==================== block 1
**Block 1: M1 wires**

Scale bar: 20 um. Supply wires on this layer in grey.
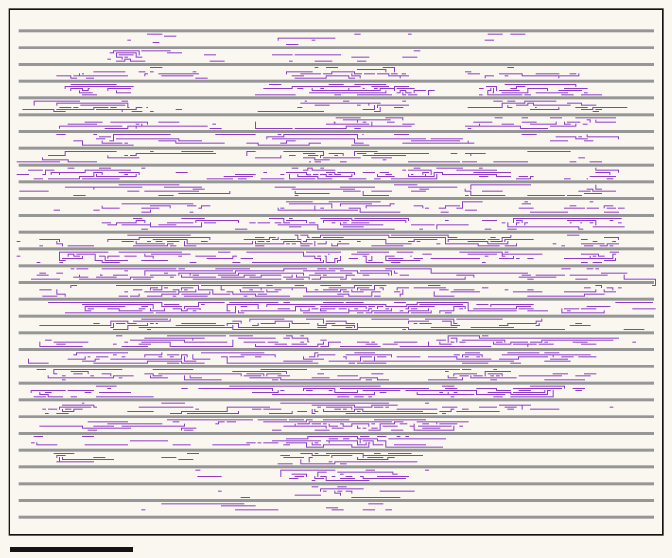
**Block 1: M2 wires**

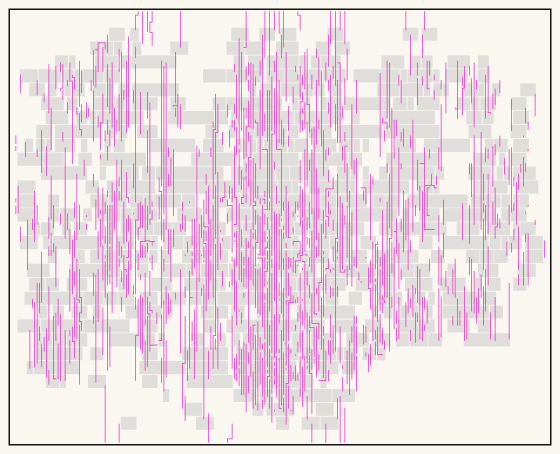
**Block 1: signal wires on met3**

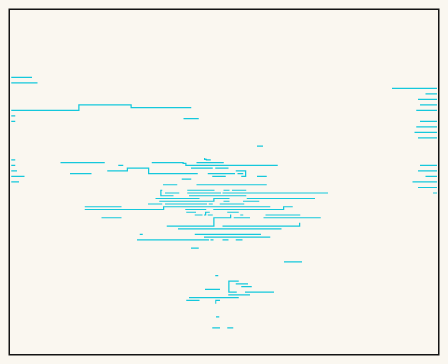
File: config.mk
export PLATFORM = sky130hd
export DESIGN_NAME = stopwatch_lap_timer
export DESIGN_NICKNAME = d
export VERILOG_FILES = /design/src/rtl/stopwatch_lap_timer.sv
export SDC_FILE = /design/constraint.sdc
export NUM_CORES = 1
export LEC_CHECK = 0
export CAP_MARGIN = 30
export CORE_ASPECT_RATIO = 0.8
export CORE_UTILIZATION = 40
export CTS_CLUSTER_DIAMETER = 120
export DETAILED_ROUTE_END_ITERATION = 16
export GPL_ROUTABILITY_DRIVEN = 0
export HOLD_SLACK_MARGIN = 0.15
export PLACE_DENSITY = 0.71
export REMOVE_ABC_BUFFERS = 1
export SLEW_MARGIN = 40
export SYNTH_ARGS = -nofsm -noshare
export SYNTH_HDL_FRONTEND = slang
export SYNTH_SLANG_ARGS = --single-unit
File: constraint.sdc
create_clock -name clk -period 2.5 [get_ports clk]
set_input_delay 0.75 -clock clk [delete_from_list [all_inputs] [get_ports clk]]
set_output_delay 0.75 -clock clk [all_outputs]
set_load 0.02 [all_outputs]
File: src/rtl/stopwatch_lap_timer.sv
// M:SS.d BCD stopwatch with start/stop, lap freeze, up/down count, preset load and tick prescaler.
// Optional leading-zero blanking of the minutes and seconds-tens digits: STOPWATCH_LEAD_ZERO_BLANK_EN.
module stopwatch_lap_timer #(
  parameter int CLK_DIV        = 10,
  parameter int MAX_MIN        = 9,
  parameter int SEG_ACTIVE_LOW = 0
) (
  input  logic       clk,
  input  logic       clr,
  input  logic       start_stop,
  input  logic       lap,
  input  logic       mode,
  input  logic       load,
  input  logic [3:0] load_min,
  input  logic [2:0] load_sec_t,
  input  logic [3:0] load_sec_u,
  input  logic [3:0] load_ds,
  output logic       running,
  output logic       done,
  output logic [6:0] Minutes_7_Seg,
  output logic [6:0] Second_L_7_Seg,
  output logic [6:0] Second_R_7_Seg,
  output logic [6:0] Decisecond_7_Seg
);

  localparam int            PW         = (CLK_DIV > 1) ? $clog2(CLK_DIV) : 1;
  localparam logic [PW-1:0] PRESC_LAST = PW'(CLK_DIV - 1);
  localparam logic [3:0]    MIN_LAST   = 4'(MAX_MIN);
  localparam logic [6:0]    SEG_POL    = (SEG_ACTIVE_LOW != 0) ? 7'h7F : 7'h00;

  logic [PW-1:0] presc, presc_next;
  logic [3:0]    cnt_min, cnt_su, cnt_ds;
  logic [2:0]    cnt_st;
  logic [3:0]    nxt_min, nxt_su, nxt_ds;
  logic [2:0]    nxt_st;
  logic [3:0]    disp_min, disp_su, disp_ds;
  logic [2:0]    disp_st;
  logic          frozen;
  logic          run_next, done_next;
  logic          tick, zero_now, zero_next;

  function automatic logic [3:0] sat_digit(input logic [3:0] v, input logic [3:0] lim);
    return (v > lim) ? lim : v;
  endfunction

  function automatic logic [2:0] sat_tens(input logic [2:0] v);
    return (v > 3'd5) ? 3'd5 : v;
  endfunction

  function automatic logic [6:0] seg7(input logic [3:0] v);
    case (v)
      4'd0:    return 7'b0111111;
      4'd1:    return 7'b0000110;
      4'd2:    return 7'b1011011;
      4'd3:    return 7'b1001111;
      4'd4:    return 7'b1100110;
      4'd5:    return 7'b1101101;
      4'd6:    return 7'b1111101;
      4'd7:    return 7'b0000111;
      4'd8:    return 7'b1111111;
      4'd9:    return 7'b1101111;
      default: return 7'b0000000;
    endcase
  endfunction

  assign tick     = running && (presc == PRESC_LAST);
  assign zero_now = (cnt_min == 4'd0) && (cnt_st == 3'd0) && (cnt_su == 4'd0) && (cnt_ds == 4'd0);

  always_comb begin
    nxt_min = cnt_min;
    nxt_st  = cnt_st;
    nxt_su  = cnt_su;
    nxt_ds  = cnt_ds;
    if (load) begin
      nxt_min = sat_digit(sat_digit(load_min, 4'd9), MIN_LAST);
      nxt_st  = sat_tens(load_sec_t);
      nxt_su  = sat_digit(load_sec_u, 4'd9);
      nxt_ds  = sat_digit(load_ds, 4'd9);
    end else if (tick && !mode) begin
      if (cnt_ds >= 4'd9) begin
        nxt_ds = 4'd0;
        if (cnt_su >= 4'd9) begin
          nxt_su = 4'd0;
          if (cnt_st >= 3'd5) begin
            nxt_st  = 3'd0;
            nxt_min = (cnt_min >= MIN_LAST) ? 4'd0 : cnt_min + 4'd1;
          end else begin
            nxt_st = cnt_st + 3'd1;
          end
        end else begin
          nxt_su = cnt_su + 4'd1;
        end
      end else begin
        nxt_ds = cnt_ds + 4'd1;
      end
    end else if (tick && mode) begin
      if (cnt_ds == 4'd0) begin
        nxt_ds = 4'd9;
        if (cnt_su == 4'd0) begin
          nxt_su = 4'd9;
          if (cnt_st == 3'd0) begin
            nxt_st  = 3'd5;
            nxt_min = (cnt_min == 4'd0) ? MIN_LAST : cnt_min - 4'd1;
          end else begin
            nxt_st = cnt_st - 3'd1;
          end
        end else begin
          nxt_su = cnt_su - 4'd1;
        end
      end else begin
        nxt_ds = cnt_ds - 4'd1;
      end
    end
  end

  assign zero_next = (nxt_min == 4'd0) && (nxt_st == 3'd0) && (nxt_su == 4'd0) && (nxt_ds == 4'd0);

  // Run/done control: load wins and swallows a coincident start_stop; a countdown
  // tick landing on zero forces a stop regardless of any stop pulse on the same edge.
  always_comb begin
    run_next   = running;
    done_next  = done;
    presc_next = presc;
    if (load) begin
      done_next  = 1'b0;
      presc_next = '0;
    end else begin
      if (running) presc_next = tick ? '0 : presc + 1'b1;
      if (start_stop && !(mode && zero_now)) begin
        run_next = !running;
        if (!running) done_next = 1'b0;
      end
      if (tick && mode && zero_next) begin
        run_next  = 1'b0;
        done_next = 1'b1;
      end
    end
  end

  always_ff @(posedge clk or negedge clr) begin
    if (!clr) begin
      presc    <= '0;
      running  <= 1'b0;
      done     <= 1'b0;
      frozen   <= 1'b0;
      cnt_min  <= 4'd0;
      cnt_st   <= 3'd0;
      cnt_su   <= 4'd0;
      cnt_ds   <= 4'd0;
      disp_min <= 4'd0;
      disp_st  <= 3'd0;
      disp_su  <= 4'd0;
      disp_ds  <= 4'd0;
    end else begin
      presc   <= presc_next;
      running <= run_next;
      done    <= done_next;
      frozen  <= frozen ^ lap;
      cnt_min <= nxt_min;
      cnt_st  <= nxt_st;
      cnt_su  <= nxt_su;
      cnt_ds  <= nxt_ds;
      if (!frozen) begin
        disp_min <= nxt_min;
        disp_st  <= nxt_st;
        disp_su  <= nxt_su;
        disp_ds  <= nxt_ds;
      end
    end
  end

  // Segment decode straight off the display latch; blank is applied before polarity.
  always_comb begin
    Minutes_7_Seg    = seg7(disp_min);
    Second_L_7_Seg   = seg7({1'b0, disp_st});
    Second_R_7_Seg   = seg7(disp_su);
    Decisecond_7_Seg = seg7(disp_ds);
`ifdef STOPWATCH_LEAD_ZERO_BLANK_EN
    if (disp_min == 4'd0) begin
      Minutes_7_Seg = 7'b0000000;
      if (disp_st == 3'd0) Second_L_7_Seg = 7'b0000000;
    end
`endif
    Minutes_7_Seg    = Minutes_7_Seg ^ SEG_POL;
    Second_L_7_Seg   = Second_L_7_Seg ^ SEG_POL;
    Second_R_7_Seg   = Second_R_7_Seg ^ SEG_POL;
    Decisecond_7_Seg = Decisecond_7_Seg ^ SEG_POL;
  end

endmodule
==> reports/qor.yml <==
outcome:
  violations: "negative setup slack"
  run_status: "complete, but fails checks"
worst_setup_path:
  critPathLaunch: "cnt_ds[0]"
  worst_path_largest_cell_delay_ns: 0.51
  cp.depth: 11
  cp.required_ns: 2.69
  path_buffers: 3
  rr_endpoint: "done"
layout:
  clkbuf_count: 7
  inv_count: 40
  insertedDiodeCount: 0
  flops: 37
  layout.cells.most_common: "buf_4"
  fin_util_pct: 61.51
  design_area_um2: 5000
  num-fill-cells: 699
  num-nonclk-buffers: 152
floorplan:
  chipArea_um2: 8985
  initCoreUtil_pct: 42.36
  core_area_um2: 8128
  taps: 108
final_timing:
  relSlewSlack_pct: 60.84
  tightestPinTransition_ns: 0.5824
  setup_viol: 2
  setup_ws_ns: -0.07995
  period_used_pct: 103.2
clock_tree:
  cts_resized: 44
  cts_hold_buf: 0
  insertion_delay_ns: 0.30
grt:
  grt_max_degree: 21
  grt.busiest_layer: "met2"
  grt_pass1_wl_um: 16580
  antenna_found_initial: 0
worst_hold_path:
  hp-class: "primary input to async pin"
routing:
  met1Wirelength_um: 4639
  antenna_left: 0
  dr.pass1.iters: 5
job:
  warnings: 58
yosys:
  yosysTopAreaCell: "dfrtp_1"
  synth_chip_area_um2: 3443
  yosysWarnings: 0
  ys_types: 73
  synth-edff-count: 0
  syn_inst: 401
  yosysSeqAreaShare_pct: 26.89
power_and_ir_drop:
  power_per_cell_area_nw_per_um2: 824.9
  power_mw: 4.124
  leakage_nw: 2.382
  pwr-share-seq_pct: 24.8
Notes on 'M1 wires' of block 1 above:
The longest straight run is 25.3 um. The layer holds 44% of the routed length. The wires run mostly horizontal. The layer carries 4,640 um of wire.
drt total wl: 10,590 um
Vias: 3,662

Notes on 'M2 wires' of block 1 above:
The longest straight run is 40.1 um. The layer holds 48% of the routed length.
grt met2 use: 38.86%

Notes on 'signal wires on met3' of block 1 above:
The wires run mostly horizontal. The longest straight run is 26.2 um. The layer holds 6.5% of the routed length. 76 nets have wire on it.
GRT met3 Usage: 4.071%

[sequential cells by signal, indices dropped and copies added, names as in the netlist]
register	cells
cnt_ds	4
cnt_min	4
cnt_st	3
cnt_su	4
disp_ds	4
disp_min	4
disp_st	3
disp_su	4
done	1
frozen	1
presc	4
running	1
[cell families after synthesis]
family	Yosys count	share of synthesized area [%]
AOI/OAI and AO/OA	136	27.25
xor gates and xnor gates	7	1.781
adders and majority gates	40	14.53
buffers and inverters	63	7.304
DFF	37	26.89
muxes	8	2.471
and+or+nand+nor	110	19.77

==================== block 2
**Block 2: M1 wires**

Scale bar: 50 um. Supply wires on this layer in grey.
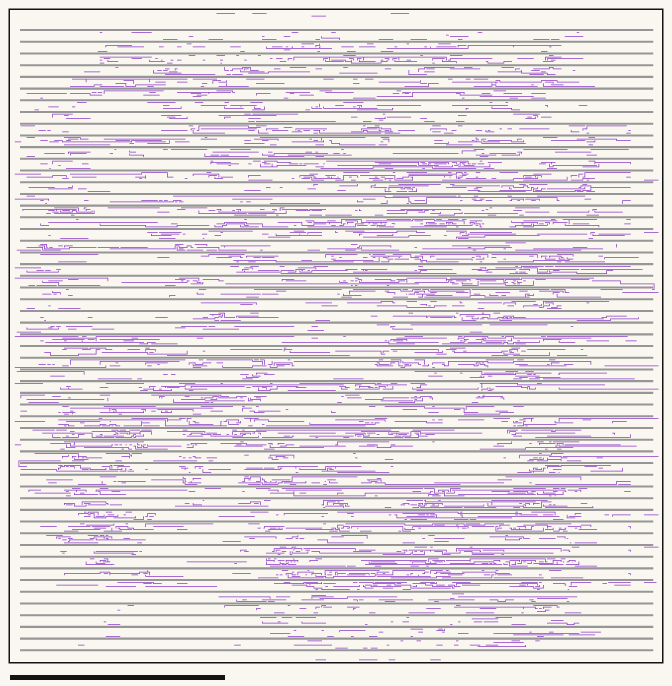
--- src/rtl/lsu_wb_subword.sv ---
// Data-side load/store unit acting as a Wishbone classic master for byte/half/word accesses.
// Define LSU_MISALIGN_EN to split misaligned half/word accesses into two locked bus beats.
module lsu_wb_subword #(
  parameter int unsigned ADDR_WIDTH     = 32,
  parameter int unsigned TAGSIZE        = 1,
  parameter int unsigned MAX_RETRY      = 3,
  parameter int unsigned TIMEOUT_CYCLES = 255
) (
  input  logic                  clk,
  input  logic                  rstn_i,
  input  logic                  req_i,
  input  logic                  we_i,
  input  logic [1:0]            size_i,
  input  logic                  unsigned_i,
  input  logic [ADDR_WIDTH-1:0] addr_i,
  input  logic [31:0]           data_i,
  output logic [31:0]           data_o,
  output logic                  valid_o,
  output logic                  err_o,
  output logic                  busy_o,
  output logic                  wb_cyc_o,
  output logic                  wb_stb_o,
  output logic                  wb_we_o,
  output logic                  wb_lock_o,
  output logic [ADDR_WIDTH-1:0] wb_adr_o,
  output logic [3:0]            wb_sel_o,
  output logic [31:0]           wb_dat_o,
  output logic [TAGSIZE-1:0]    wb_tga_o,
  output logic [TAGSIZE-1:0]    wb_tgd_o,
  output logic [TAGSIZE-1:0]    wb_tgc_o,
  input  logic [31:0]           wb_dat_i,
  input  logic                  wb_ack_i,
  input  logic                  wb_err_i,
  input  logic                  wb_rty_i
);
  localparam int unsigned RW = (MAX_RETRY < 1) ? 1 : $clog2(MAX_RETRY + 1);
  localparam int unsigned TW = (TIMEOUT_CYCLES < 2) ? 1 : $clog2(TIMEOUT_CYCLES);

  typedef enum logic [1:0] {IDLE, BEAT1, BEAT2, RESP} state_t;
  state_t state_q, state_d;

  logic [ADDR_WIDTH-1:0] addr_q;
  logic [1:0]            size_q;
  logic                  we_q, uns_q, bad_q;
  logic [31:0]           data_q;
  logic [RW-1:0]         rty_q, rty_d;
  logic [TW-1:0]         to_q, to_d;

  logic                  cyc_q, cyc_d, stb_q, stb_d, lock_q, lock_d, wbwe_q, wbwe_d;
  logic [ADDR_WIDTH-1:0] adr_q, adr_d;
  logic [3:0]            sel_q, sel_d;
  logic [31:0]           dat_q, dat_d, rdata_q, rdata_d;
  logic                  valid_q, valid_d, err_q, err_d;

  logic [ADDR_WIDTH-1:0] cur_addr, base;
  logic [1:0]            cur_size, cur_off;
  logic [31:0]           cur_data, dat1, ld_sh, ld_val;
  logic [4:0]            sh;
  logic [3:0]            mask, sel1;
  logic                  mis, bad_in, fail, done;
`ifdef LSU_MISALIGN_EN
  logic                  split_q;
  logic [31:0]           beat1_q, beat1_d, dat2;
  logic [7:0]            lanes;
  logic [63:0]           st64;
  logic [3:0]            sel2;
`endif

  // Live inputs while idle so the bus outputs can be registered in the accept cycle.
  always_comb begin
    cur_addr = (state_q == IDLE) ? addr_i : addr_q;
    cur_size = (state_q == IDLE) ? size_i : size_q;
    cur_data = (state_q == IDLE) ? data_i : data_q;
    cur_off  = cur_addr[1:0];
    sh       = {cur_off, 3'b000};
    base     = {cur_addr[ADDR_WIDTH-1:2], 2'b00};
    case (cur_size)
      2'b00:   mask = 4'b0001;
      2'b01:   mask = 4'b0011;
      default: mask = 4'b1111;
    endcase
    mis = ((cur_size == 2'b01) && (cur_off == 2'b11)) ||
          ((cur_size == 2'b10) && (cur_off != 2'b00));
`ifdef LSU_MISALIGN_EN
    bad_in = (cur_size == 2'b11);
    lanes  = {4'b0000, mask} << cur_off;
    sel1   = lanes[3:0];
    sel2   = lanes[7:4];
    st64   = {32'h0, cur_data} << sh;
    dat1   = st64[31:0];
    dat2   = st64[63:32];
    ld_sh  = 32'(((state_q == BEAT2) ? {wb_dat_i, beat1_q} : {32'h0, wb_dat_i}) >> sh);
`else
    bad_in = (cur_size == 2'b11) || mis;
    sel1   = mask << cur_off;
    dat1   = cur_data << sh;
    ld_sh  = wb_dat_i >> sh;
`endif
    case (size_q)
      2'b00:   ld_val = {{24{~uns_q & ld_sh[7]}}, ld_sh[7:0]};
      2'b01:   ld_val = {{16{~uns_q & ld_sh[15]}}, ld_sh[15:0]};
      default: ld_val = ld_sh;
    endcase
  end

  always_comb begin
    state_d = state_q;
    cyc_d   = cyc_q;
    stb_d   = stb_q;
    lock_d  = lock_q;
    wbwe_d  = wbwe_q;
    adr_d   = adr_q;
    sel_d   = sel_q;
    dat_d   = dat_q;
    valid_d = 1'b0;
    err_d   = 1'b0;
    rdata_d = '0;
    rty_d   = rty_q;
    to_d    = to_q;
    fail    = 1'b0;
    done    = 1'b0;
`ifdef LSU_MISALIGN_EN
    beat1_d = beat1_q;
`endif
    case (state_q)
      IDLE: begin
        if (req_i) begin
          // Rejected requests still pass through BEAT1 (bus idle) so the error
          // response lands with the same latency as a zero-wait access.
          state_d = BEAT1;
          rty_d   = '0;
          to_d    = '0;
          if (!bad_in) begin
            cyc_d  = 1'b1;
            stb_d  = 1'b1;
            wbwe_d = we_i;
            adr_d  = base;
            sel_d  = sel1;
            dat_d  = dat1;
`ifdef LSU_MISALIGN_EN
            lock_d = mis;
`endif
          end
        end
      end
      BEAT1, BEAT2: begin
        if (bad_q) begin
          fail = 1'b1;
        end else if (!stb_q) begin
          stb_d = 1'b1;
        end else if (wb_err_i) begin
          fail = 1'b1;
        end else if (wb_rty_i) begin
          if (rty_q == RW'(MAX_RETRY)) begin
            fail = 1'b1;
          end else begin
            rty_d = rty_q + RW'(1);
            to_d  = '0;
            stb_d = 1'b0;
          end
        end else if (wb_ack_i) begin
`ifdef LSU_MISALIGN_EN
          if ((state_q == BEAT1) && split_q) begin
            state_d = BEAT2;
            adr_d   = base + ADDR_WIDTH'(4);
            sel_d   = sel2;
            dat_d   = dat2;
            rty_d   = '0;
            to_d    = '0;
            beat1_d = wb_dat_i;
          end else begin
            done = 1'b1;
          end
`else
          done = 1'b1;
`endif
        end else if (to_q == TW'(TIMEOUT_CYCLES - 1)) begin
          fail = 1'b1;
        end else begin
          to_d = to_q + TW'(1);
        end
      end
      RESP:    state_d = IDLE;
      default: state_d = IDLE;
    endcase
    if (fail || done) begin
      state_d = RESP;
      valid_d = 1'b1;
      err_d   = fail;
      rdata_d = (done && !we_q) ? ld_val : '0;
      cyc_d   = 1'b0;
      stb_d   = 1'b0;
      lock_d  = 1'b0;
      wbwe_d  = 1'b0;
      adr_d   = '0;
      sel_d   = '0;
      dat_d   = '0;
    end
  end

  always_ff @(posedge clk or negedge rstn_i) begin
    if (!rstn_i) begin
      state_q <= IDLE;
      addr_q  <= '0;
      size_q  <= '0;
      we_q    <= 1'b0;
      uns_q   <= 1'b0;
      bad_q   <= 1'b0;
      data_q  <= '0;
      rty_q   <= '0;
      to_q    <= '0;
      cyc_q   <= 1'b0;
      stb_q   <= 1'b0;
      lock_q  <= 1'b0;
      wbwe_q  <= 1'b0;
      adr_q   <= '0;
      sel_q   <= '0;
      dat_q   <= '0;
      valid_q <= 1'b0;
      err_q   <= 1'b0;
      rdata_q <= '0;
`ifdef LSU_MISALIGN_EN
      split_q <= 1'b0;
      beat1_q <= '0;
`endif
    end else begin
      state_q <= state_d;
      rty_q   <= rty_d;
      to_q    <= to_d;
      cyc_q   <= cyc_d;
      stb_q   <= stb_d;
      lock_q  <= lock_d;
      wbwe_q  <= wbwe_d;
      adr_q   <= adr_d;
      sel_q   <= sel_d;
      dat_q   <= dat_d;
      valid_q <= valid_d;
      err_q   <= err_d;
      rdata_q <= rdata_d;
`ifdef LSU_MISALIGN_EN
      beat1_q <= beat1_d;
`endif
      if ((state_q == IDLE) && req_i) begin
        addr_q  <= addr_i;
        size_q  <= size_i;
        we_q    <= we_i;
        uns_q   <= unsigned_i;
        data_q  <= data_i;
        bad_q   <= bad_in;
`ifdef LSU_MISALIGN_EN
        split_q <= mis;
`endif
      end
    end
  end

  assign data_o    = rdata_q;
  assign valid_o   = valid_q;
  assign err_o     = err_q;
  assign busy_o    = (state_q != IDLE);
  assign wb_cyc_o  = cyc_q;
  assign wb_stb_o  = stb_q;
  assign wb_we_o   = wbwe_q;
  assign wb_lock_o = lock_q;
  assign wb_adr_o  = adr_q;
  assign wb_sel_o  = sel_q;
  assign wb_dat_o  = dat_q;
  assign wb_tga_o  = '0;
  assign wb_tgd_o  = '0;
  assign wb_tgc_o  = '0;
endmodule
--- config.mk ---
export PLATFORM = sky130hd
export DESIGN_NAME = lsu_wb_subword
export DESIGN_NICKNAME = d
export VERILOG_FILES = /design/src/rtl/lsu_wb_subword.sv
export SDC_FILE = /design/constraint.sdc
export NUM_CORES = 1
export LEC_CHECK = 0
export ABC_AREA = 1
export CORE_MARGIN = 2
export CORE_UTILIZATION = 35
export CTS_BUF_LIST = sky130_fd_sc_hd__clkbuf_2
export CTS_CLUSTER_DIAMETER = 60
export DETAILED_ROUTE_END_ITERATION = 6
export SLEW_MARGIN = 0
export SYNTH_ARGS = -nofsm -noshare
export SYNTH_HDL_FRONTEND = slang
export SYNTH_SLANG_ARGS = --single-unit
--- constraint.sdc ---
create_clock -name clk -period 2.7 [get_ports clk]
set_input_delay 0.27 -clock clk [delete_from_list [all_inputs] [get_ports clk]]
set_output_delay 0.27 -clock clk [all_outputs]
set_load 0.05 [all_outputs]
==> reports/qor.yml <==
outcome:
  run_status: "finished, final reports clean"
worst_setup_path:
  cp-start-kind: "flip-flop"
  endpoint_kind: "flip-flop"
  path_buffers: 4
  path_cells: "inv_1, ha_2, inv_2, nand2_1, nand2_1, nand2_1, nand2_1, nand3_1, nor2_2, buf_4, nand2_2, buf_4, o21ai_0"
  arrival_ns: 3.02
  rr_endpoint: "wb_we_o"
  critPathSlowestCell: "dfrtp_1"
  cp_top_family: "simple AND/OR/NAND/NOR gates"
yosys:
  top_cell_area_share_pct: 50.57
  synth_area_um2: 7620
  synth_chip_area_um2: 7620
  mux_area_share_pct: 0.1478
  flop_cell: "dfrtp_1"
  syn-mean-instance-area_um2: 7.705
  synthAoiAreaFrac_pct: 14.35
  ys.flops: 154
  ys_types: 35
grt:
  antenna_found_initial: 3
  grt.busiest_layer: "met2"
job:
  warnings: 29
final_timing:
  skew_ns: 0.03299
  maxSlewViolCount: 0
  clock.fmax_ghz: 0.4180
  hold_viol_final: 0
  setup_viol: 0
clock_tree:
  cts_root_buffer: "clkbuf_2"
  clk_pin_slew_worst_paths_ns: 0.23
  cts_resized: 0
  clockBufferDepth: 2
place:
  place_ws_ns: 0.07074
routing:
  wire_per_inst_um: 14.72
  maxUsedRoutingLayer: "met4"
  via_per_inst: 4.679
floorplan:
  io-pin-count: 216
  initCoreUtil_pct: 35.91
worst_hold_path:
  hold_depth: 3
  hp-start: "addr_i[14]"
  hold_end: "wb_adr_o[14]"
layout:
  num-fill-cells: 2133
  area_delta_synth_final_pct: 39.16
  lay_top_cells: "321 x nand2_1, 207 x clkdlybuf4s50_1, 154 x dfrtp_1, 93 x inv_1, 91 x o21ai_0"
  inv_count: 97
power_and_ir_drop:
  power_mw: 12.75
  leakage_nw: 5.227
## Picture notes: 'M1 wires' of block 2
The layer holds 46% of the routed length. The wires run mostly horizontal.
Vias: 7,066
GR Util met1: 27.02%
drt total wl: 22,220 um

## worst max path at each step
| stage | end | slack (ns) | startpoint |
|---|---|---|---|
| after floorplan | wb_dat_o[24] | 0.64 | state_q[0] |
| after global placement | wb_dat_o[9] | 0.14 | addr_i[1] |
| after detailed placement | wb_dat_o[14] | 0.07 | addr_i[1] |
| after CTS | wb_dat_o[19] | 0.03 | state_q[1] |
| after global routing | wb_adr_o[31] | -0.003 | state_q[0] |
| final | wb_we_o | 0.31 | state_q[0] |
## power by group
group	internal, mW	switching (mW)
clock network	0.452	0.896
registers	3.05	0.385
logic	2.57	5.40

==================== block 3
**Block 3: M1 wires**

Scale bar: 20 um. Supply wires on this layer in grey.
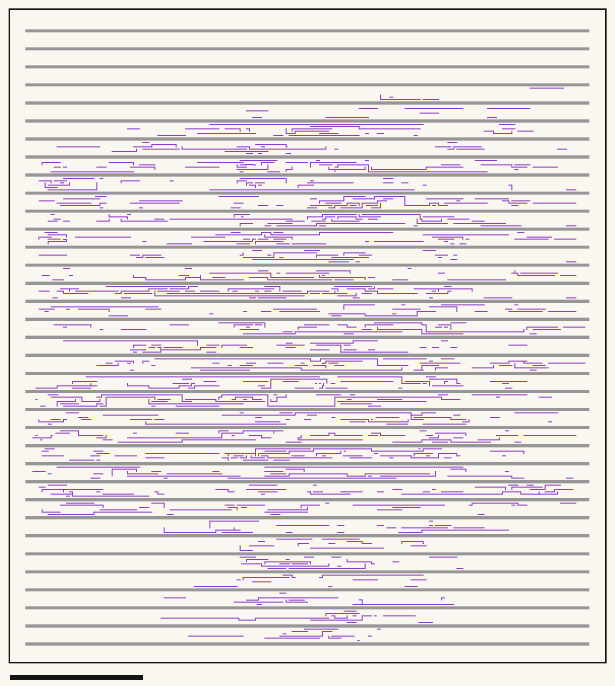
**Block 3: M2 wires**

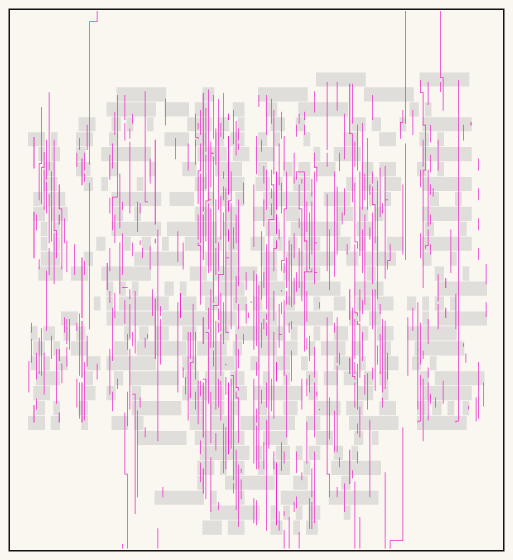
**Block 3: signal wires on met3**

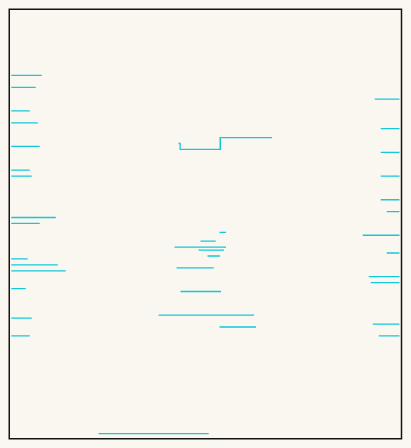
[src/rtl/seq_array_multiplier.sv]
// Sequential shift-add multiplier: one multiplier bit per clock, optional
// two's-complement mode via sign/magnitude, valid/ready on both sides.
module seq_array_multiplier #(
  parameter int WIDTH = 8
) (
  input  logic               clk,
  input  logic               rst_n,
  input  logic               in_valid,
  output logic               in_ready,
  input  logic [WIDTH-1:0]   a,
  input  logic [WIDTH-1:0]   b,
  input  logic               signed_mode,
  output logic               out_valid,
  input  logic               out_ready,
  output logic [2*WIDTH-1:0] product,
  output logic               busy
);

  localparam int CNT_W = $clog2(WIDTH + 1);
  localparam logic [CNT_W-1:0] LAST = CNT_W'(WIDTH);

  typedef enum logic [1:0] {IDLE, RUN, DONE} state_t;

  state_t               state, state_nxt;
  logic [WIDTH-1:0]     mcand;
  logic [2*WIDTH-1:0]   acc;    // {partial sum, remaining multiplier bits}
  logic [CNT_W-1:0]     cnt;
  logic                 neg;
  logic                 mode_q;
  logic                 accept;
  logic [WIDTH-1:0]     a_mag, b_mag;
  logic [WIDTH:0]       sum;

  assign accept = in_valid && in_ready;

  // Signed operands are reduced to magnitudes; the most negative value maps
  // to 2^(WIDTH-1), which still fits the unsigned WIDTH-bit field.
  always_comb begin
    a_mag = a;
    b_mag = b;
    if (signed_mode && a[WIDTH-1]) a_mag = ~a + WIDTH'(1);
    if (signed_mode && b[WIDTH-1]) b_mag = ~b + WIDTH'(1);
  end

  always_comb begin
    sum = {1'b0, acc[2*WIDTH-1:WIDTH]};
    if (acc[0]) sum = {1'b0, acc[2*WIDTH-1:WIDTH]} + {1'b0, mcand};
  end

  always_ff @(posedge clk or negedge rst_n) begin
    if (!rst_n) state <= IDLE;
    else        state <= state_nxt;
  end

  always_comb begin
    state_nxt = state;
    case (state)
      IDLE:    if (in_valid)    state_nxt = RUN;
      RUN:     if (cnt == LAST) state_nxt = DONE;
      DONE:    if (out_ready)   state_nxt = IDLE;
      default:                  state_nxt = IDLE;
    endcase
  end

  always_comb begin
    in_ready  = (state == IDLE);
    out_valid = (state == DONE);
    busy      = (state != IDLE);
  end

  always_ff @(posedge clk or negedge rst_n) begin
    if (!rst_n) begin
      mcand   <= '0;
      acc     <= '0;
      cnt     <= '0;
      neg     <= 1'b0;
      mode_q  <= 1'b0;
      product <= '0;
    end else if (accept) begin
      mode_q <= signed_mode;
      neg    <= signed_mode && (a[WIDTH-1] ^ b[WIDTH-1]);
      mcand  <= a_mag;
      acc    <= {{WIDTH{1'b0}}, b_mag};
      cnt    <= '0;
    end else if (state == RUN) begin
      if (cnt != LAST) begin
        acc <= {sum, acc[WIDTH-1:1]};
        cnt <= cnt + CNT_W'(1);
      end else begin
        product <= (mode_q && neg) ? (~acc + (2*WIDTH)'(1)) : acc;
      end
    end
  end

endmodule

[config.mk]
export PLATFORM = sky130hd
export DESIGN_NAME = seq_array_multiplier
export DESIGN_NICKNAME = d
export VERILOG_FILES = /design/src/rtl/seq_array_multiplier.sv
export SDC_FILE = /design/constraint.sdc
export NUM_CORES = 1
export LEC_CHECK = 0
export ABC_CLOCK_PERIOD_IN_PS = 1900
export CELL_PAD_IN_SITES_DETAIL_PLACEMENT = 1
export CELL_PAD_IN_SITES_GLOBAL_PLACEMENT = 2
export CORE_ASPECT_RATIO = 1.1
export CORE_MARGIN = 2
export CORE_UTILIZATION = 35
export DETAILED_ROUTE_END_ITERATION = 8
export DONT_BUFFER_PORTS = 1
export PLACE_DENSITY = 0.87
export SLEW_MARGIN = 15
export SYNTH_ARGS = -nofsm -noshare
export SYNTH_HDL_FRONTEND = slang
export SYNTH_SLANG_ARGS = --single-unit
[constraint.sdc]
create_clock -name clk -period 1.9 [get_ports clk]
set_input_delay 0.38 -clock clk [delete_from_list [all_inputs] [get_ports clk]]
set_output_delay 0.38 -clock clk [all_outputs]
set_load 0.005 [all_outputs]
==> reports/qor.yml <==
layout:
  design.final.nets: 366
  flops: 48
  bufAreaShareNonClock_pct: 6.499
  fin_util_pct: 41.10
  sh_comb_area_pct: 47.54
  top_area_cell_class: "multi-input combinational cells"
  num-fill-cells: 933
power_and_ir_drop:
  pwr-share-seq_pct: 36.7
  power_leader: "combinational logic"
yosys:
  simple_gate_share_pct: 17.32
  synthAoiAreaFrac_pct: 18.38
  syn_inst: 312
  yosysCellCount: 312
  common_cells: "48 x dfrtp_1, 47 x nand2_1, 36 x o21ai_0"
floorplan:
  chipArea_um2: 8827
  core_area_um2: 7870
  io-pin-count: 40
  initCoreUtil_pct: 35.98
worst_setup_path:
  cp.depth: 7
  path_buffers: 0
routing:
  wire_per_inst_um: 15.68
  dr.pass1.iters: 4
  met2_length_um: 3337
  drtIter0Drc: 103
clock_tree:
  clock-sinks: 48
  htreeDepth: 2
job:
  cap_viol_max_count: 0
  warnings: 28
final_timing:
  hold_viol_final: 0
outcome:
  run_status: "finished, final reports clean"
place:
  place_ws_ns: -0.08384
  port_buffers: 0
  dpl-instance-area_um2: 3048
grt:
  grt_max_degree: 49
## Picture notes: 'M1 wires' of block 3
The longest straight run is 35.2 um. The layer holds 47% of the routed length. 343 nets have wire on it. The wires run mostly horizontal.
GR Util met1: 20.95%
drt total wl: 6901 um

## Picture notes: 'M2 wires' of block 3
308 nets have wire on it. The layer holds 48% of the routed length.
grt met2 use: 27.51%
Vias: 2,290

## Picture notes: 'signal wires on met3' of block 3
The layer carries 269 um of wire. The longest straight run is 25.1 um. 34 nets have wire on it. The layer holds 3.9% of the routed length. The wires run mostly horizontal.
GRT met3 Usage: 3.318%

final timing paths:
| path | startpoint | endpoint | slack (ns) |
|---|---|---|---|
| setup / recovery | acc[8] | acc[15] | 0.001 |
| hold / removal | out_ready | state[1] | 0.17 |
| setup reg to reg | acc[8] | acc[15] | 0.001 |
| hold reg to reg | mcand[3] | mcand[3] | 0.50 |
| max in group asynchronous | rst_n | acc[0] | 1.09 |
| min in group asynchronous | rst_n | cnt[0] | 0.59 |
worst reg2reg max path: cells and delay by family (launching register included):
family	cells	cell delay, ns
AOI/OAI and AO/OA	5	0.82
adders and majority gates	2	0.55
DFF	1	0.41

==================== block 4
--- src/rtl/shift_unit.sv ---
// Multi-mode shift register. A parallel load or a shift/rotate command is
// accepted while idle; a command then advances one position per enabled cycle
// and signals completion with a one-cycle done pulse.
module shift_unit #(
  parameter int   p_nbits       = 8,
  parameter logic p_reset_value = 1'b0,
  parameter int   p_amt_w       = 4
) (
  input  logic               clk,
  input  logic               reset,
  input  logic [p_nbits-1:0] load,
  input  logic               load_en,
  input  logic               start,
  input  logic [2:0]         op,
  input  logic [p_amt_w-1:0] amount,
  input  logic               d,
  input  logic               en,
  output logic [p_nbits-1:0] q,
  output logic               so,
  output logic               busy,
  output logic               done
);

  localparam logic [2:0] c_op_sll = 3'b000;
  localparam logic [2:0] c_op_srl = 3'b001;
  localparam logic [2:0] c_op_sra = 3'b010;
  localparam logic [2:0] c_op_rol = 3'b011;
  localparam logic [2:0] c_op_ror = 3'b100;

  typedef enum logic {
    S_IDLE  = 1'b0,
    S_SHIFT = 1'b1
  } state_t;

  state_t               r_state;
  logic [p_nbits-1:0]   r_q;
  logic                 r_so;
  logic                 r_done;
  logic [2:0]           r_op;
  logic [p_amt_w-1:0]   r_cnt;

  state_t               w_state_next;
  logic [p_nbits-1:0]   w_q_next;
  logic                 w_so_next;
  logic                 w_done_next;
  logic [2:0]           w_op_next;
  logic [p_amt_w-1:0]   w_cnt_next;

  logic [p_nbits-1:0]   w_pos_q;
  logic                 w_pos_so;

  // Result of a single position of the latched operation applied to q.
  // Reserved opcodes leave q and so untouched.
  always_comb begin
    w_pos_q  = r_q;
    w_pos_so = r_so;
    case (r_op)
      c_op_sll: begin
        w_pos_q  = {r_q[p_nbits-2:0], d};
        w_pos_so = r_q[p_nbits-1];
      end
      c_op_srl: begin
        w_pos_q  = {d, r_q[p_nbits-1:1]};
        w_pos_so = r_q[0];
      end
      c_op_sra: begin
        w_pos_q  = {r_q[p_nbits-1], r_q[p_nbits-1:1]};
        w_pos_so = r_q[0];
      end
      c_op_rol: begin
        w_pos_q  = {r_q[p_nbits-2:0], r_q[p_nbits-1]};
        w_pos_so = r_q[p_nbits-1];
      end
      c_op_ror: begin
        w_pos_q  = {r_q[0], r_q[p_nbits-1:1]};
        w_pos_so = r_q[0];
      end
      default: begin
        w_pos_q  = r_q;
        w_pos_so = r_so;
      end
    endcase
  end

  // Next-state logic: load/start arbitration in IDLE, stepping in SHIFT.
  // done defaults low so it only lasts one cycle after being set.
  always_comb begin
    w_state_next = r_state;
    w_q_next     = r_q;
    w_so_next    = r_so;
    w_done_next  = 1'b0;
    w_op_next    = r_op;
    w_cnt_next   = r_cnt;
    case (r_state)
      S_IDLE: begin
        if (load_en) begin
          w_q_next = load;
        end else if (start) begin
          if (amount == '0) begin
            w_done_next = 1'b1;
          end else begin
            w_op_next    = op;
            w_cnt_next   = amount;
            w_state_next = S_SHIFT;
          end
        end
      end
      S_SHIFT: begin
        if (en) begin
          w_q_next   = w_pos_q;
          w_so_next  = w_pos_so;
          w_cnt_next = r_cnt - 1'b1;
          if (r_cnt == p_amt_w'(1)) begin
            w_state_next = S_IDLE;
            w_done_next  = 1'b1;
          end
        end
      end
      default: begin
        w_state_next = S_IDLE;
      end
    endcase
  end

  // State and datapath registers; reset aborts any command without a done pulse.
  always_ff @(posedge clk) begin
    if (reset) begin
      r_state <= S_IDLE;
      r_q     <= {p_nbits{p_reset_value}};
      r_so    <= 1'b0;
      r_done  <= 1'b0;
      r_op    <= c_op_sll;
      r_cnt   <= '0;
    end else begin
      r_state <= w_state_next;
      r_q     <= w_q_next;
      r_so    <= w_so_next;
      r_done  <= w_done_next;
      r_op    <= w_op_next;
      r_cnt   <= w_cnt_next;
    end
  end

  assign q    = r_q;
  assign so   = r_so;
  assign busy = (r_state == S_SHIFT);
  assign done = r_done;

endmodule

--- config.mk ---
export PLATFORM = sky130hd
export DESIGN_NAME = shift_unit
export DESIGN_NICKNAME = d
export VERILOG_FILES = /design/src/rtl/shift_unit.sv
export SDC_FILE = /design/constraint.sdc
export NUM_CORES = 1
export LEC_CHECK = 0
export CELL_PAD_IN_SITES_DETAIL_PLACEMENT = 1
export CELL_PAD_IN_SITES_GLOBAL_PLACEMENT = 1
export CORE_MARGIN = 2
export CORE_UTILIZATION = 37
export DETAILED_ROUTE_END_ITERATION = 7
export PLACE_DENSITY_LB_ADDON = 0.1
export SLEW_MARGIN = 20
export SYNTH_ARGS = -nofsm -noshare
export SYNTH_HDL_FRONTEND = slang
export SYNTH_SLANG_ARGS = --single-unit
export TNS_END_PERCENT = 100
--- constraint.sdc ---
create_clock -name clk -period 3.6 [get_ports clk]
set_clock_uncertainty 0.15 [all_clocks]
set_input_delay 0.72 -clock clk [delete_from_list [all_inputs] [get_ports clk]]
set_output_delay 0.72 -clock clk [all_outputs]
set_load 0.01 [all_outputs]
==> reports/qor.yml <==
power_and_ir_drop:
  combPwrFrac_pct: 25.2
  power_leader: "registers"
  leakage_nw: 0.5234
  swShare_pct: 30.33
  pg_clk_uw: 132
  seq-power_uw: 235
floorplan:
  rows: 19
  io-pin-count: 32
  core_area_um2: 2805
routing:
  dr.pass1.iters: 6
  drc: 2
  maxUsedRoutingLayer: "met4"
  drtIter0Drc: 70
clock_tree:
  cts_resized: 0
  cts_tree: "built"
worst_setup_path:
  cp_top_family: "flip-flops"
  arrival_ns: 1.68
  critPathMaxFanout: 18
  r2r_start: "busy"
  cp-start-kind: "flip-flop"
final_timing:
  min_period_ns: 2.553
  clock.fmax_ghz: 0.3917
  rsz0062_at_grt: "false"
  period_used_pct: 70.92
  hold_viol_final: 0
  finalSetupTns_ns: 0
layout:
  flops: 18
  area_delta_synth_final_pct: 28.38
  drive_gt1_share_pct: 6.536
  largest_reg_flops: 8
  post_layout_nonfiller_instances: 184
  comb_area_um2: 658.1
  regArea_um2: 360.3
  lay_top_cells: "31 x clkdlybuf4s50_1, 18 x dfxtp_1, 10 x a31oi_1, 10 x mux2i_1, 9 x a21oi_1"
  top_area_cell_class: "multi-input combinational cells"
  num-multi-input-gates: 94
  bufAreaShareNonClock_pct: 21.75
grt:
  grt_max_degree: 19
  grt.busiest_layer: "met2"
  grt_pass1_vias: 1027
  grt_remaining_overflow: 0
  use_met3_pct: 2.198
outcome:
  run_status: "complete, but fails checks"
  violations: "design-rule violations"
place:
  gp_congestion: 0.8000
yosys:
  yosysWarnings: 0
  fp_nets: 152
  syn_inst: 129
  area_leaders: "dfxtp_1 32%, mux2i_1 9.0%, a31oi_1 5.6%"
  synth_chip_area_um2: 1111
  yosysTopAreaCell: "dfxtp_1"
  synthArstFlopShare_pct: 0
job:
  cap_viol_max_count: 0
  warnings: 27
worst_hold_path:
  hp-start: "so"
kinds of logic (layout without fill, tap and decap cells):
kind of cell,Yosys count,after routing,share of synthesized area [%]
AOI/OAI and AO/OA,43,43,26.01
xor gates and xnor gates,2,2,1.577
DFF,18,18,32.43
and+or+nand+nor,37,37,20.38
buffers and inverters,17,41,8.333
adders and majority gates,2,2,2.252
muxes,10,10,9.009
path summary, 6_finish.rpt:
check	endpoint	slack (ns)	depth (start not counted)
hold / removal	so	0.33	2
setup reg to reg	r_cnt[0]	1.52	4
hold reg to reg	so	0.33	2
setup / recovery	busy	1.05	1
**Block 4: M1 wires**

Scale bar: 20 um. Supply wires on this layer in grey.
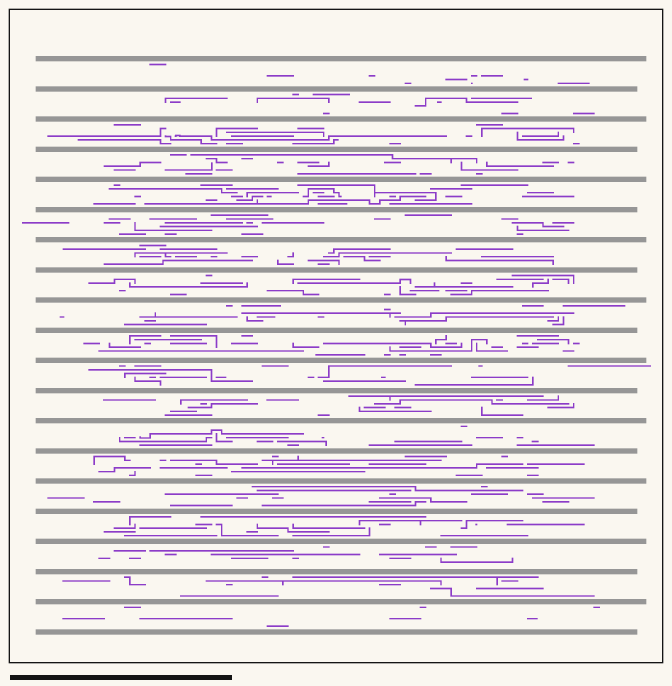
The layer carries 1,490 um of wire. The longest straight run is 22.1 um. 151 nets have wire on it. The wires run mostly horizontal. The layer holds 48% of the routed length.
GR Util met1: 27.17%
Vias: 1,093


==================== block 5
`config.mk`:
```
export PLATFORM = sky130hd
export DESIGN_NAME = instr_fetch_unit
export DESIGN_NICKNAME = d
export VERILOG_FILES = /design/src/rtl/fetch_pkg.sv /design/src/rtl/fetch_queue.sv /design/src/rtl/instr_fetch_unit.sv
export SDC_FILE = /design/constraint.sdc
export NUM_CORES = 1
export LEC_CHECK = 0
export CORE_MARGIN = 8
export CORE_UTILIZATION = 53
export DETAILED_ROUTE_END_ITERATION = 12
export MAX_ROUTING_LAYER = met4
export PLACE_DENSITY_LB_ADDON = 0.08
export SLEW_MARGIN = 25
export SYNTH_ARGS = -nofsm -noshare
export SYNTH_HDL_FRONTEND = slang
export SYNTH_SLANG_ARGS = --single-unit
```
`constraint.sdc`:
```
create_clock -name Clock -period 10 [get_ports Clock]
set_clock_uncertainty 0.15 [all_clocks]
set_input_delay 2 -clock Clock [delete_from_list [all_inputs] [get_ports Clock]]
set_output_delay 2 -clock Clock [all_outputs]
set_load 0.02 [all_outputs]
```
`src/rtl/fetch_pkg.sv`:
```
// Shared definitions for the instruction fetch slice.
// Provides bus widths, the halt encoding, the PC step and the queue-entry payload.
package fetch_pkg;

  localparam int unsigned ADDR_W      = 16;
  localparam int unsigned DATA_W      = 16;
  localparam int unsigned INSTR_BYTES = 2;

  localparam logic [DATA_W-1:0] HALT_WORD = 16'hEFFF;

  // One prefetched instruction together with the byte address it came from.
  typedef struct packed {
    logic [DATA_W-1:0] instr;
    logic [ADDR_W-1:0] pc;
  } fetch_entry_t;

endpackage

```
`src/rtl/fetch_queue.sv`:
```
// Small prefetch FIFO of fetch entries.
// Ports:
//   clock, reset  - clock and synchronous active-high reset
//   push, wdata   - enqueue request and payload (accepted when not full or popping)
//   pop           - dequeue request (ignored when empty)
//   flush         - discard all entries; wins over push and pop
//   head          - oldest entry, all zeros when empty
//   count, full   - occupancy and full flag
module fetch_queue
  import fetch_pkg::*;
#(
  parameter int unsigned DEPTH = 2,
  localparam int unsigned CNT_W = $clog2(DEPTH + 1)
) (
  input  logic             clock,
  input  logic             reset,
  input  logic             push,
  input  logic             pop,
  input  logic             flush,
  input  fetch_entry_t     wdata,
  output fetch_entry_t     head,
  output logic [CNT_W-1:0] count,
  output logic             full
);

  localparam int unsigned PTR_W = $clog2(DEPTH);

  fetch_entry_t     entries [DEPTH];
  logic [PTR_W-1:0] wr_ptr;
  logic [PTR_W-1:0] rd_ptr;
  logic             empty;
  logic             do_pop;
  logic             do_push;

  assign empty   = (count == '0);
  assign full    = (count == CNT_W'(DEPTH));
  assign do_pop  = pop & ~empty;
  // A full queue can still take a word when the head leaves in the same cycle.
  assign do_push = push & (~full | do_pop);
  assign head    = empty ? '0 : entries[rd_ptr];

  // Pointer and occupancy bookkeeping; pointers wrap naturally since DEPTH is a power of two.
  always_ff @(posedge clock) begin
    if (reset || flush) begin
      wr_ptr <= '0;
      rd_ptr <= '0;
      count  <= '0;
    end else begin
      if (do_push) wr_ptr <= wr_ptr + PTR_W'(1);
      if (do_pop)  rd_ptr <= rd_ptr + PTR_W'(1);
      count <= count + CNT_W'(do_push) - CNT_W'(do_pop);
    end
  end

  // Entry storage needs no reset: occupancy alone decides what is visible.
  always_ff @(posedge clock) begin
    if (!reset && !flush && do_push) entries[wr_ptr] <= wdata;
  end

endmodule

```
`src/rtl/instr_fetch_unit.sv`:
```
// Instruction fetch front end: drives the fetch address, captures the returned
// word into a prefetch queue and hands instructions to decode.
// Ports:
//   Clock, Reset          - clock and synchronous active-high reset
//   IAddress, IReadData   - instruction memory address and combinational read word
//   Redirect, RedirectPC  - branch taken: flush queue and refetch from target
//   InstrValid, Instr,
//   InstrPC, InstrReady   - decode handshake for the queue head
//   Halted                - halt word fetched; no further fetches until redirect/reset
module instr_fetch_unit
  import fetch_pkg::*;
#(
  parameter int unsigned       DEPTH    = 2,
  parameter logic [ADDR_W-1:0] RESET_PC = 16'h0000
) (
  input  logic              Clock,
  input  logic              Reset,
  output logic [ADDR_W-1:0] IAddress,
  input  logic [DATA_W-1:0] IReadData,
  input  logic              Redirect,
  input  logic [ADDR_W-1:0] RedirectPC,
  output logic              InstrValid,
  output logic [DATA_W-1:0] Instr,
  output logic [ADDR_W-1:0] InstrPC,
  input  logic              InstrReady,
  output logic              Halted
);

  localparam int unsigned CNT_W = $clog2(DEPTH + 1);

  logic [ADDR_W-1:0] fetch_pc;
  logic              halt_latch;
  logic              pop;
  logic              push;
  logic              q_full;
  logic [CNT_W-1:0]  q_count;
  fetch_entry_t      q_head;
  fetch_entry_t      q_wdata;

  assign IAddress   = fetch_pc;
  assign InstrValid = (q_count != '0);
  assign Instr      = q_head.instr;
  assign InstrPC    = q_head.pc;
  assign Halted     = halt_latch;

  assign pop  = InstrValid & InstrReady;
  assign push = ~Redirect & ~halt_latch & (~q_full | pop);

  assign q_wdata = '{instr: IReadData, pc: fetch_pc};

  // PC and halt control; a redirect discards this cycle's fetch, costing one bubble.
  always_ff @(posedge Clock) begin
    if (Reset) begin
      fetch_pc   <= RESET_PC;
      halt_latch <= 1'b0;
    end else if (Redirect) begin
      fetch_pc   <= {RedirectPC[ADDR_W-1:1], 1'b0};
      halt_latch <= 1'b0;
    end else if (push) begin
      fetch_pc <= fetch_pc + ADDR_W'(INSTR_BYTES);
      if (IReadData == HALT_WORD) halt_latch <= 1'b1;
    end
  end

  fetch_queue #(
    .DEPTH(DEPTH)
  ) u_queue (
    .clock(Clock),
    .reset(Reset),
    .push (push),
    .pop  (pop),
    .flush(Redirect),
    .wdata(q_wdata),
    .head (q_head),
    .count(q_count),
    .full (q_full)
  );

endmodule

```
**Block 5: M1 wires**

Scale bar: 20 um. Supply wires on this layer in grey.
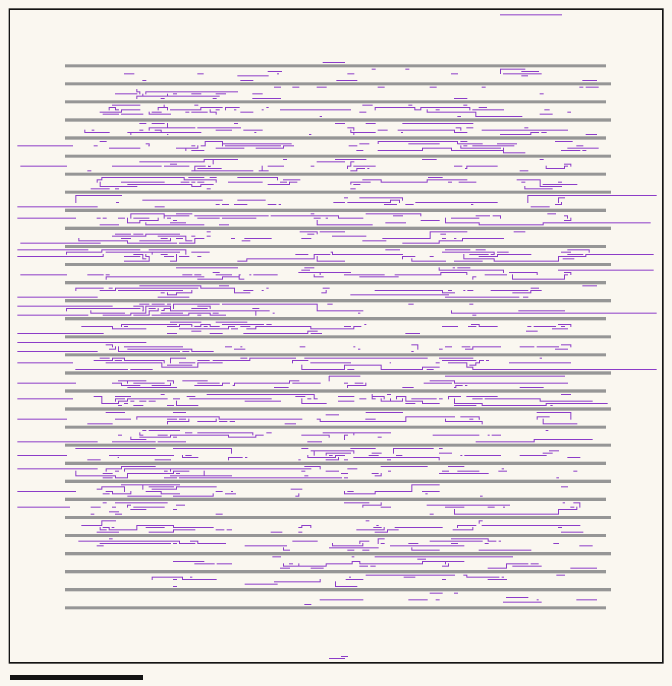
The longest straight run is 30.8 um. The wires run mostly horizontal. The layer holds 45% of the routed length.
Vias: 2,412
drt total wl: 7298 um
GR Util met1: 19.22%

**Block 5: M2 wires**

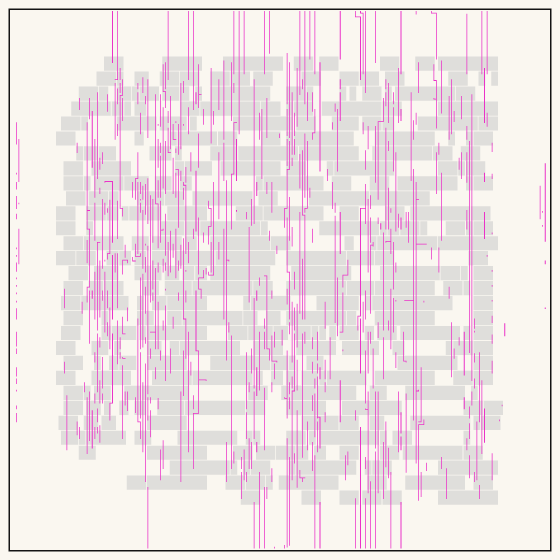
The longest straight run is 52.0 um. The wires run mostly vertical. The layer holds 49% of the routed length. 328 nets have wire on it.
grt met2 use: 25.03%

==> reports/qor.yml <==
outcome:
  run_status: "finished, final reports clean"
yosys:
  yosysWarnings: 0
  ys.flops: 83
  top_cell_area_share_pct: 52.05
  area_leaders: "edfxtp_1 52%, dfxtp_1 12%, mux2i_1 9.0%"
  synthArstFlopShare_pct: 0
  mux_area_share_pct: 8.954
  simple_gate_share_pct: 16.16
  synthAoiAreaFrac_pct: 4.267
place:
  dp_hpwl_um: 5083
  gp_congestion: 0.7582
  port_buffers: 82
worst_setup_path:
  cp-endpoint: "InstrPC[7]"
  cp-start-kind: "flip-flop"
  cp.depth: 3
  path_buffers: 1
  worst_path_largest_cell_delay_ns: 0.98
  critPathMaxFanout: 31
  critPathSlowestCell: "dfxtp_2"
  cp.required_ns: 7.85
layout:
  clk_share_pct: 3.495
  layout.cells.most_common: "clkdlybuf4s50_1"
  inv_count: 5
  comb_area_um2: 1204
  num-fill-cells: 493
  design.final.nets: 395
  regArea_um2: 2283
  insertedDiodeCount: 0
  top_area_cell_class: "sequential cells"
grt:
  grt_remaining_overflow: 0
  grt_pass1_wl_um: 11850
  grt.busiest_layer: "met2"
  grt_usage_pct: 15.80
  grt_max_degree: 32
power_and_ir_drop:
  power_leader: "registers"
  p_clk_share_pct: 27.1
  p_comb_uw: 136
  leakage_nw: 1.481
clock_tree:
  clock-sinks: 83
  cts_inserted_buffers: 9
  cts_resized: 0
  cts_root_buffer: "clkbuf_8"
  insertion_delay_ns: 0.34
  postCtsSetupBuffers: 0
  clockBufferDepth: 2
routing:
  maxUsedRoutingLayer: "met4"
  wire_per_inst_um: 16.51
  drtIter0Drc: 139
  via_per_inst: 5.457
worst_hold_path:
  hp-start: "u_queue.rd_ptr"
floorplan:
  chipArea_um2: 9634
  initCoreUtil_pct: 53.84
  die_h_um: 98.16
final_timing:
  tightestPinTransition_ns: 0.9721
  setup_viol: 0
  min_period_ns: 4.481
through the flow:
step	cell area [um2]	total power [mW]	instances	utilization [%]	worst slack, ns
after floorplan	3581	0.4820	277	-	3.448
after global placement	4457	0.5474	426	67.08	5.527
after detailed placement	4457	0.5499	426	67.08	5.515
after CTS	4618	0.7475	442	69.51	5.497
after global routing	4618	0.7710	442	69.51	5.435
final	4618	0.7409	442	69.51	5.519
flip-flops by register name (all words and copies together) (netlist names), named ones only:
signal and cells:
u_queue.entries 62, IAddress 15, u_queue.count 2, Halted 1, u_queue.rd_ptr 1, u_queue.wr_ptr 1

==================== block 6
**Block 6: M1 wires**

Scale bar: 20 um. Supply wires on this layer in grey.
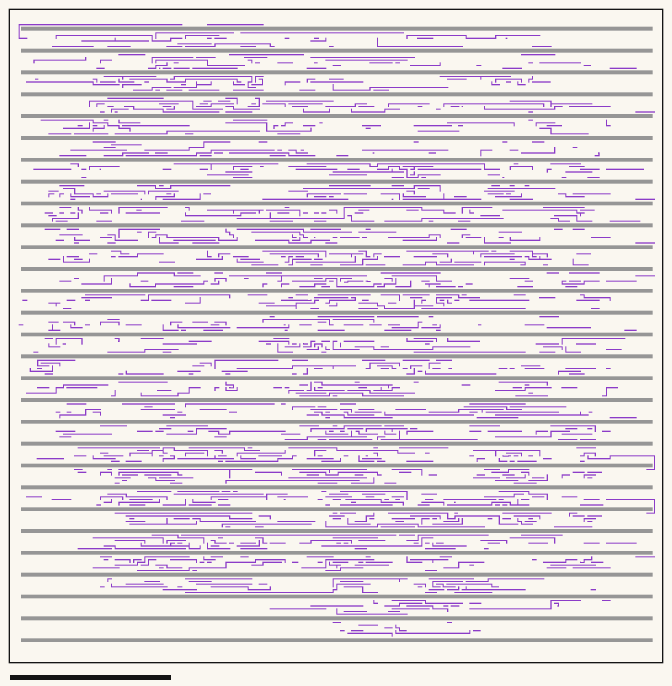
**Block 6: M2 wires**

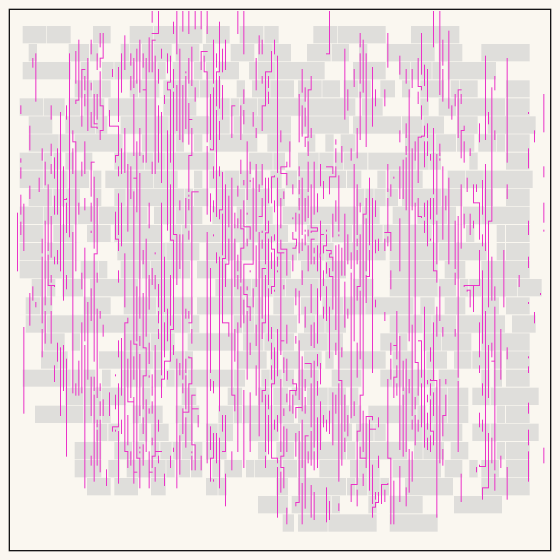
**Block 6: signal wires on met3**

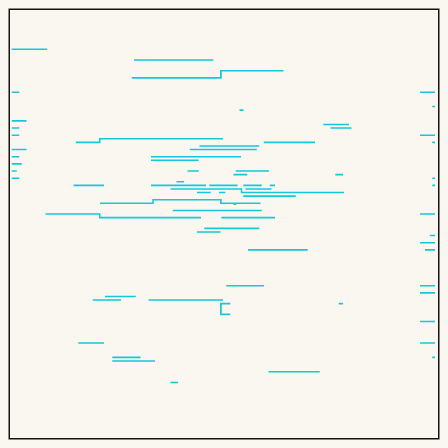
==> src/rtl/spm_pkg.sv <==
// Shared types and helpers for the sequential shift-add multiplier.
package spm_pkg;

  typedef enum logic [1:0] {
    IDLE = 2'd0,
    RUN  = 2'd1,
    FIX  = 2'd2
  } state_t;

  // Widest operand the helpers handle; WIDTH is limited to 2..32.
  localparam int MAX_W = 32;

  // Product width for a given operand width.
  function automatic int prod_w(input int w);
    return 2 * w;
  endfunction

  // Two's-complement magnitude of a zero-extended operand. The caller keeps
  // the low WIDTH bits, which are exact modulo 2^WIDTH, so the most negative
  // value maps to 2^(WIDTH-1) with no overflow.
  function automatic logic [MAX_W-1:0] twos_mag(input logic [MAX_W-1:0] v,
                                                input logic             neg);
    return neg ? (~v + 32'd1) : v;
  endfunction

endpackage

==> src/rtl/spm_mag_sign.sv <==
// Operand conditioning: converts both operands to unsigned magnitudes and
// derives the sign the final product must carry.
module spm_mag_sign
  import spm_pkg::*;
#(
  parameter int WIDTH = 8
) (
  input  logic [WIDTH-1:0] i_x,
  input  logic [WIDTH-1:0] i_y,
  input  logic             i_is_signed,
  output logic [WIDTH-1:0] o_x_mag,
  output logic [WIDTH-1:0] o_y_mag,
  output logic             o_sign
);

  logic w_x_neg;
  logic w_y_neg;

  // An operand is negated only when signed mode is selected and its MSB is set.
  assign w_x_neg = i_is_signed & i_x[WIDTH-1];
  assign w_y_neg = i_is_signed & i_y[WIDTH-1];

  assign o_x_mag = WIDTH'(twos_mag(MAX_W'(i_x), w_x_neg));
  assign o_y_mag = WIDTH'(twos_mag(MAX_W'(i_y), w_y_neg));
  assign o_sign  = i_is_signed & (i_x[WIDTH-1] ^ i_y[WIDTH-1]);

endmodule

==> src/rtl/spm_seq_mult.sv <==
// Sequential shift-add multiplier: one multiplier bit per clock, signed or
// unsigned per operation, start/busy/done handshake.
module spm_seq_mult
  import spm_pkg::*;
#(
  parameter int WIDTH = 8,
  parameter int CNT_W = $clog2(WIDTH + 1)
) (
  input  logic               clk,
  input  logic               rst,
  input  logic               start,
  input  logic               is_signed,
  input  logic [WIDTH-1:0]   x,
  input  logic [WIDTH-1:0]   y,
  output logic               busy,
  output logic               done,
  output logic [2*WIDTH-1:0] prod
);

  localparam int PROD_W = prod_w(WIDTH);

  state_t              r_state;
  logic [CNT_W-1:0]    r_cnt;
  logic [PROD_W-1:0]   r_acc;
  logic [WIDTH-1:0]    r_x_mag;
  logic [WIDTH-1:0]    r_y_mag;
  logic                r_sign;
  logic                r_busy;
  logic                r_done;
  logic [PROD_W-1:0]   r_prod;

  logic [WIDTH-1:0]    w_x_mag;
  logic [WIDTH-1:0]    w_y_mag;
  logic                w_sign;
  logic                w_accept;
  logic [PROD_W-1:0]   w_addend;

  spm_mag_sign #(
    .WIDTH (WIDTH)
  ) u_mag_sign (
    .i_x         (x),
    .i_y         (y),
    .i_is_signed (is_signed),
    .o_x_mag     (w_x_mag),
    .o_y_mag     (w_y_mag),
    .o_sign      (w_sign)
  );

  // A request is taken in IDLE and also on the result edge (FIX), so a held
  // start yields one operation every WIDTH+1 cycles with no idle gap.
  assign w_accept = start && ((r_state == IDLE) || (r_state == FIX));

  // Multiplicand magnitude aligned to the bit position being retired.
  assign w_addend = PROD_W'(r_x_mag) << r_cnt;

  // Control FSM and shift-add datapath.
  always_ff @(posedge clk) begin
    if (rst) begin
      r_state <= IDLE;
      r_cnt   <= '0;
      r_acc   <= '0;
      r_x_mag <= '0;
      r_y_mag <= '0;
      r_sign  <= 1'b0;
      r_busy  <= 1'b0;
      r_done  <= 1'b0;
      r_prod  <= '0;
    end else begin
      r_done <= 1'b0;
      case (r_state)
        IDLE: begin
        end
        RUN: begin
          if (r_y_mag[0]) begin
            r_acc <= r_acc + w_addend;
          end
          r_y_mag <= r_y_mag >> 1;
          r_cnt   <= r_cnt + CNT_W'(1);
          if (r_cnt == CNT_W'(WIDTH - 1)) begin
            r_state <= FIX;
          end
        end
        FIX: begin
          r_prod  <= r_sign ? (~r_acc + PROD_W'(1)) : r_acc;
          r_done  <= 1'b1;
          r_busy  <= 1'b0;
          r_state <= IDLE;
        end
        default: begin
          r_state <= IDLE;
        end
      endcase
      // Capture overrides the FIX-edge release when a new request is waiting.
      if (w_accept) begin
        r_x_mag <= w_x_mag;
        r_y_mag <= w_y_mag;
        r_sign  <= w_sign;
        r_acc   <= '0;
        r_cnt   <= '0;
        r_busy  <= 1'b1;
        r_state <= RUN;
      end
    end
  end

  assign busy = r_busy;
  assign done = r_done;
  assign prod = r_prod;

endmodule

==> config.mk <==
export PLATFORM = sky130hd
export DESIGN_NAME = spm_seq_mult
export DESIGN_NICKNAME = d
export VERILOG_FILES = /design/src/rtl/spm_pkg.sv /design/src/rtl/spm_mag_sign.sv /design/src/rtl/spm_seq_mult.sv
export SDC_FILE = /design/constraint.sdc
export NUM_CORES = 1
export LEC_CHECK = 0
export CORE_UTILIZATION = 60
export DETAILED_ROUTE_END_ITERATION = 10
export HOLD_SLACK_MARGIN = 0.08
export PLACE_DENSITY = 0.83
export SYNTH_ARGS = -nofsm -noshare
export SYNTH_HDL_FRONTEND = slang
export SYNTH_SLANG_ARGS = --single-unit
==> constraint.sdc <==
create_clock -name clk -period 9.05 [get_ports clk]
set_clock_uncertainty 0.15 [all_clocks]
set_input_delay 1.3575 -clock clk [delete_from_list [all_inputs] [get_ports clk]]
set_output_delay 1.3575 -clock clk [all_outputs]
set_load 0.03 [all_outputs]
==> reports/qor.yml <==
layout:
  drive_gt1_share_pct: 5.765
  design.final.nets: 538
  post_layout_nonfiller_instances: 578
  layout.cells.most_common: "nand2_1"
  fin_util_pct: 71.85
  area_delta_synth_final_pct: 14.32
yosys:
  syn_inst: 476
  yosysSeqAreaShare_pct: 30.31
  topCombFamilyByArea: "simple AND/OR/NAND/NOR gates"
  ys.flops: 57
  fp_nets: 516
  ys_types: 54
  syn-mean-instance-area_um2: 7.909
  mux_area_share_pct: 6.746
outcome:
  run_status: "finished, final reports clean"
worst_setup_path:
  rr_worst_depth: 11
  r2r_setup_slack_ns: 5.37
  path_buffers: 0
  path_common_cell: "o21ai_0"
  critPathLaunch: "r_cnt[1]"
  cp.depth: 11
  critPathMaxFanout: 19
worst_hold_path:
  hp-class: "flip-flop to flip-flop"
  hp-start: "prod[0]"
clock_tree:
  insertion_delay_ns: 0.34
  htreeDepth: 3
  postCtsSetupBuffers: 0
  cts_root_buffer: "clkbuf_8"
final_timing:
  period_used_pct: 40.70
  clock.fmax_ghz: 0.2715
  maxSlewViolCount: 0
grt:
  antenna_found_initial: 0
  grt_max_degree: 40
routing:
  drc: 0
  drtIter0Drc: 212
  antenna_left: 0
  via_per_inst: 5.971
floorplan:
  chipArea_um2: 6596
  core_area_um2: 5991
  die_h_um: 81.22
  rows: 28
  io-pin-count: 38
job:
  cap_viol_max_count: 0
power_and_ir_drop:
  combPwrFrac_pct: 14.9
Notes on 'M1 wires' of block 6 above:
The wires run mostly horizontal. The layer carries 3,690 um of wire. The longest straight run is 26.7 um. 493 nets have wire on it.
Vias: 3,451
drt total wl: 8328 um
GR Util met1: 34.75%

Notes on 'M2 wires' of block 6 above:
The longest straight run is 37.7 um. 430 nets have wire on it. The wires run mostly vertical. The layer carries 4,030 um of wire.
grt met2 use: 44.71%

Notes on 'signal wires on met3' of block 6 above:
58 nets have wire on it. The wires run mostly horizontal. The longest straight run is 23.2 um.
GRT met3 Usage: 6.742%

==> cell type report <==
type,instances,share of cell area [%]
clock buffers,9,2.878
repair buffers,40,9.128
multi-input cells,380,57.33
clock inverters,7,1.105
well taps,75,2.180
flip-flops and latches,57,26.51
inverters,10,0.8721
==> power groups by stage <==
stage	Clock (mW)	Combinational, mW	Sequential [mW]
after floorplan	0	0.0610	0.270
after global placement	0	0.0797	0.274
after detailed placement	0	0.0822	0.275
after CTS	0.209	0.0830	0.269
after global routing	0.223	0.0929	0.270
final	0.207	0.0834	0.269

==================== block 7
`config.mk`:
```
export PLATFORM = sky130hd
export DESIGN_NAME = fsk_phase_sequencer
export DESIGN_NICKNAME = d
export VERILOG_FILES = /design/src/rtl/fsk_phase_sequencer.sv
export SDC_FILE = /design/constraint.sdc
export NUM_CORES = 1
export LEC_CHECK = 0
export CORE_AREA = 5 5 42 44
export CTS_CLUSTER_DIAMETER = 120
export DETAILED_ROUTE_END_ITERATION = 16
export DIE_AREA = 0 0 47 49
export DONT_BUFFER_PORTS = 1
export GPL_ROUTABILITY_DRIVEN = 1
export SLEW_MARGIN = 5
export SYNTH_ARGS = -nofsm -noshare
export SYNTH_HDL_FRONTEND = slang
export SYNTH_SLANG_ARGS = --single-unit
```
`constraint.sdc`:
```
create_clock -name clk -period 2.8 [get_ports clk]
set_input_delay 0.42 -clock clk [delete_from_list [all_inputs] [get_ports clk]]
set_output_delay 0.42 -clock clk [all_outputs]
set_load 0.01 [all_outputs]
```
`src/rtl/fsk_phase_sequencer.sv`:
```
// Continuous-phase 2-FSK phase sequencer for the sine lookup.
// Buffers one payload bit ahead and steps the phase once per sample strobe.
module fsk_phase_sequencer #(
    parameter int PHASE_RES = 3,
    parameter int SPS       = 8,
    parameter int F0_STEP   = 1,
    parameter int F1_STEP   = 2
) (
    input  logic                 clk,
    input  logic                 reset,
    input  logic                 sample_en,
    input  logic                 bit_valid,
    input  logic                 bit_data,
    output logic                 bit_ready,
    output logic [PHASE_RES-1:0] phase,
    output logic                 phase_valid,
    output logic                 symbol_done,
    output logic                 busy
);

    localparam int CW = (SPS > 1) ? $clog2(SPS) : 1;
    localparam logic [CW-1:0] LAST = CW'(SPS - 1);
    localparam logic [PHASE_RES-1:0] STEP0 = PHASE_RES'(F0_STEP);
    localparam logic [PHASE_RES-1:0] STEP1 = PHASE_RES'(F1_STEP);

    typedef enum logic {
        IDLE,
        RUN
    } state_t;

    state_t                 state_q;
    logic [PHASE_RES-1:0]   phase_q;
    logic [PHASE_RES-1:0]   phase_d;
    logic [CW-1:0]          cnt_q;
    logic [CW-1:0]          cnt_d;
    logic                   cur_q;
    logic                   nxt_q;
    logic                   nxt_full_q;
    logic                   xfer;
    logic                   boundary;

    assign bit_ready   = (state_q == IDLE) || !nxt_full_q;
    assign xfer        = bit_valid && bit_ready;
    assign boundary    = (state_q == RUN) && sample_en && (cnt_q == LAST);
    assign phase_d     = phase_q + (cur_q ? STEP1 : STEP0);
    assign cnt_d       = cnt_q + 1'b1;

    assign phase       = phase_q;
    assign phase_valid = (state_q == RUN);
    assign symbol_done = boundary;
    assign busy        = (state_q == RUN) || nxt_full_q;

    always_ff @(posedge clk or posedge reset) begin
        if (reset) begin
            state_q    <= IDLE;
            phase_q    <= '0;
            cnt_q      <= '0;
            cur_q      <= 1'b0;
            nxt_q      <= 1'b0;
            nxt_full_q <= 1'b0;
        end else begin
            unique case (state_q)
                IDLE: begin
                    phase_q <= '0;
                    cnt_q   <= '0;
                    if (xfer) begin
                        cur_q   <= bit_data;
                        state_q <= RUN;
                    end
                end
                RUN: begin
                    if (boundary) begin
                        cnt_q <= '0;
                        if (nxt_full_q) begin
                            cur_q      <= nxt_q;
                            nxt_full_q <= 1'b0;
                            phase_q    <= phase_d;
                        end else if (xfer) begin
                            // bypass: the buffer stays empty
                            cur_q   <= bit_data;
                            phase_q <= phase_d;
                        end else begin
                            phase_q <= '0;
                            state_q <= IDLE;
                        end
                    end else begin
                        if (sample_en) begin
                            phase_q <= phase_d;
                            cnt_q   <= cnt_d;
                        end
                        if (xfer) begin
                            nxt_q      <= bit_data;
                            nxt_full_q <= 1'b1;
                        end
                    end
                end
                default: state_q <= IDLE;
            endcase
        end
    end

endmodule

```
==> reports/qor.yml <==
yosys:
  top_cell: "dfrtp_1"
  yosysCellCount: 58
  ys.flops: 10
  ys_types: 26
worst_setup_path:
  critPathKind: "flip-flop to output pin"
  critPathMaxFanout: 6
  endpoint_kind: "output pin"
  r2r_start: "cur_q"
  worst_path_largest_cell_delay_ns: 0.37
routing:
  antenna_left: 0
  drtIter0Drc: 7
  met2_length_um: 441
  drc: 0
  wire_per_inst_um: 13.37
  dr.pass1.iters: 4
power_and_ir_drop:
  power_leader: "registers"
  pwr-share-seq_pct: 44.6
  leakage_nw: 0.3090
  power_uw: 557.6
  ir_drop_v: 0.0003177
  swShare_pct: 33.59
  combPwrFrac_pct: 31.8
floorplan:
  initCoreUtil_pct: 42.77
  core_area_um2: 1401
final_timing:
  setup_ws_ns: 1.031
  setup_viol: 0
  holdWs_ns: 0.002397
  relSlewSlack_pct: 74.08
  min_period_ns: 1.769
  clock.fmax_ghz: 0.5654
  rsz0062_at_grt: "false"
layout:
  comb_area_um2: 296.5
  flops: 10
  insertedDiodeCount: 0
  layout.cells.most_common: "dfrtp_1"
  fin_util_pct: 45.18
  area_delta_synth_final_pct: 5.637
  bufAreaShareNonClock_pct: 0
  regArea_um2: 250.2
  design.final.nets: 70
  clkbuf_count: 4
grt:
  grt_pass1_vias: 374
  grt_usage_pct: 10.60
  antenna_found_initial: 0
  use_met3_pct: 6.642
worst_hold_path:
  hp-class: "primary input to async pin"
job:
  cap_viol_max_count: 0
place:
  place_ws_ns: 1.132
  dp_cells: 72
outcome:
  run_status: "finished, final reports clean"
clock_tree:
  cts_inserted_buffers: 3
  cts_resized: 0
[cells by family (layout without fill, tap and decap cells)]
family	Yosys count	in the layout	synth area share [%]
fa+ha+maj	4	4	9.604
simple gates	19	19	21.51
compound gates	14	14	16.49
mux	1	1	1.879
flops	10	10	41.75
buf+inv	10	12	8.768
[sequential cells by signal (all words and copies together), names as in the netlist]
register and count:
cur_q 1, nxt_full_q 1, phase 3, nxt_q 1, phase_valid 1, cnt_q 3
[worst max-delay path, delay by kind of cell (launching register included)]
kind	cells	cell delay, ns
DFF	1	0.37
adders and majority gates	2	0.38
and+or+nand+nor	2	0.33
**Block 7: M1 wires**

Scale bar: 10 um. Supply wires on this layer in grey.
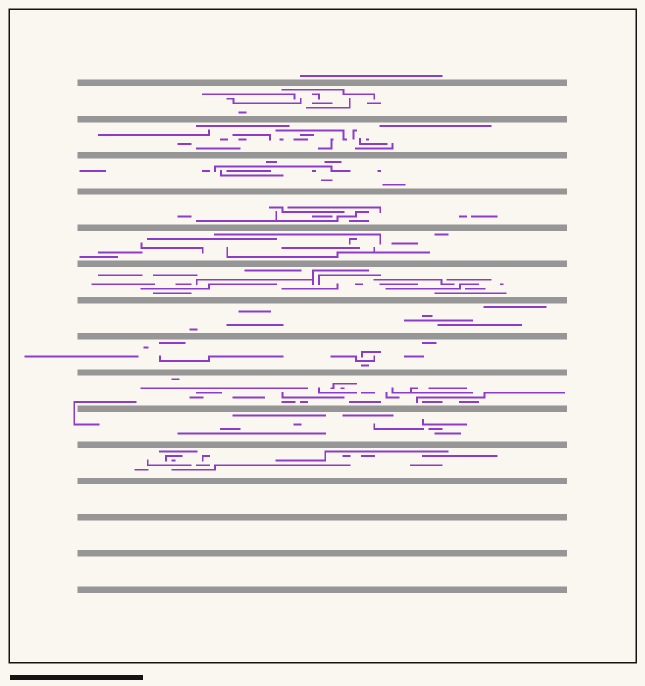
The layer carries 486 um of wire. 68 nets have wire on it. The longest straight run is 12.4 um.
GR Util met1: 14.51%
Vias: 398

**Block 7: M2 wires**

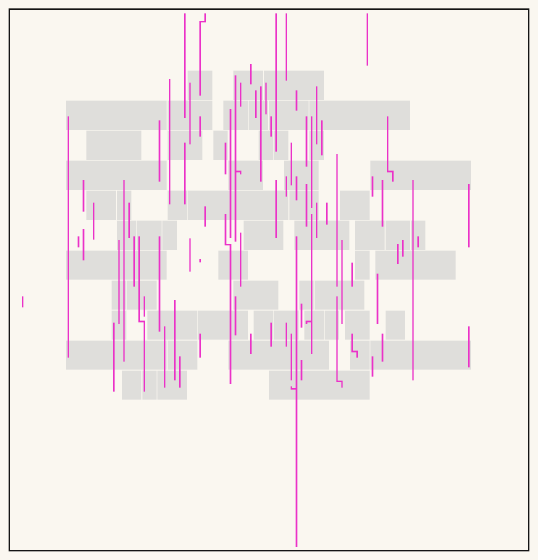
53 nets have wire on it. The layer carries 442 um of wire. The wires run mostly vertical. The longest straight run is 28.1 um.
drt total wl: 1016 um
grt met2 use: 13.12%


==================== block 8
**Block 8: M1 wires**

Scale bar: 50 um. Supply wires on this layer in grey.
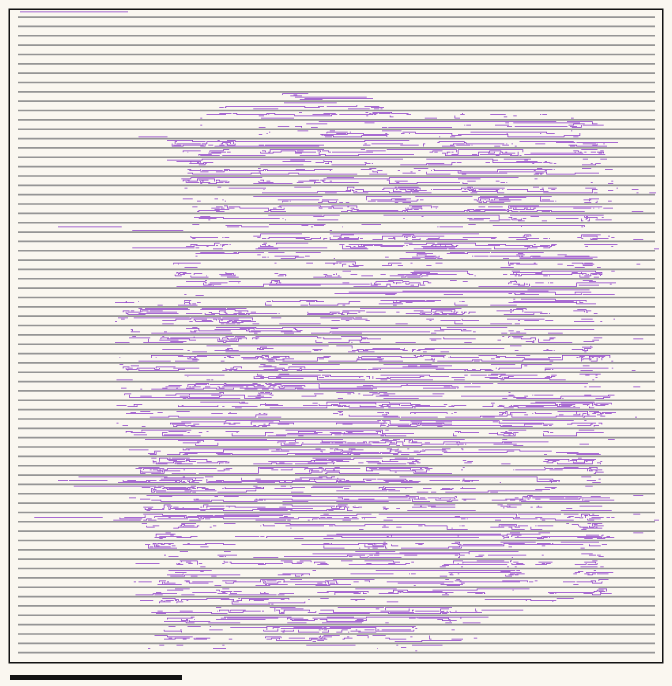
**Block 8: M2 wires**

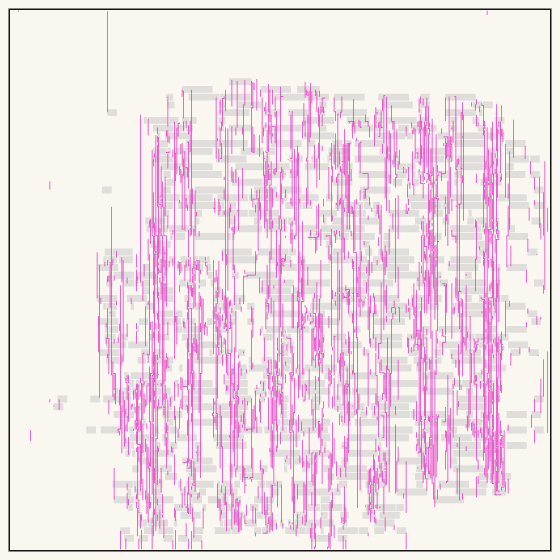
<file path="src/rtl/tpu_pkg.sv">
// Shared definitions for the systolic result path.
//  - MODE_* : post-process selectors carried alongside each frame
//  - BYTES_PER_FRAME / ELEMS_PER_FRAME : frame geometry (2x2 result, 16-bit elems)
//  - elem_t / frame_t : one element, one packed frame (element k at [k])
//  - asm_state_t : result byte assembler states
//  - post_proc() : ReLU / int8 saturation applied to one signed element
package tpu_pkg;

   localparam logic [1:0] MODE_RAW      = 2'd0;
   localparam logic [1:0] MODE_RELU     = 2'd1;
   localparam logic [1:0] MODE_SAT      = 2'd2;
   localparam logic [1:0] MODE_RELU_SAT = 2'd3;

   localparam int BYTES_PER_FRAME = 8;
   localparam int ELEMS_PER_FRAME = 4;

   typedef logic [15:0] elem_t;
   typedef elem_t [ELEMS_PER_FRAME-1:0] frame_t;

   typedef enum logic {A_IDLE, A_COLLECT} asm_state_t;

   // ReLU runs before the clamp, so mode 3 lands in [0,127].
   function automatic elem_t post_proc(input elem_t x, input logic [1:0] mode);
      logic signed [15:0] v;
      logic               relu, sat;
      v    = signed'(x);
      relu = (mode == MODE_RELU) || (mode == MODE_RELU_SAT);
      sat  = (mode == MODE_SAT)  || (mode == MODE_RELU_SAT);
      if (mode == MODE_RAW) return x;
      if (relu && (v < 16'sd0)) v = 16'sd0;
      if (sat) begin
         if (v > 16'sd127)       v = 16'sd127;
         else if (v < -16'sd128) v = -16'sd128;
      end
      return elem_t'(v);
   endfunction

endpackage

</file>
<file path="src/rtl/result_drain_if.sv">
// Byte-in / element-out stream bundle of the result drain.
//  in_valid/in_first/in_byte/mode : result bytes from the control unit
//  out_valid/out_ready            : host element handshake
//  out_data/out_idx/out_last      : element value, index 0..3, last-of-frame
// master = producer/host side, slave = result_drain.
interface result_drain_if;
   import tpu_pkg::*;

   logic        in_valid;
   logic        in_first;
   logic [7:0]  in_byte;
   logic [1:0]  mode;
   logic        out_valid;
   logic        out_ready;
   elem_t       out_data;
   logic [1:0]  out_idx;
   logic        out_last;

   modport master (
      output in_valid, in_first, in_byte, mode, out_ready,
      input  out_valid, out_data, out_idx, out_last
   );

   modport slave (
      input  in_valid, in_first, in_byte, mode, out_ready,
      output out_valid, out_data, out_idx, out_last
   );

endinterface

</file>
<file path="src/rtl/result_frame_fifo.sv">
// Whole-frame FIFO with per-element read-out.
//  clk, rst_n : clock, synchronous active-low reset (pointers only)
//  push, push_frame : frame write request (dropped when full, see drop)
//  pop        : one element consumed from the head
//  drop       : push refused this cycle
//  nxt_vld/nxt_elem/nxt_idx : head view after this cycle's pop, before this
//                             cycle's push -- the caller registers it, which
//                             gives the one-cycle push-to-visible latency.
module result_frame_fifo
   import tpu_pkg::*;
#(
   parameter int FRAMES = 2
) (
   input  logic       clk,
   input  logic       rst_n,
   input  logic       push,
   input  frame_t     push_frame,
   input  logic       pop,
   output logic       drop,
   output logic       nxt_vld,
   output elem_t      nxt_elem,
   output logic [1:0] nxt_idx
);

   localparam int AW = $clog2(FRAMES);
   localparam logic [AW:0] PTR_ONE = 1;

   // frame pointers carry a wrap bit so full and empty are distinguishable
   logic [AW:0] wr_ptr, rd_ptr, rd_nxt;
   logic [1:0]  elem_ptr;
   frame_t      mem [FRAMES];

   logic empty, full, pop_ok, head_rel, push_ok;

   assign empty    = (wr_ptr == rd_ptr);
   assign full     = (wr_ptr[AW] != rd_ptr[AW]) && (wr_ptr[AW-1:0] == rd_ptr[AW-1:0]);
   assign pop_ok   = pop && !empty;
   assign head_rel = pop_ok && (elem_ptr == 2'd3);
   // the slot freed by the final beat can take a new frame on the same edge
   assign push_ok  = push && (!full || head_rel);
   assign drop     = push && !push_ok;

   assign rd_nxt   = head_rel ? rd_ptr + PTR_ONE : rd_ptr;
   assign nxt_idx  = pop_ok ? elem_ptr + 2'd1 : elem_ptr;
   // wr_ptr is the pre-push value: a frame written now is not visible yet
   assign nxt_vld  = (wr_ptr != rd_nxt);
   assign nxt_elem = mem[rd_nxt[AW-1:0]][nxt_idx];

   always_ff @(posedge clk) begin
      if (!rst_n) begin
         wr_ptr   <= '0;
         rd_ptr   <= '0;
         elem_ptr <= 2'd0;
      end else begin
         if (push_ok) wr_ptr <= wr_ptr + PTR_ONE;
         rd_ptr   <= rd_nxt;
         elem_ptr <= nxt_idx;
      end
   end

   always_ff @(posedge clk) begin
      if (push_ok) mem[wr_ptr[AW-1:0]] <= push_frame;
   end

endmodule

</file>
<file path="src/rtl/result_drain.sv">
// Result drain: reassembles 8-byte result frames into four signed 16-bit
// elements, post-processes them, buffers whole frames and streams them to
// the host one element per beat.
//  clk, rst_n : clock, synchronous active-low reset
//  bus        : result_drain_if.slave (byte input stream, element output stream)
//  clr_err    : clears ovf/ferr (a same-cycle set wins)
//  ovf        : sticky, a completed frame was dropped on a full FIFO
//  ferr       : sticky, a frame restarted before all 8 bytes arrived
module result_drain
   import tpu_pkg::*;
#(
   parameter int FRAMES = 2,
   parameter int OUT_W  = 16
) (
   input  logic clk,
   input  logic rst_n,
   result_drain_if.slave bus,
   input  logic clr_err,
   output logic ovf,
   output logic ferr
);

   // ---------------- assembler ----------------
   asm_state_t      st;
   logic [2:0]      cnt;
   logic [6:0][7:0] byte_q;     // bytes 0..6; byte 7 is taken straight off the bus
   logic [1:0]      frm_mode;

   logic   take_first, frame_done, ferr_set;
   frame_t raw, pp;

   assign take_first = bus.in_valid && bus.in_first;
   assign frame_done = (st == A_COLLECT) && bus.in_valid && !bus.in_first && (cnt == 3'd7);
   assign ferr_set   = take_first && (st == A_COLLECT);

   always_ff @(posedge clk) begin
      if (!rst_n) begin
         st       <= A_IDLE;
         cnt      <= 3'd0;
         byte_q   <= '0;
         frm_mode <= MODE_RAW;
      end else begin
         case (st)
            A_IDLE: begin
               if (take_first) begin
                  byte_q[0] <= bus.in_byte;
                  cnt       <= 3'd1;
                  frm_mode  <= bus.mode;
                  st        <= A_COLLECT;
               end
            end
            A_COLLECT: begin
               if (take_first) begin
                  // restart: the partial frame is abandoned
                  byte_q[0] <= bus.in_byte;
                  cnt       <= 3'd1;
                  frm_mode  <= bus.mode;
               end else if (bus.in_valid) begin
                  if (cnt == 3'd7) begin
                     cnt <= 3'd0;
                     st  <= A_IDLE;
                  end else begin
                     byte_q[cnt] <= bus.in_byte;
                     cnt         <= cnt + 3'd1;
                  end
               end
            end
            default: st <= A_IDLE;
         endcase
      end
   end

   // hi byte first: elem k = {byte 2k, byte 2k+1}
   always_comb begin
      raw[0] = {byte_q[0], byte_q[1]};
      raw[1] = {byte_q[2], byte_q[3]};
      raw[2] = {byte_q[4], byte_q[5]};
      raw[3] = {byte_q[6], bus.in_byte};
      pp[0]  = post_proc(raw[0], frm_mode);
      pp[1]  = post_proc(raw[1], frm_mode);
      pp[2]  = post_proc(raw[2], frm_mode);
      pp[3]  = post_proc(raw[3], frm_mode);
   end

   // ---------------- frame FIFO ----------------
   logic       pop, drop, nxt_vld;
   elem_t      nxt_elem;
   logic [1:0] nxt_idx;

   assign pop = bus.out_valid && bus.out_ready;

   result_frame_fifo #(.FRAMES(FRAMES)) u_fifo (
      .clk        (clk),
      .rst_n      (rst_n),
      .push       (frame_done),
      .push_frame (pp),
      .pop        (pop),
      .drop       (drop),
      .nxt_vld    (nxt_vld),
      .nxt_elem   (nxt_elem),
      .nxt_idx    (nxt_idx)
   );

   // ---------------- registered output ----------------
   logic             vld_q, last_q;
   logic [OUT_W-1:0] data_q;
   logic [1:0]       idx_q;

   always_ff @(posedge clk) begin
      if (!rst_n) begin
         vld_q  <= 1'b0;
         data_q <= '0;
         idx_q  <= 2'd0;
         last_q <= 1'b0;
      end else begin
         // with no handshake the FIFO head view is unchanged, so these hold
         vld_q  <= nxt_vld;
         data_q <= nxt_vld ? nxt_elem : '0;
         idx_q  <= nxt_vld ? nxt_idx : 2'd0;
         last_q <= nxt_vld && (nxt_idx == 2'd3);
      end
   end

   assign bus.out_valid = vld_q;
   assign bus.out_data  = data_q;
   assign bus.out_idx   = idx_q;
   assign bus.out_last  = last_q;

   // ---------------- sticky flags ----------------
   always_ff @(posedge clk) begin
      if (!rst_n) begin
         ovf  <= 1'b0;
         ferr <= 1'b0;
      end else begin
         ovf  <= drop     | (ovf  & ~clr_err);
         ferr <= ferr_set | (ferr & ~clr_err);
      end
   end

endmodule

</file>
<file path="src/flat_wrapper.sv">
// flat-port wrapper written by rule: the top's interface ports become plain ports
module result_drain_flat import tpu_pkg::*;
#(
   parameter int FRAMES = 2,
   parameter int OUT_W  = 16
)
  (clk, rst_n, clr_err, ovf, ferr, bus_in_valid, bus_in_first, bus_in_byte, bus_mode, bus_out_ready, bus_out_valid, bus_out_data, bus_out_idx, bus_out_last);
  result_drain_if bus_i ();
  input  logic clk;
  input  logic rst_n;
  input  logic clr_err;
  output logic ovf;
  output logic ferr;
  input wire logic [$bits(bus_i.in_valid)-1:0] bus_in_valid;
  input wire logic [$bits(bus_i.in_first)-1:0] bus_in_first;
  input wire logic [$bits(bus_i.in_byte)-1:0] bus_in_byte;
  input wire logic [$bits(bus_i.mode)-1:0] bus_mode;
  input wire logic [$bits(bus_i.out_ready)-1:0] bus_out_ready;
  output wire logic [$bits(bus_i.out_valid)-1:0] bus_out_valid;
  output wire logic [$bits(bus_i.out_data)-1:0] bus_out_data;
  output wire logic [$bits(bus_i.out_idx)-1:0] bus_out_idx;
  output wire logic [$bits(bus_i.out_last)-1:0] bus_out_last;
  assign bus_i.in_valid = bus_in_valid;
  assign bus_i.in_first = bus_in_first;
  assign bus_i.in_byte = bus_in_byte;
  assign bus_i.mode = bus_mode;
  assign bus_i.out_ready = bus_out_ready;
  assign bus_out_valid = bus_i.out_valid;
  assign bus_out_data = bus_i.out_data;
  assign bus_out_idx = bus_i.out_idx;
  assign bus_out_last = bus_i.out_last;
  result_drain #(.FRAMES(FRAMES), .OUT_W(OUT_W)) u_core (.clk(clk), .rst_n(rst_n), .bus(bus_i), .clr_err(clr_err), .ovf(ovf), .ferr(ferr));
endmodule
</file>
<file path="config.mk">
export PLATFORM = sky130hd
export DESIGN_NAME = result_drain_flat
export DESIGN_NICKNAME = d
export VERILOG_FILES = /design/src/rtl/tpu_pkg.sv /design/src/rtl/result_drain_if.sv /design/src/rtl/result_frame_fifo.sv /design/src/rtl/result_drain.sv /design/src/flat_wrapper.sv
export SDC_FILE = /design/constraint.sdc
export NUM_CORES = 1
export LEC_CHECK = 0
export CORE_MARGIN = 2
export CORE_UTILIZATION = 30
export CTS_BUF_LIST = sky130_fd_sc_hd__clkbuf_4
export DETAILED_ROUTE_END_ITERATION = 16
export PLACE_DENSITY = 0.52
export RECOVER_POWER = 100
export SLEW_MARGIN = 20
export SYNTH_ARGS = -nofsm -noshare
export SYNTH_HDL_FRONTEND = slang
export SYNTH_SLANG_ARGS = --single-unit
</file>
<file path="constraint.sdc">
create_clock -name clk -period 9.4 [get_ports clk]
set_clock_uncertainty 0.1 [all_clocks]
set_input_delay 1.41 -clock clk [delete_from_list [all_inputs] [get_ports clk]]
set_output_delay 1.41 -clock clk [all_outputs]
set_load 0.005 [all_outputs]
</file>
==> reports/qor.yml <==
final_timing:
  maxSlewViolCount: 122
layout:
  layout.cells.most_common: "edfxtp_1"
  lay_top_cells: "128 x edfxtp_1, 97 x clkbuf_4, 89 x dfxtp_1, 81 x mux2i_1, 62 x nor2_1"
  post_layout_nonfiller_instances: 1371
  num-multi-input-gates: 528
worst_setup_path:
  rr_endpoint: "u_core.bus.out_last"
  endpoint_kind: "flip-flop"
outcome:
  violations: "max-capacitance violations, max-slew violations"
  run_status: "complete, but fails checks"
routing:
  maxUsedRoutingLayer: "met4"
  drc: 0
  met1Wirelength_um: 13110
power_and_ir_drop:
  power_mw: 1.912
  power_per_cell_area_nw_per_um2: 161.8
clock_tree:
  cts_inserted_buffers: 60
yosys:
  synth-edff-count: 128
job:
  cap_viol_max_count: 3
## Picture notes: 'M1 wires' of block 8
842 nets have wire on it. The layer carries 13,100 um of wire. The wires run mostly horizontal. The longest straight run is 69.0 um.
Vias: 7,116
GR Util met1: 21.54%

## Picture notes: 'M2 wires' of block 8
The wires run mostly vertical. The layer holds 45% of the routed length.
grt met2 use: 24.29%
drt total wl: 27,500 um

[flip-flops by register name, indices dropped and copies added, names as in the netlist]
name	count
u_core.bus.out_last	1
u_core.byte_q	56
u_core.frm_mode	2
u_core.u_fifo.mem	128
u_core.u_fifo.elem_ptr	2
u_core.u_fifo.wr_ptr	2
u_core.bus.out_idx	2
u_core.cnt	3
u_core.bus.out_valid	1
u_core.ferr	1
u_core.ovf	1
u_core.bus.out_data	16
u_core.u_fifo.rd_ptr	2
u_core.st	1
[worst min-delay path, cell delays in order (launching register included)]
cell	delay [ns]
dfxtp_1	0.33
a32oi_1	0.06
nor2_1	0.07

==================== block 9
==> config.mk <==
export PLATFORM = sky130hd
export DESIGN_NAME = mdio_link_poller_flat
export DESIGN_NICKNAME = d
export VERILOG_FILES = /design/src/rtl/mdio_pkg.sv /design/src/rtl/mdio_link_poller_if.sv /design/src/rtl/mdio_poll_timer.sv /design/src/rtl/mdio_link_poller.sv /design/src/flat_wrapper.sv
export SDC_FILE = /design/constraint.sdc
export NUM_CORES = 1
export LEC_CHECK = 0
export CAP_MARGIN = 10
export CORE_MARGIN = 3
export CORE_UTILIZATION = 45
export DETAILED_ROUTE_END_ITERATION = 12
export HOLD_SLACK_MARGIN = 0.03
export MAX_ROUTING_LAYER = met4
export PLACE_DENSITY = 0.77
export SYNTH_ARGS = -nofsm -noshare
export SYNTH_HDL_FRONTEND = slang
export SYNTH_SLANG_ARGS = --single-unit
==> constraint.sdc <==
create_clock -name clk -period 2.4 [get_ports clk]
set_input_delay 0.48 -clock clk [delete_from_list [all_inputs] [get_ports clk]]
set_output_delay 0.48 -clock clk [all_outputs]
set_load 0.01 [all_outputs]
==> src/rtl/mdio_pkg.sv <==
// Shared constants and types for the MDIO link poller: BMSR location, speed
// encoding, poller FSM states and the published link tuple.
package mdio_pkg;

    localparam logic [4:0] BMSR_ADDR     = 5'h01;
    localparam int         BMSR_LINK_BIT = 2;

    typedef enum logic [1:0] {
        SPEED_10M  = 2'd0,
        SPEED_100M = 2'd1,
        SPEED_1G   = 2'd2,
        SPEED_RSVD = 2'd3
    } speed_e;

    typedef enum logic [2:0] {
        ST_IDLE,
        ST_HOST_ISSUE,
        ST_HOST_WAIT,
        ST_BMSR_ISSUE,
        ST_BMSR_WAIT,
        ST_SPD_ISSUE,
        ST_SPD_WAIT
    } state_e;

    typedef struct packed {
        logic   up;
        speed_e speed;
        logic   duplex;
    } link_t;

endpackage

==> src/rtl/mdio_link_poller_if.sv <==
// Register-access handshake used on both sides of the poller: the host side
// (poller is slave) and the transceiver management port (poller is master).
interface mdio_link_poller_if;
    logic        reg_rd;
    logic        reg_wr;
    logic [4:0]  reg_addr;
    logic [4:0]  md_addr;
    logic [15:0] wr_data;
    logic [15:0] rd_data;
    logic        busy;

    modport master (output reg_rd, reg_wr, reg_addr, md_addr, wr_data,
                    input  rd_data, busy);
    modport slave  (input  reg_rd, reg_wr, reg_addr, md_addr, wr_data,
                    output rd_data, busy);
endinterface

==> src/rtl/mdio_poll_timer.sv <==
// Reload down-counter that raises a sticky poll_due flag every INTERVAL
// enabled cycles; the flag is cleared when the poll sequence starts.
module mdio_poll_timer #(
    parameter int INTERVAL = 1250000
) (
    input  logic clk,
    input  logic rst,
    input  logic en,
    input  logic clr,
    output logic due
);
    localparam int             CW     = $clog2(INTERVAL);
    localparam logic [CW-1:0]  RELOAD = CW'(INTERVAL - 1);

    logic [CW-1:0] cnt;

    always_ff @(posedge clk) begin
        if (rst) begin
            cnt <= RELOAD;
            due <= 1'b0;
        end else begin
            if (clr) due <= 1'b0;
            // A fresh expiry outranks a same-cycle clear so no interval is lost.
            if (en) begin
                if (cnt == '0) begin
                    cnt <= RELOAD;
                    due <= 1'b1;
                end else begin
                    cnt <= cnt - 1'b1;
                end
            end
        end
    end
endmodule

==> src/rtl/mdio_link_poller.sv <==
// Arbitrates host register accesses and periodic BMSR/speed polls onto one
// transceiver management port and publishes the resulting link status.
module mdio_link_poller
    import mdio_pkg::*;
#(
    parameter int         POLL_INTERVAL = 1250000,
    parameter logic [4:0] PHY_ADDR      = 5'd0,
    parameter logic [4:0] SPEED_REG     = 5'h11,
    parameter logic [3:0] SPEED_LSB     = 4'd14,
    parameter logic [3:0] DUPLEX_BIT    = 4'd13
) (
    input  logic                      clk,
    input  logic                      rst,
    input  logic                      poll_en,
    mdio_link_poller_if.slave         host,
    mdio_link_poller_if.master        phy,
    output logic                      link_up,
    output logic [1:0]                link_speed,
    output logic                      link_duplex,
    output logic                      status_valid,
    output logic                      link_change
);
    state_e      state, nxt;
    logic        pend, op_wr;
    logic [4:0]  p_addr, p_md;
    logic [15:0] p_data, rd_q;
    logic        seen_busy, done;
    logic        poll_due, poll_start;
    logic        commit;
    link_t       cur, new_link;

    mdio_poll_timer #(.INTERVAL(POLL_INTERVAL)) u_timer (
        .clk (clk),
        .rst (rst),
        .en  (poll_en),
        .clr (poll_start),
        .due (poll_due)
    );

    // Completion is the falling edge of busy after it was seen high.
    assign done = seen_busy && !phy.busy;

    always_ff @(posedge clk) begin
        if (rst) state <= ST_IDLE;
        else     state <= nxt;
    end

    always_comb begin
        nxt = state;
        case (state)
            ST_IDLE: begin
                if (!phy.busy) begin
                    if (pend)                     nxt = ST_HOST_ISSUE;
                    else if (poll_due && poll_en) nxt = ST_BMSR_ISSUE;
                end
            end
            ST_HOST_ISSUE: nxt = ST_HOST_WAIT;
            ST_HOST_WAIT:  if (done) nxt = ST_IDLE;
            ST_BMSR_ISSUE: nxt = ST_BMSR_WAIT;
            ST_BMSR_WAIT:  if (done) nxt = phy.rd_data[BMSR_LINK_BIT] ? ST_SPD_ISSUE : ST_IDLE;
            ST_SPD_ISSUE:  nxt = ST_SPD_WAIT;
            ST_SPD_WAIT:   if (done) nxt = ST_IDLE;
            default:       nxt = ST_IDLE;
        endcase
    end

    assign poll_start = (state == ST_IDLE) && (nxt == ST_BMSR_ISSUE);

    // Transceiver fields follow the state so they stay stable through the wait.
    always_comb begin
        phy.reg_rd   = 1'b0;
        phy.reg_wr   = 1'b0;
        phy.reg_addr = '0;
        phy.md_addr  = '0;
        phy.wr_data  = '0;
        case (state)
            ST_HOST_ISSUE, ST_HOST_WAIT: begin
                phy.reg_rd   = (state == ST_HOST_ISSUE) && !op_wr;
                phy.reg_wr   = (state == ST_HOST_ISSUE) && op_wr;
                phy.reg_addr = p_addr;
                phy.md_addr  = p_md;
                phy.wr_data  = p_data;
            end
            ST_BMSR_ISSUE, ST_BMSR_WAIT: begin
                phy.reg_rd   = (state == ST_BMSR_ISSUE);
                phy.reg_addr = BMSR_ADDR;
                phy.md_addr  = PHY_ADDR;
            end
            ST_SPD_ISSUE, ST_SPD_WAIT: begin
                phy.reg_rd   = (state == ST_SPD_ISSUE);
                phy.reg_addr = SPEED_REG;
                phy.md_addr  = PHY_ADDR;
            end
            default: ;
        endcase
    end

    always_comb begin
        new_link = '0;
        commit   = 1'b0;
        if (done && state == ST_BMSR_WAIT && !phy.rd_data[BMSR_LINK_BIT]) begin
            commit = 1'b1;
        end else if (done && state == ST_SPD_WAIT) begin
            commit          = 1'b1;
            new_link.up     = 1'b1;
            new_link.speed  = speed_e'(phy.rd_data[SPEED_LSB +: 2]);
            new_link.duplex = phy.rd_data[DUPLEX_BIT];
        end
    end

    always_ff @(posedge clk) begin
        if (rst) begin
            pend         <= 1'b0;
            op_wr        <= 1'b0;
            p_addr       <= '0;
            p_md         <= '0;
            p_data       <= '0;
            rd_q         <= '0;
            seen_busy    <= 1'b0;
            cur          <= '0;
            status_valid <= 1'b0;
            link_change  <= 1'b0;
        end else begin
            link_change <= 1'b0;
            if (!pend && (host.reg_rd || host.reg_wr)) begin
                pend   <= 1'b1;
                op_wr  <= host.reg_wr;
                p_addr <= host.reg_addr;
                p_md   <= host.md_addr;
                p_data <= host.wr_data;
            end
            if (state == ST_HOST_ISSUE || state == ST_BMSR_ISSUE || state == ST_SPD_ISSUE)
                seen_busy <= 1'b0;
            else if (phy.busy)
                seen_busy <= 1'b1;
            if (state == ST_HOST_WAIT && done) begin
                if (!op_wr) rd_q <= phy.rd_data;
                pend <= 1'b0;
            end
            if (commit) begin
                cur          <= new_link;
                status_valid <= 1'b1;
                link_change  <= status_valid && (new_link != cur);
            end
        end
    end

    assign host.rd_data = rd_q;
    assign host.busy    = pend;
    assign link_up      = cur.up;
    assign link_speed   = cur.speed;
    assign link_duplex  = cur.duplex;

endmodule

==> src/flat_wrapper.sv <==
// flat-port wrapper written by rule: the top's interface ports become plain ports
module mdio_link_poller_flat import mdio_pkg::*;
#(
    parameter int         POLL_INTERVAL = 1250000,
    parameter logic [4:0] PHY_ADDR      = 5'd0,
    parameter logic [4:0] SPEED_REG     = 5'h11,
    parameter logic [3:0] SPEED_LSB     = 4'd14,
    parameter logic [3:0] DUPLEX_BIT    = 4'd13
)
  (clk, rst, poll_en, link_up, link_speed, link_duplex, status_valid, link_change, host_reg_rd, host_reg_wr, host_reg_addr, host_md_addr, host_wr_data, host_rd_data, host_busy, phy_reg_rd, phy_reg_wr, phy_reg_addr, phy_md_addr, phy_wr_data, phy_rd_data, phy_busy);
  mdio_link_poller_if host_i ();
  mdio_link_poller_if phy_i ();
  input  logic clk;
  input  logic rst;
  input  logic poll_en;
  output logic link_up;
  output logic [1:0] link_speed;
  output logic link_duplex;
  output logic status_valid;
  output logic link_change;
  input wire logic [$bits(host_i.reg_rd)-1:0] host_reg_rd;
  input wire logic [$bits(host_i.reg_wr)-1:0] host_reg_wr;
  input wire logic [$bits(host_i.reg_addr)-1:0] host_reg_addr;
  input wire logic [$bits(host_i.md_addr)-1:0] host_md_addr;
  input wire logic [$bits(host_i.wr_data)-1:0] host_wr_data;
  output wire logic [$bits(host_i.rd_data)-1:0] host_rd_data;
  output wire logic [$bits(host_i.busy)-1:0] host_busy;
  output wire logic [$bits(phy_i.reg_rd)-1:0] phy_reg_rd;
  output wire logic [$bits(phy_i.reg_wr)-1:0] phy_reg_wr;
  output wire logic [$bits(phy_i.reg_addr)-1:0] phy_reg_addr;
  output wire logic [$bits(phy_i.md_addr)-1:0] phy_md_addr;
  output wire logic [$bits(phy_i.wr_data)-1:0] phy_wr_data;
  input wire logic [$bits(phy_i.rd_data)-1:0] phy_rd_data;
  input wire logic [$bits(phy_i.busy)-1:0] phy_busy;
  assign host_i.reg_rd = host_reg_rd;
  assign host_i.reg_wr = host_reg_wr;
  assign host_i.reg_addr = host_reg_addr;
  assign host_i.md_addr = host_md_addr;
  assign host_i.wr_data = host_wr_data;
  assign host_rd_data = host_i.rd_data;
  assign host_busy = host_i.busy;
  assign phy_reg_rd = phy_i.reg_rd;
  assign phy_reg_wr = phy_i.reg_wr;
  assign phy_reg_addr = phy_i.reg_addr;
  assign phy_md_addr = phy_i.md_addr;
  assign phy_wr_data = phy_i.wr_data;
  assign phy_i.rd_data = phy_rd_data;
  assign phy_i.busy = phy_busy;
  mdio_link_poller #(.POLL_INTERVAL(POLL_INTERVAL), .PHY_ADDR(PHY_ADDR), .SPEED_REG(SPEED_REG), .SPEED_LSB(SPEED_LSB), .DUPLEX_BIT(DUPLEX_BIT)) u_core (.clk(clk), .rst(rst), .poll_en(poll_en), .host(host_i), .phy(phy_i), .link_up(link_up), .link_speed(link_speed), .link_duplex(link_duplex), .status_valid(status_valid), .link_change(link_change));
endmodule
==> reports/qor.yml <==
floorplan:
  io-pin-count: 99
  die_h_um: 90.44
  rows: 30
  die-width_um: 90.44
  initCoreUtil_pct: 46.70
yosys:
  common_cells: "76 x dfxtp_1, 67 x nand2_1, 39 x nor2_1"
  synthAdderAreaFrac_pct: 0.7020
  synth_area_um2: 3208
  fp_nets: 425
  synthAoiAreaFrac_pct: 10.22
  xor_share_pct: 4.368
  top_cell: "dfxtp_1"
  syn_inst: 376
  yosysWarnings: 0
  synth_chip_area_um2: 3208
power_and_ir_drop:
  pg_clk_uw: 942
  p_clk_share_pct: 37.3
  ir_drop_v: 0.0003476
  power_mw: 2.528
  leakage_nw: 1.947
  seq-power_mw: 1.32
  p_switching_uw: 580.3
  combPwrFrac_pct: 10.4
  p_comb_uw: 262
worst_setup_path:
  rr_endpoint: "u_core.u_timer.cnt[17]"
  cp-start-kind: "flip-flop"
  path_cells: "xnor2_1, nor2_1, buf_6, and2_1, clkdlybuf4s50_1"
  cp-endpoint: "phy_md_addr[2]"
  endpoint_kind: "output pin"
  rr_worst_depth: 6
final_timing:
  holdWs_ns: 0.4502
  maxSlewViolCount: 0
  tightestPinTransition_ns: 0.6910
  setup_viol: 0
grt:
  grt_pass1_wl_um: 12920
  grt_usage_pct: 19.47
  antenna_found_initial: 0
worst_hold_path:
  hp-start: "u_core.p_addr[1]"
clock_tree:
  clockBufferDepth: 2
  cts_inserted_buffers: 9
  cts_tree: "built"
  insertion_delay_ns: 0.33
  clock-sinks: 76
layout:
  fin_util_pct: 66.28
  layout.cells.most_common: "clkdlybuf4s50_1"
  area_delta_synth_final_pct: 41.93
place:
  place_ws_ns: 0.07643
  dpl-instance-area_um2: 4294
routing:
  drc: 0
job:
  warnings: 26
outcome:
  run_status: "finished, final reports clean"
[area by class of cell]
type	instances	area, um2	share of cell area [%]
Sequential cell	76	1526	33.53
Multi-Input combinational cell	272	1577	34.62
Clock inverter	4	48.80	1.072
Timing Repair Buffer	109	1110	24.37
Tap cell	96	120.1	2.638
Inverter	7	26.28	0.5771
Clock buffer	12	145.1	3.188
[per-layer routing]
layer	up-vias	track usage [%]	routed length [um]
met5	-	-	0
met4	0	3.571	43
met3	4	5.667	344
met2	64	31.74	3690
met1	1355	24.35	3504
li1	1469	-	-
**Block 9: M1 wires**

Scale bar: 20 um. Supply wires on this layer in grey.
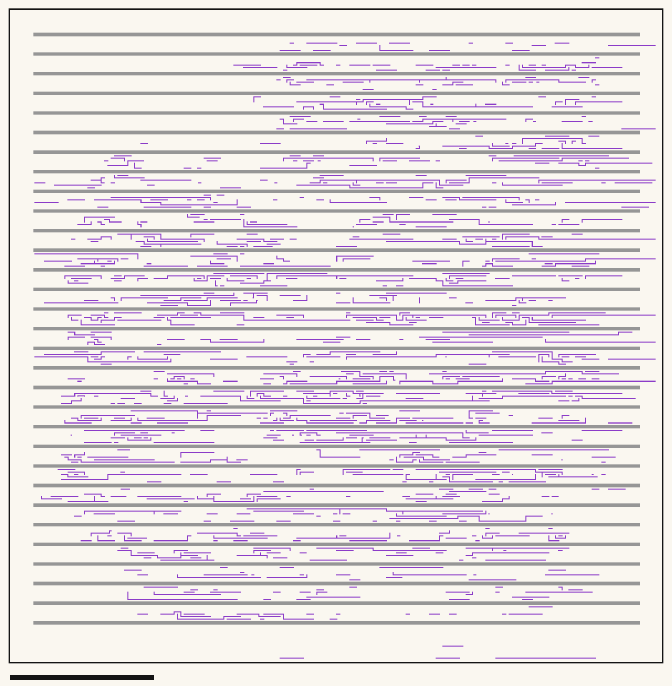
The layer holds 46% of the routed length. The longest straight run is 26.2 um. 482 nets have wire on it. The wires run mostly horizontal.
GR Util met1: 24.35%
drt total wl: 7582 um
Vias: 2,892

**Block 9: M2 wires**

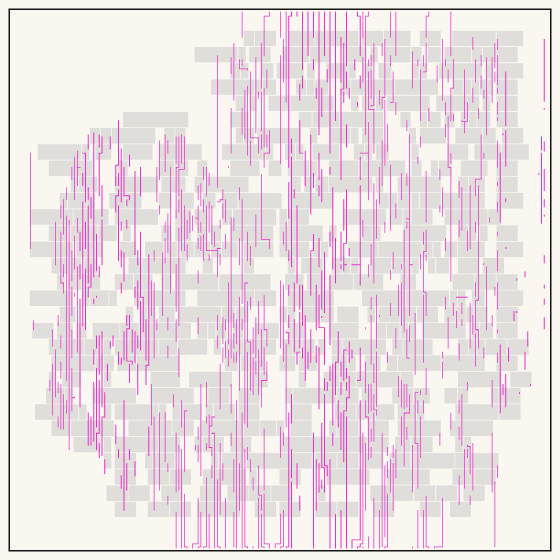
The layer carries 3,690 um of wire. 440 nets have wire on it. The wires run mostly vertical. The longest straight run is 38.4 um.
grt met2 use: 31.74%


==================== block 10
$ cat config.mk
export PLATFORM = sky130hd
export DESIGN_NAME = branch_pc_unit
export DESIGN_NICKNAME = d
export VERILOG_FILES = /design/src/rtl/branch_pc_unit.sv
export SDC_FILE = /design/constraint.sdc
export NUM_CORES = 1
export LEC_CHECK = 0
export CORE_ASPECT_RATIO = 0.5
export CORE_UTILIZATION = 50
export CTS_CLUSTER_SIZE = 40
export DETAILED_ROUTE_END_ITERATION = 8
export GPL_TIMING_DRIVEN = 0
export PLACE_DENSITY = 0.89
export SYNTH_ARGS = -nofsm -noshare
export SYNTH_HDL_FRONTEND = slang
export SYNTH_SLANG_ARGS = --single-unit
$ cat constraint.sdc
create_clock -name clk -period 4.6 [get_ports clk]
set_clock_uncertainty 0.1 [all_clocks]
set_input_delay 1.15 -clock clk [delete_from_list [all_inputs] [get_ports clk]]
set_output_delay 1.15 -clock clk [all_outputs]
set_load 0.02 [all_outputs]
$ cat src/rtl/branch_pc_unit.sv
// Program counter with conditional relative branch resolved by the CON FF result.
// Optional BR_STATS_EN adds saturating committed/taken branch counters.
module branch_pc_unit #(
  parameter int              PC_W     = 32,
  parameter int              OFF_W    = 19,
  parameter logic [PC_W-1:0] RESET_PC = '0
) (
  input  logic            clk,
  input  logic            clr,
  input  logic [31:0]     ir,
  input  logic            pc_load,
  input  logic [PC_W-1:0] bus_in,
  input  logic            inc_pc,
  input  logic            br_start,
  input  logic            con_valid,
  input  logic            con_branch,
  output logic [PC_W-1:0] pc_out,
  output logic            busy,
  output logic            br_done,
  output logic            br_taken
`ifdef BR_STATS_EN
  ,
  output logic [15:0]     br_count,
  output logic [15:0]     br_taken_count
`endif
);

  typedef enum logic [1:0] {IDLE, WAIT_CON, UPDATE} state_t;

  state_t                 state, state_nxt;
  logic [PC_W-1:0]        pc_r;
  logic signed [PC_W-1:0] off_r;
  logic                   taken_r;
  logic                   off_ld, taken_ld, commit;
  logic                   unused_ir;

  assign unused_ir = ^ir[31:OFF_W];

  function automatic logic signed [PC_W-1:0] sext_off(input logic [OFF_W-1:0] f);
    return {{(PC_W-OFF_W){f[OFF_W-1]}}, f};
  endfunction

  function automatic logic [15:0] sat_inc(input logic [15:0] v);
    return (v == 16'hFFFF) ? v : v + 16'd1;
  endfunction

  always_ff @(posedge clk or negedge clr) begin
    if (!clr) state <= IDLE;
    else      state <= state_nxt;
  end

  // A pc_load while a branch is pending abandons it without a commit.
  always_comb begin
    state_nxt = state;
    off_ld    = 1'b0;
    taken_ld  = 1'b0;
    commit    = 1'b0;
    case (state)
      IDLE: begin
        if (br_start) begin
          off_ld    = 1'b1;
          state_nxt = WAIT_CON;
        end
      end
      WAIT_CON: begin
        if (pc_load) begin
          state_nxt = IDLE;
        end else if (con_valid) begin
          taken_ld  = 1'b1;
          state_nxt = UPDATE;
        end
      end
      UPDATE: begin
        state_nxt = IDLE;
        commit    = !pc_load;
      end
      default: state_nxt = IDLE;
    endcase
  end

  assign busy    = (state != IDLE);
  assign br_done = commit;
  assign pc_out  = pc_r;

  always_ff @(posedge clk or negedge clr) begin
    if (!clr) begin
      pc_r     <= RESET_PC;
      off_r    <= '0;
      taken_r  <= 1'b0;
      br_taken <= 1'b0;
    end else begin
      if (off_ld)   off_r   <= sext_off(ir[OFF_W-1:0]);
      if (taken_ld) taken_r <= con_branch;
      if (commit)   br_taken <= taken_r;
      // Load beats a taken branch, which beats increment.
      if (pc_load)                pc_r <= bus_in;
      else if (commit && taken_r) pc_r <= pc_r + $unsigned(off_r);
      else if (inc_pc)            pc_r <= pc_r + {{(PC_W-1){1'b0}}, 1'b1};
    end
  end

`ifdef BR_STATS_EN
  always_ff @(posedge clk or negedge clr) begin
    if (!clr) begin
      br_count       <= '0;
      br_taken_count <= '0;
    end else if (commit) begin
      br_count <= sat_inc(br_count);
      if (taken_r) br_taken_count <= sat_inc(br_taken_count);
    end
  end
`endif

endmodule

**Block 10: M1 wires**

Scale bar: 50 um. Supply wires on this layer in grey.
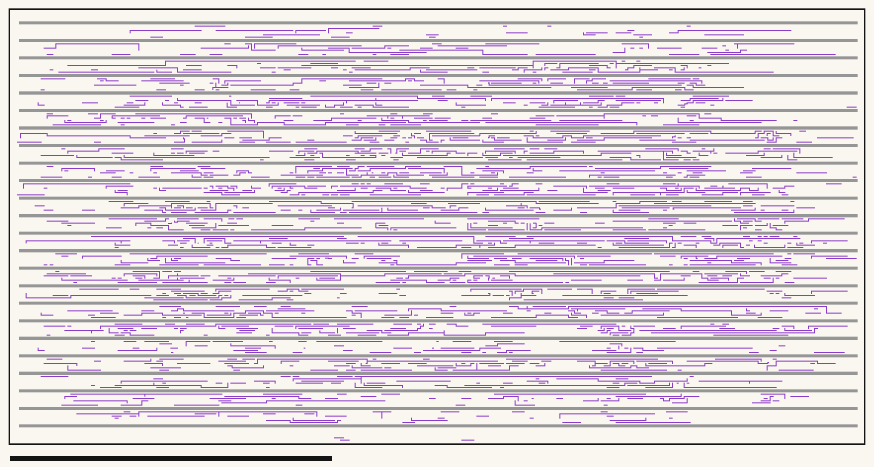
622 nets have wire on it. The layer holds 45% of the routed length. The longest straight run is 46.0 um. The wires run mostly horizontal. The layer carries 6,210 um of wire.
Vias: 4,437
GR Util met1: 41.28%
drt total wl: 13,900 um

==> reports/qor.yml <==
outcome:
  run_status: "finished, final reports clean"
routing:
  drc: 0
  met1Wirelength_um: 6207
  antenna_left: 0
power_and_ir_drop:
  ir_drop_v: 0.0001560
clock_tree:
  cts_hold_buf: 0
grt:
  use_met3_pct: 5.706
layout:
  post_layout_nonfiller_instances: 713
final_timing:
  min_period_ns: 4.433
yosys:
  synth_chip_area_um2: 4262
  synthArstFlopShare_pct: 100.0
  common_cells: "55 x dfrtp_1, 47 x nand2_1, 31 x a21oi_1"
  top_cell: "dfrtp_1"
place:
  dp_cells: 701
  dp_hpwl_um: 10210
==> cell type report <==
class	count	area, um2	share of cell area [%]
flip-flops and latches	55	1376	24.44
clock buffers	5	125.1	2.222
well taps	112	140.1	2.489
inverters	14	52.55	0.9333
plain buffers	29	133.9	2.378
multi-input cells	396	2798	49.69
clock inverters	2	17.52	0.3111
repair buffers	100	987.2	17.53
==> power by group through the flow <==
stage,clock (mW),combinational [mW],sequential [mW]
final,0.398,0.478,0.620
after global placement,0,0.453,0.624
after global routing,0.416,0.516,0.630
after floorplan,0,0.228,0.652
after detailed placement,0,0.464,0.628
after CTS,0.397,0.471,0.619

==================== block 11
**Block 11: M1 wires**

Scale bar: 20 um. Supply wires on this layer in grey.
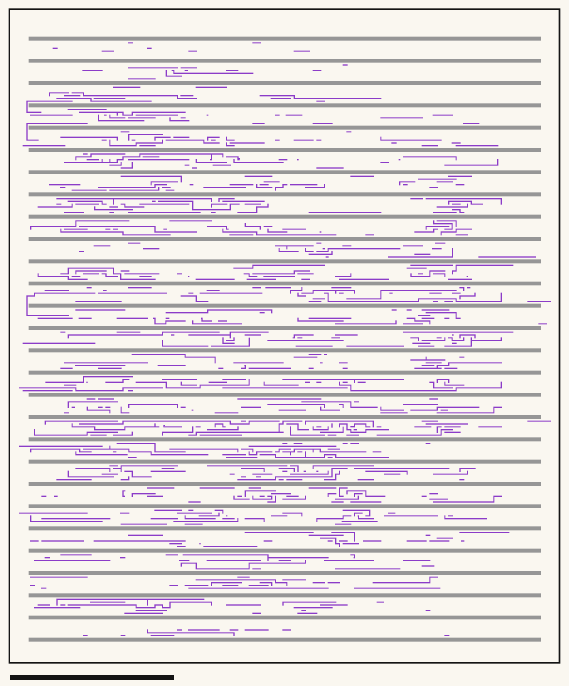
--- src/rtl/midi_rx_ctrl.sv ---
// midi_rx_ctrl: MIDI byte-stream parser between a UART receiver and MIDI event logic
//
// Drives the receiver's baud divider, consumes bytes through the rdy/clr_rdy
// handshake, assembles channel messages (with running status) and realtime
// messages, and holds each one in a single-entry valid/ready output register.
//
// Ports:
//   clk, rst        system clock, synchronous active-high reset
//   uart_rdy        receiver has a byte pending on uart_data
//   uart_data       received byte
//   uart_clr_rdy    one-cycle consume strobe back to the receiver
//   uart_clk_div    constant baud divider (bit period = CLK_DIV+1 clocks)
//   msg_valid       output message present
//   msg_ready       downstream accepts the message
//   msg_status      status byte of the message
//   msg_data1/2     data bytes, zero when unused
//   msg_len         number of data bytes (0, 1 or 2)
//   overrun         sticky: the receiver lost a byte
//   drop_cnt        saturating count of data bytes with no running status
module midi_rx_ctrl #(
    parameter logic [15:0] CLK_DIV = 16'd1599
) (
    input  logic        clk,
    input  logic        rst,
    input  logic        uart_rdy,
    input  logic [7:0]  uart_data,
    output logic        uart_clr_rdy,
    output logic [15:0] uart_clk_div,
    output logic        msg_valid,
    input  logic        msg_ready,
    output logic [7:0]  msg_status,
    output logic [7:0]  msg_data1,
    output logic [7:0]  msg_data2,
    output logic [1:0]  msg_len,
    output logic        overrun,
    output logic [7:0]  drop_cnt
);
    typedef enum logic [1:0] {S_IDLE, S_WAIT_D1, S_WAIT_D2, S_SYSEX} state_t;

    state_t      r_state;
    state_t      w_next;
    logic [7:0]  r_rs;
    logic [7:0]  r_d1;
    logic        r_valid;
    logic [7:0]  r_status;
    logic [7:0]  r_data1;
    logic [7:0]  r_data2;
    logic [1:0]  r_len;
    logic        r_overrun;
    logic [7:0]  r_drop;
    logic        r_rdy_q;
    logic        r_clr_q;

    logic        w_is_data;
    logic        w_is_rt;
    logic        w_is_chan;
    logic        w_is_f0;
    logic        w_is_sc;
    logic        w_one;
    logic        w_complete;
    logic        w_take;
    logic [7:0]  w_status;
    logic [7:0]  w_d1;
    logic [7:0]  w_d2;
    logic [1:0]  w_len;

    assign w_is_data = ~uart_data[7];
    assign w_is_rt   = &uart_data[7:3];
    assign w_is_chan = uart_data[7] & ~&uart_data[6:4];
    assign w_is_f0   = uart_data == 8'hF0;
    assign w_is_sc   = (uart_data[7:3] == 5'b11110) & ~w_is_f0;
    // Program change and channel pressure (0xC0-0xDF) carry one data byte.
    assign w_one     = r_rs[7:5] == 3'b110;

    // A byte that would complete a message is held off while the output
    // register is occupied and not being drained this cycle.
    assign w_take       = uart_rdy & ~(w_complete & r_valid & ~msg_ready);
    assign uart_clr_rdy = w_take;
    assign uart_clk_div = CLK_DIV;

    always_ff @(posedge clk) begin
        if (rst) r_state <= S_IDLE;
        else     r_state <= w_next;
    end

    always_comb begin
        w_next = r_state;
        if (w_take)
            w_next = w_is_chan ? S_WAIT_D1 :
                     w_is_f0   ? S_SYSEX :
                     w_is_sc   ? S_IDLE :
                     (w_is_data & r_state == S_WAIT_D1 & ~w_one) ? S_WAIT_D2 :
                     (w_is_data & r_state == S_WAIT_D2) ? S_WAIT_D1 : r_state;
    end

    always_comb begin
        w_complete = w_is_rt | (w_is_data & ((r_state == S_WAIT_D1 & w_one) | r_state == S_WAIT_D2));
        w_status   = w_is_rt ? uart_data : r_rs;
        w_len      = w_is_rt ? 2'd0 : (r_state == S_WAIT_D2 ? 2'd2 : 2'd1);
        w_d1       = w_is_rt ? 8'h00 : (r_state == S_WAIT_D2 ? r_d1 : uart_data);
        w_d2       = (~w_is_rt & r_state == S_WAIT_D2) ? uart_data : 8'h00;
    end

    always_ff @(posedge clk) begin
        if (rst) begin
            r_rs      <= 8'h00;
            r_d1      <= 8'h00;
            r_valid   <= 1'b0;
            r_status  <= 8'h00;
            r_data1   <= 8'h00;
            r_data2   <= 8'h00;
            r_len     <= 2'd0;
            r_overrun <= 1'b0;
            r_drop    <= 8'h00;
            r_rdy_q   <= 1'b0;
            r_clr_q   <= 1'b0;
        end else begin
            r_rdy_q <= uart_rdy;
            r_clr_q <= w_take;
            // rdy falling without having been consumed: the receiver started a new byte.
            if (r_rdy_q & ~r_clr_q & ~uart_rdy) r_overrun <= 1'b1;
            if (w_take & w_is_chan) begin
                r_rs <= uart_data;
                r_d1 <= 8'h00;
            end else if (w_take & (w_is_f0 | w_is_sc)) begin
                r_rs <= 8'h00;
            end else if (w_take & w_is_data & r_state == S_WAIT_D1 & ~w_one) begin
                r_d1 <= uart_data;
            end
            if (w_take & w_is_data & r_state == S_IDLE & ~&r_drop) r_drop <= r_drop + 8'd1;
            if (w_take & w_complete) begin
                r_valid  <= 1'b1;
                r_status <= w_status;
                r_data1  <= w_d1;
                r_data2  <= w_d2;
                r_len    <= w_len;
            end else if (msg_ready) begin
                r_valid <= 1'b0;
            end
        end
    end

    assign msg_valid  = r_valid;
    assign msg_status = r_status;
    assign msg_data1  = r_data1;
    assign msg_data2  = r_data2;
    assign msg_len    = r_len;
    assign overrun    = r_overrun;
    assign drop_cnt   = r_drop;
endmodule

--- config.mk ---
export PLATFORM = sky130hd
export DESIGN_NAME = midi_rx_ctrl
export DESIGN_NICKNAME = d
export VERILOG_FILES = /design/src/rtl/midi_rx_ctrl.sv
export SDC_FILE = /design/constraint.sdc
export NUM_CORES = 1
export LEC_CHECK = 0
export CORE_ASPECT_RATIO = 1.2
export CORE_MARGIN = 2
export CORE_UTILIZATION = 52
export CTS_BUF_LIST = sky130_fd_sc_hd__clkbuf_16
export DETAILED_ROUTE_END_ITERATION = 8
export PLACE_DENSITY = 0.85
export SLEW_MARGIN = 0
export SYNTH_ARGS = -nofsm -noshare
export SYNTH_HDL_FRONTEND = slang
export SYNTH_SLANG_ARGS = --single-unit
export TNS_END_PERCENT = 10
--- constraint.sdc ---
create_clock -name clk -period 4.04 [get_ports clk]
set_input_delay 1.01 -clock clk [delete_from_list [all_inputs] [get_ports clk]]
set_output_delay 1.01 -clock clk [all_outputs]
set_load 0.1 [all_outputs]
==> reports/qor.yml <==
layout:
  design.final.nets: 307
  design_area_um2: 3087
  lay_top_cells: "56 x dfxtp_1, 47 x clkdlybuf4s50_1, 24 x nor2_1, 16 x a21oi_1, 16 x conb_1"
  fin_util_pct: 67.18
  num-fill-cells: 376
clock_tree:
  cts_tree: "built"
final_timing:
  finalSetupTns_ns: 0
  setup_viol: 0
  setup_ws_ns: 0.6607
  min_period_ns: 3.379
place:
  dpl-instance-area_um2: 2915
  gp_congestion: 0.8122
  dp_cells: 345
worst_setup_path:
  critPathLaunch: "uart_data[3]"
  rr_worst_depth: 4
  path_buffers: 2
  endpoint_kind: "output pin"
  arrival_ns: 2.37
  cp-endpoint: "uart_clr_rdy"
  path_cells: "clkdlybuf4s50_1, nand4_2, nand2_1, a31oi_2, buf_12"
  critPathSlowestCell: "clkdlybuf4s50_1"
power_and_ir_drop:
  p_comb_uw: 264
  combPwrFrac_pct: 19.6
  power_leader: "registers"
  pwr-share-seq_pct: 43.5
  pg_clk_uw: 497
grt:
  grt.busiest_layer: "met2"
  grt_remaining_overflow: 0
  grt_usage_pct: 22.49
  grt_max_degree: 30
yosys:
  ys_types: 54
  synthArstFlopShare_pct: 0
  simple_gate_share_pct: 17.86
  syn-mean-instance-area_um2: 9.841
floorplan:
  taps: 58
routing:
  wire_per_inst_um: 15.40
outcome:
  run_status: "finished, final reports clean"
Notes on 'M1 wires' of block 11 above:
The longest straight run is 18.9 um. The wires run mostly horizontal. The layer holds 42% of the routed length. The layer carries 2,300 um of wire. 265 nets have wire on it.
drt total wl: 5437 um
Vias: 2,002
GR Util met1: 27.54%

[cell usage after synthesis, types with 3 or more instances]
library cell,number,area [um2]
inv_1,11,41.29
a311oi_2,5,75.07
buf_6,3,33.78
o21ai_1,3,15.01
buf_2,5,25.02
nand2_1,9,33.78
dfxtp_1,56,1121
o221a_1,3,33.78
a221o_1,8,80.08
mux2i_1,8,80.08
nand3_1,7,35.03
a21oi_1,16,80.08
buf_4,17,127.6
clkbuf_1,3,11.26
nor2_1,24,90.09
a22o_1,8,70.07
or3_1,3,18.77
a22oi_1,8,60.06
and2_1,10,62.56


==> layout pictures side by side <==
Cell classes on the final placement.
image #1
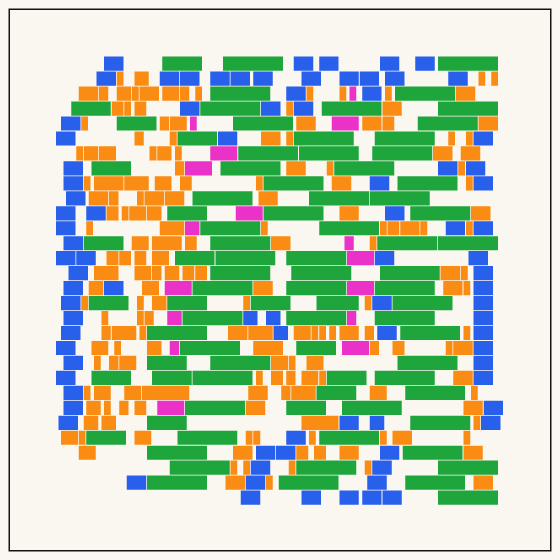
image #2
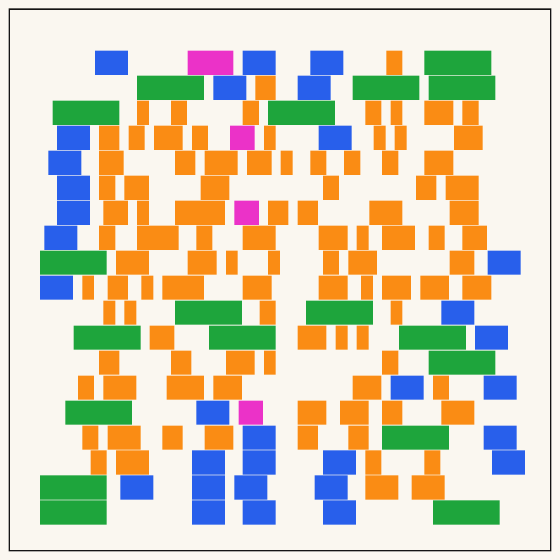
image #3
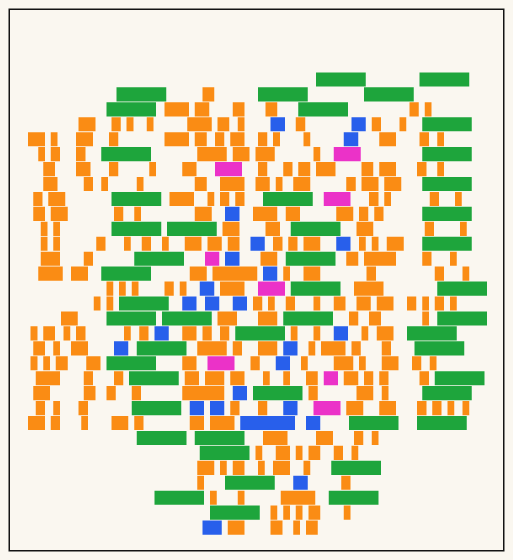
image #4
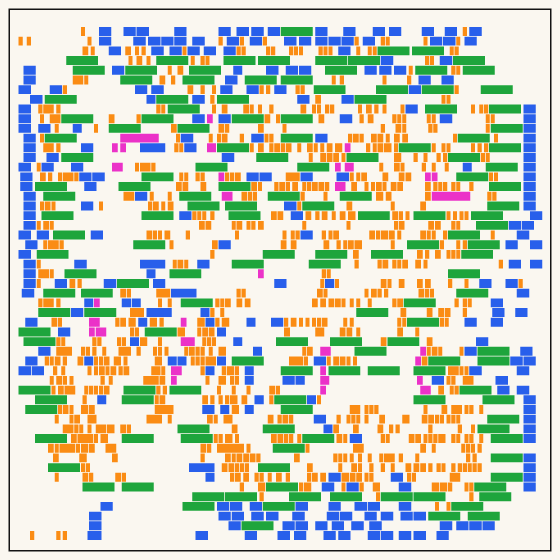
image #5
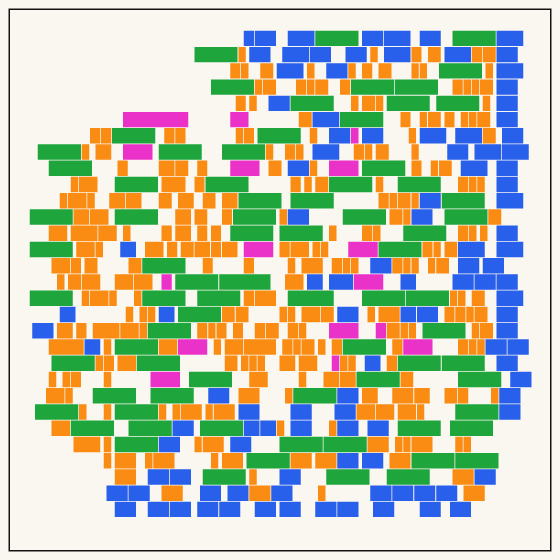
image #6
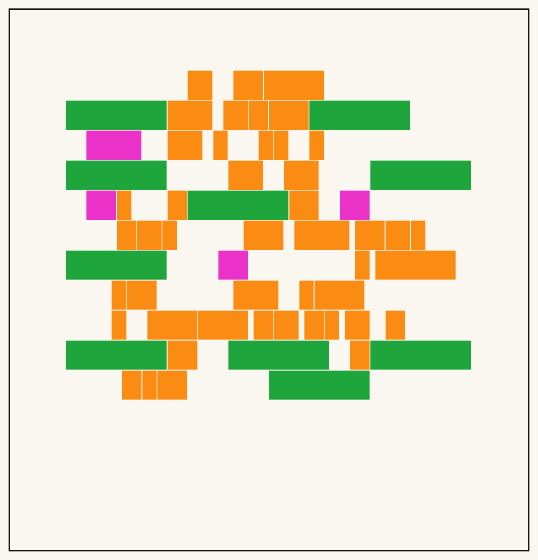
block 9 -> image #5
block 5 -> image #1
block 2 -> image #4
block 3 -> image #3
block 7 -> image #6
block 4 -> image #2


==> screenshots <==
Signal wires on met3.
(a)
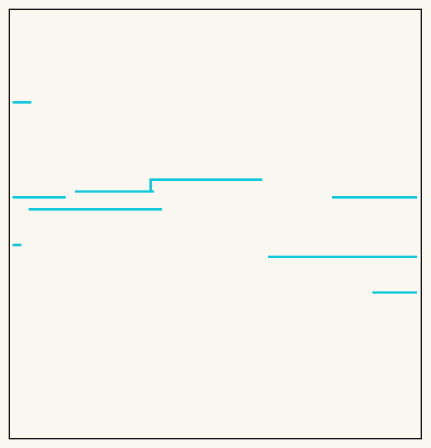
(b)
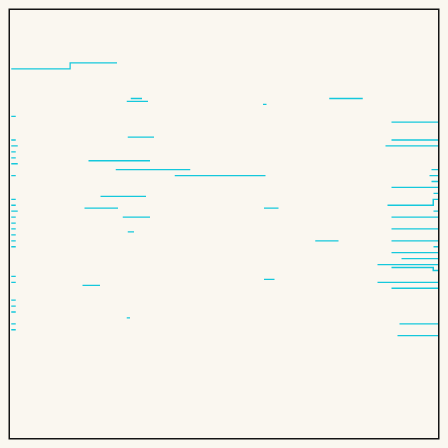
(c)
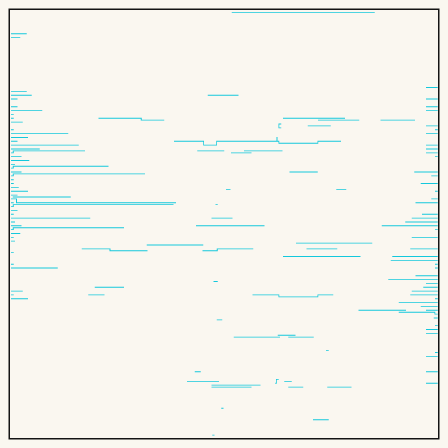
(d)
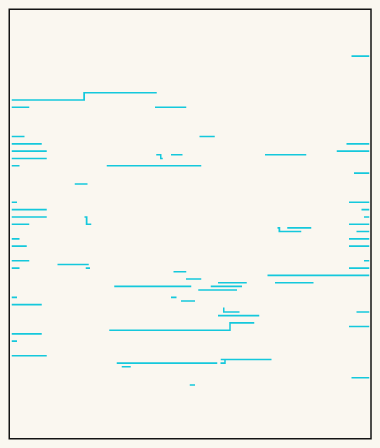
(e)
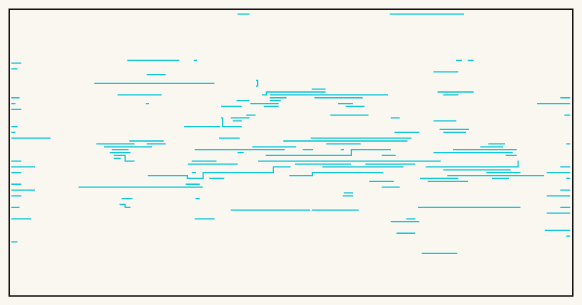
(f)
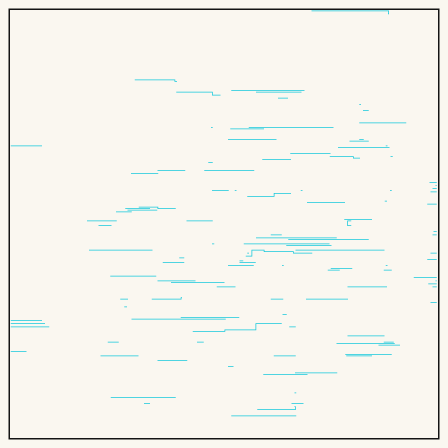
(d) -> block 11
(f) -> block 8
(e) -> block 10
(c) -> block 2
(b) -> block 5
(a) -> block 7

Power is estimated from default activity; no workload was simulated.
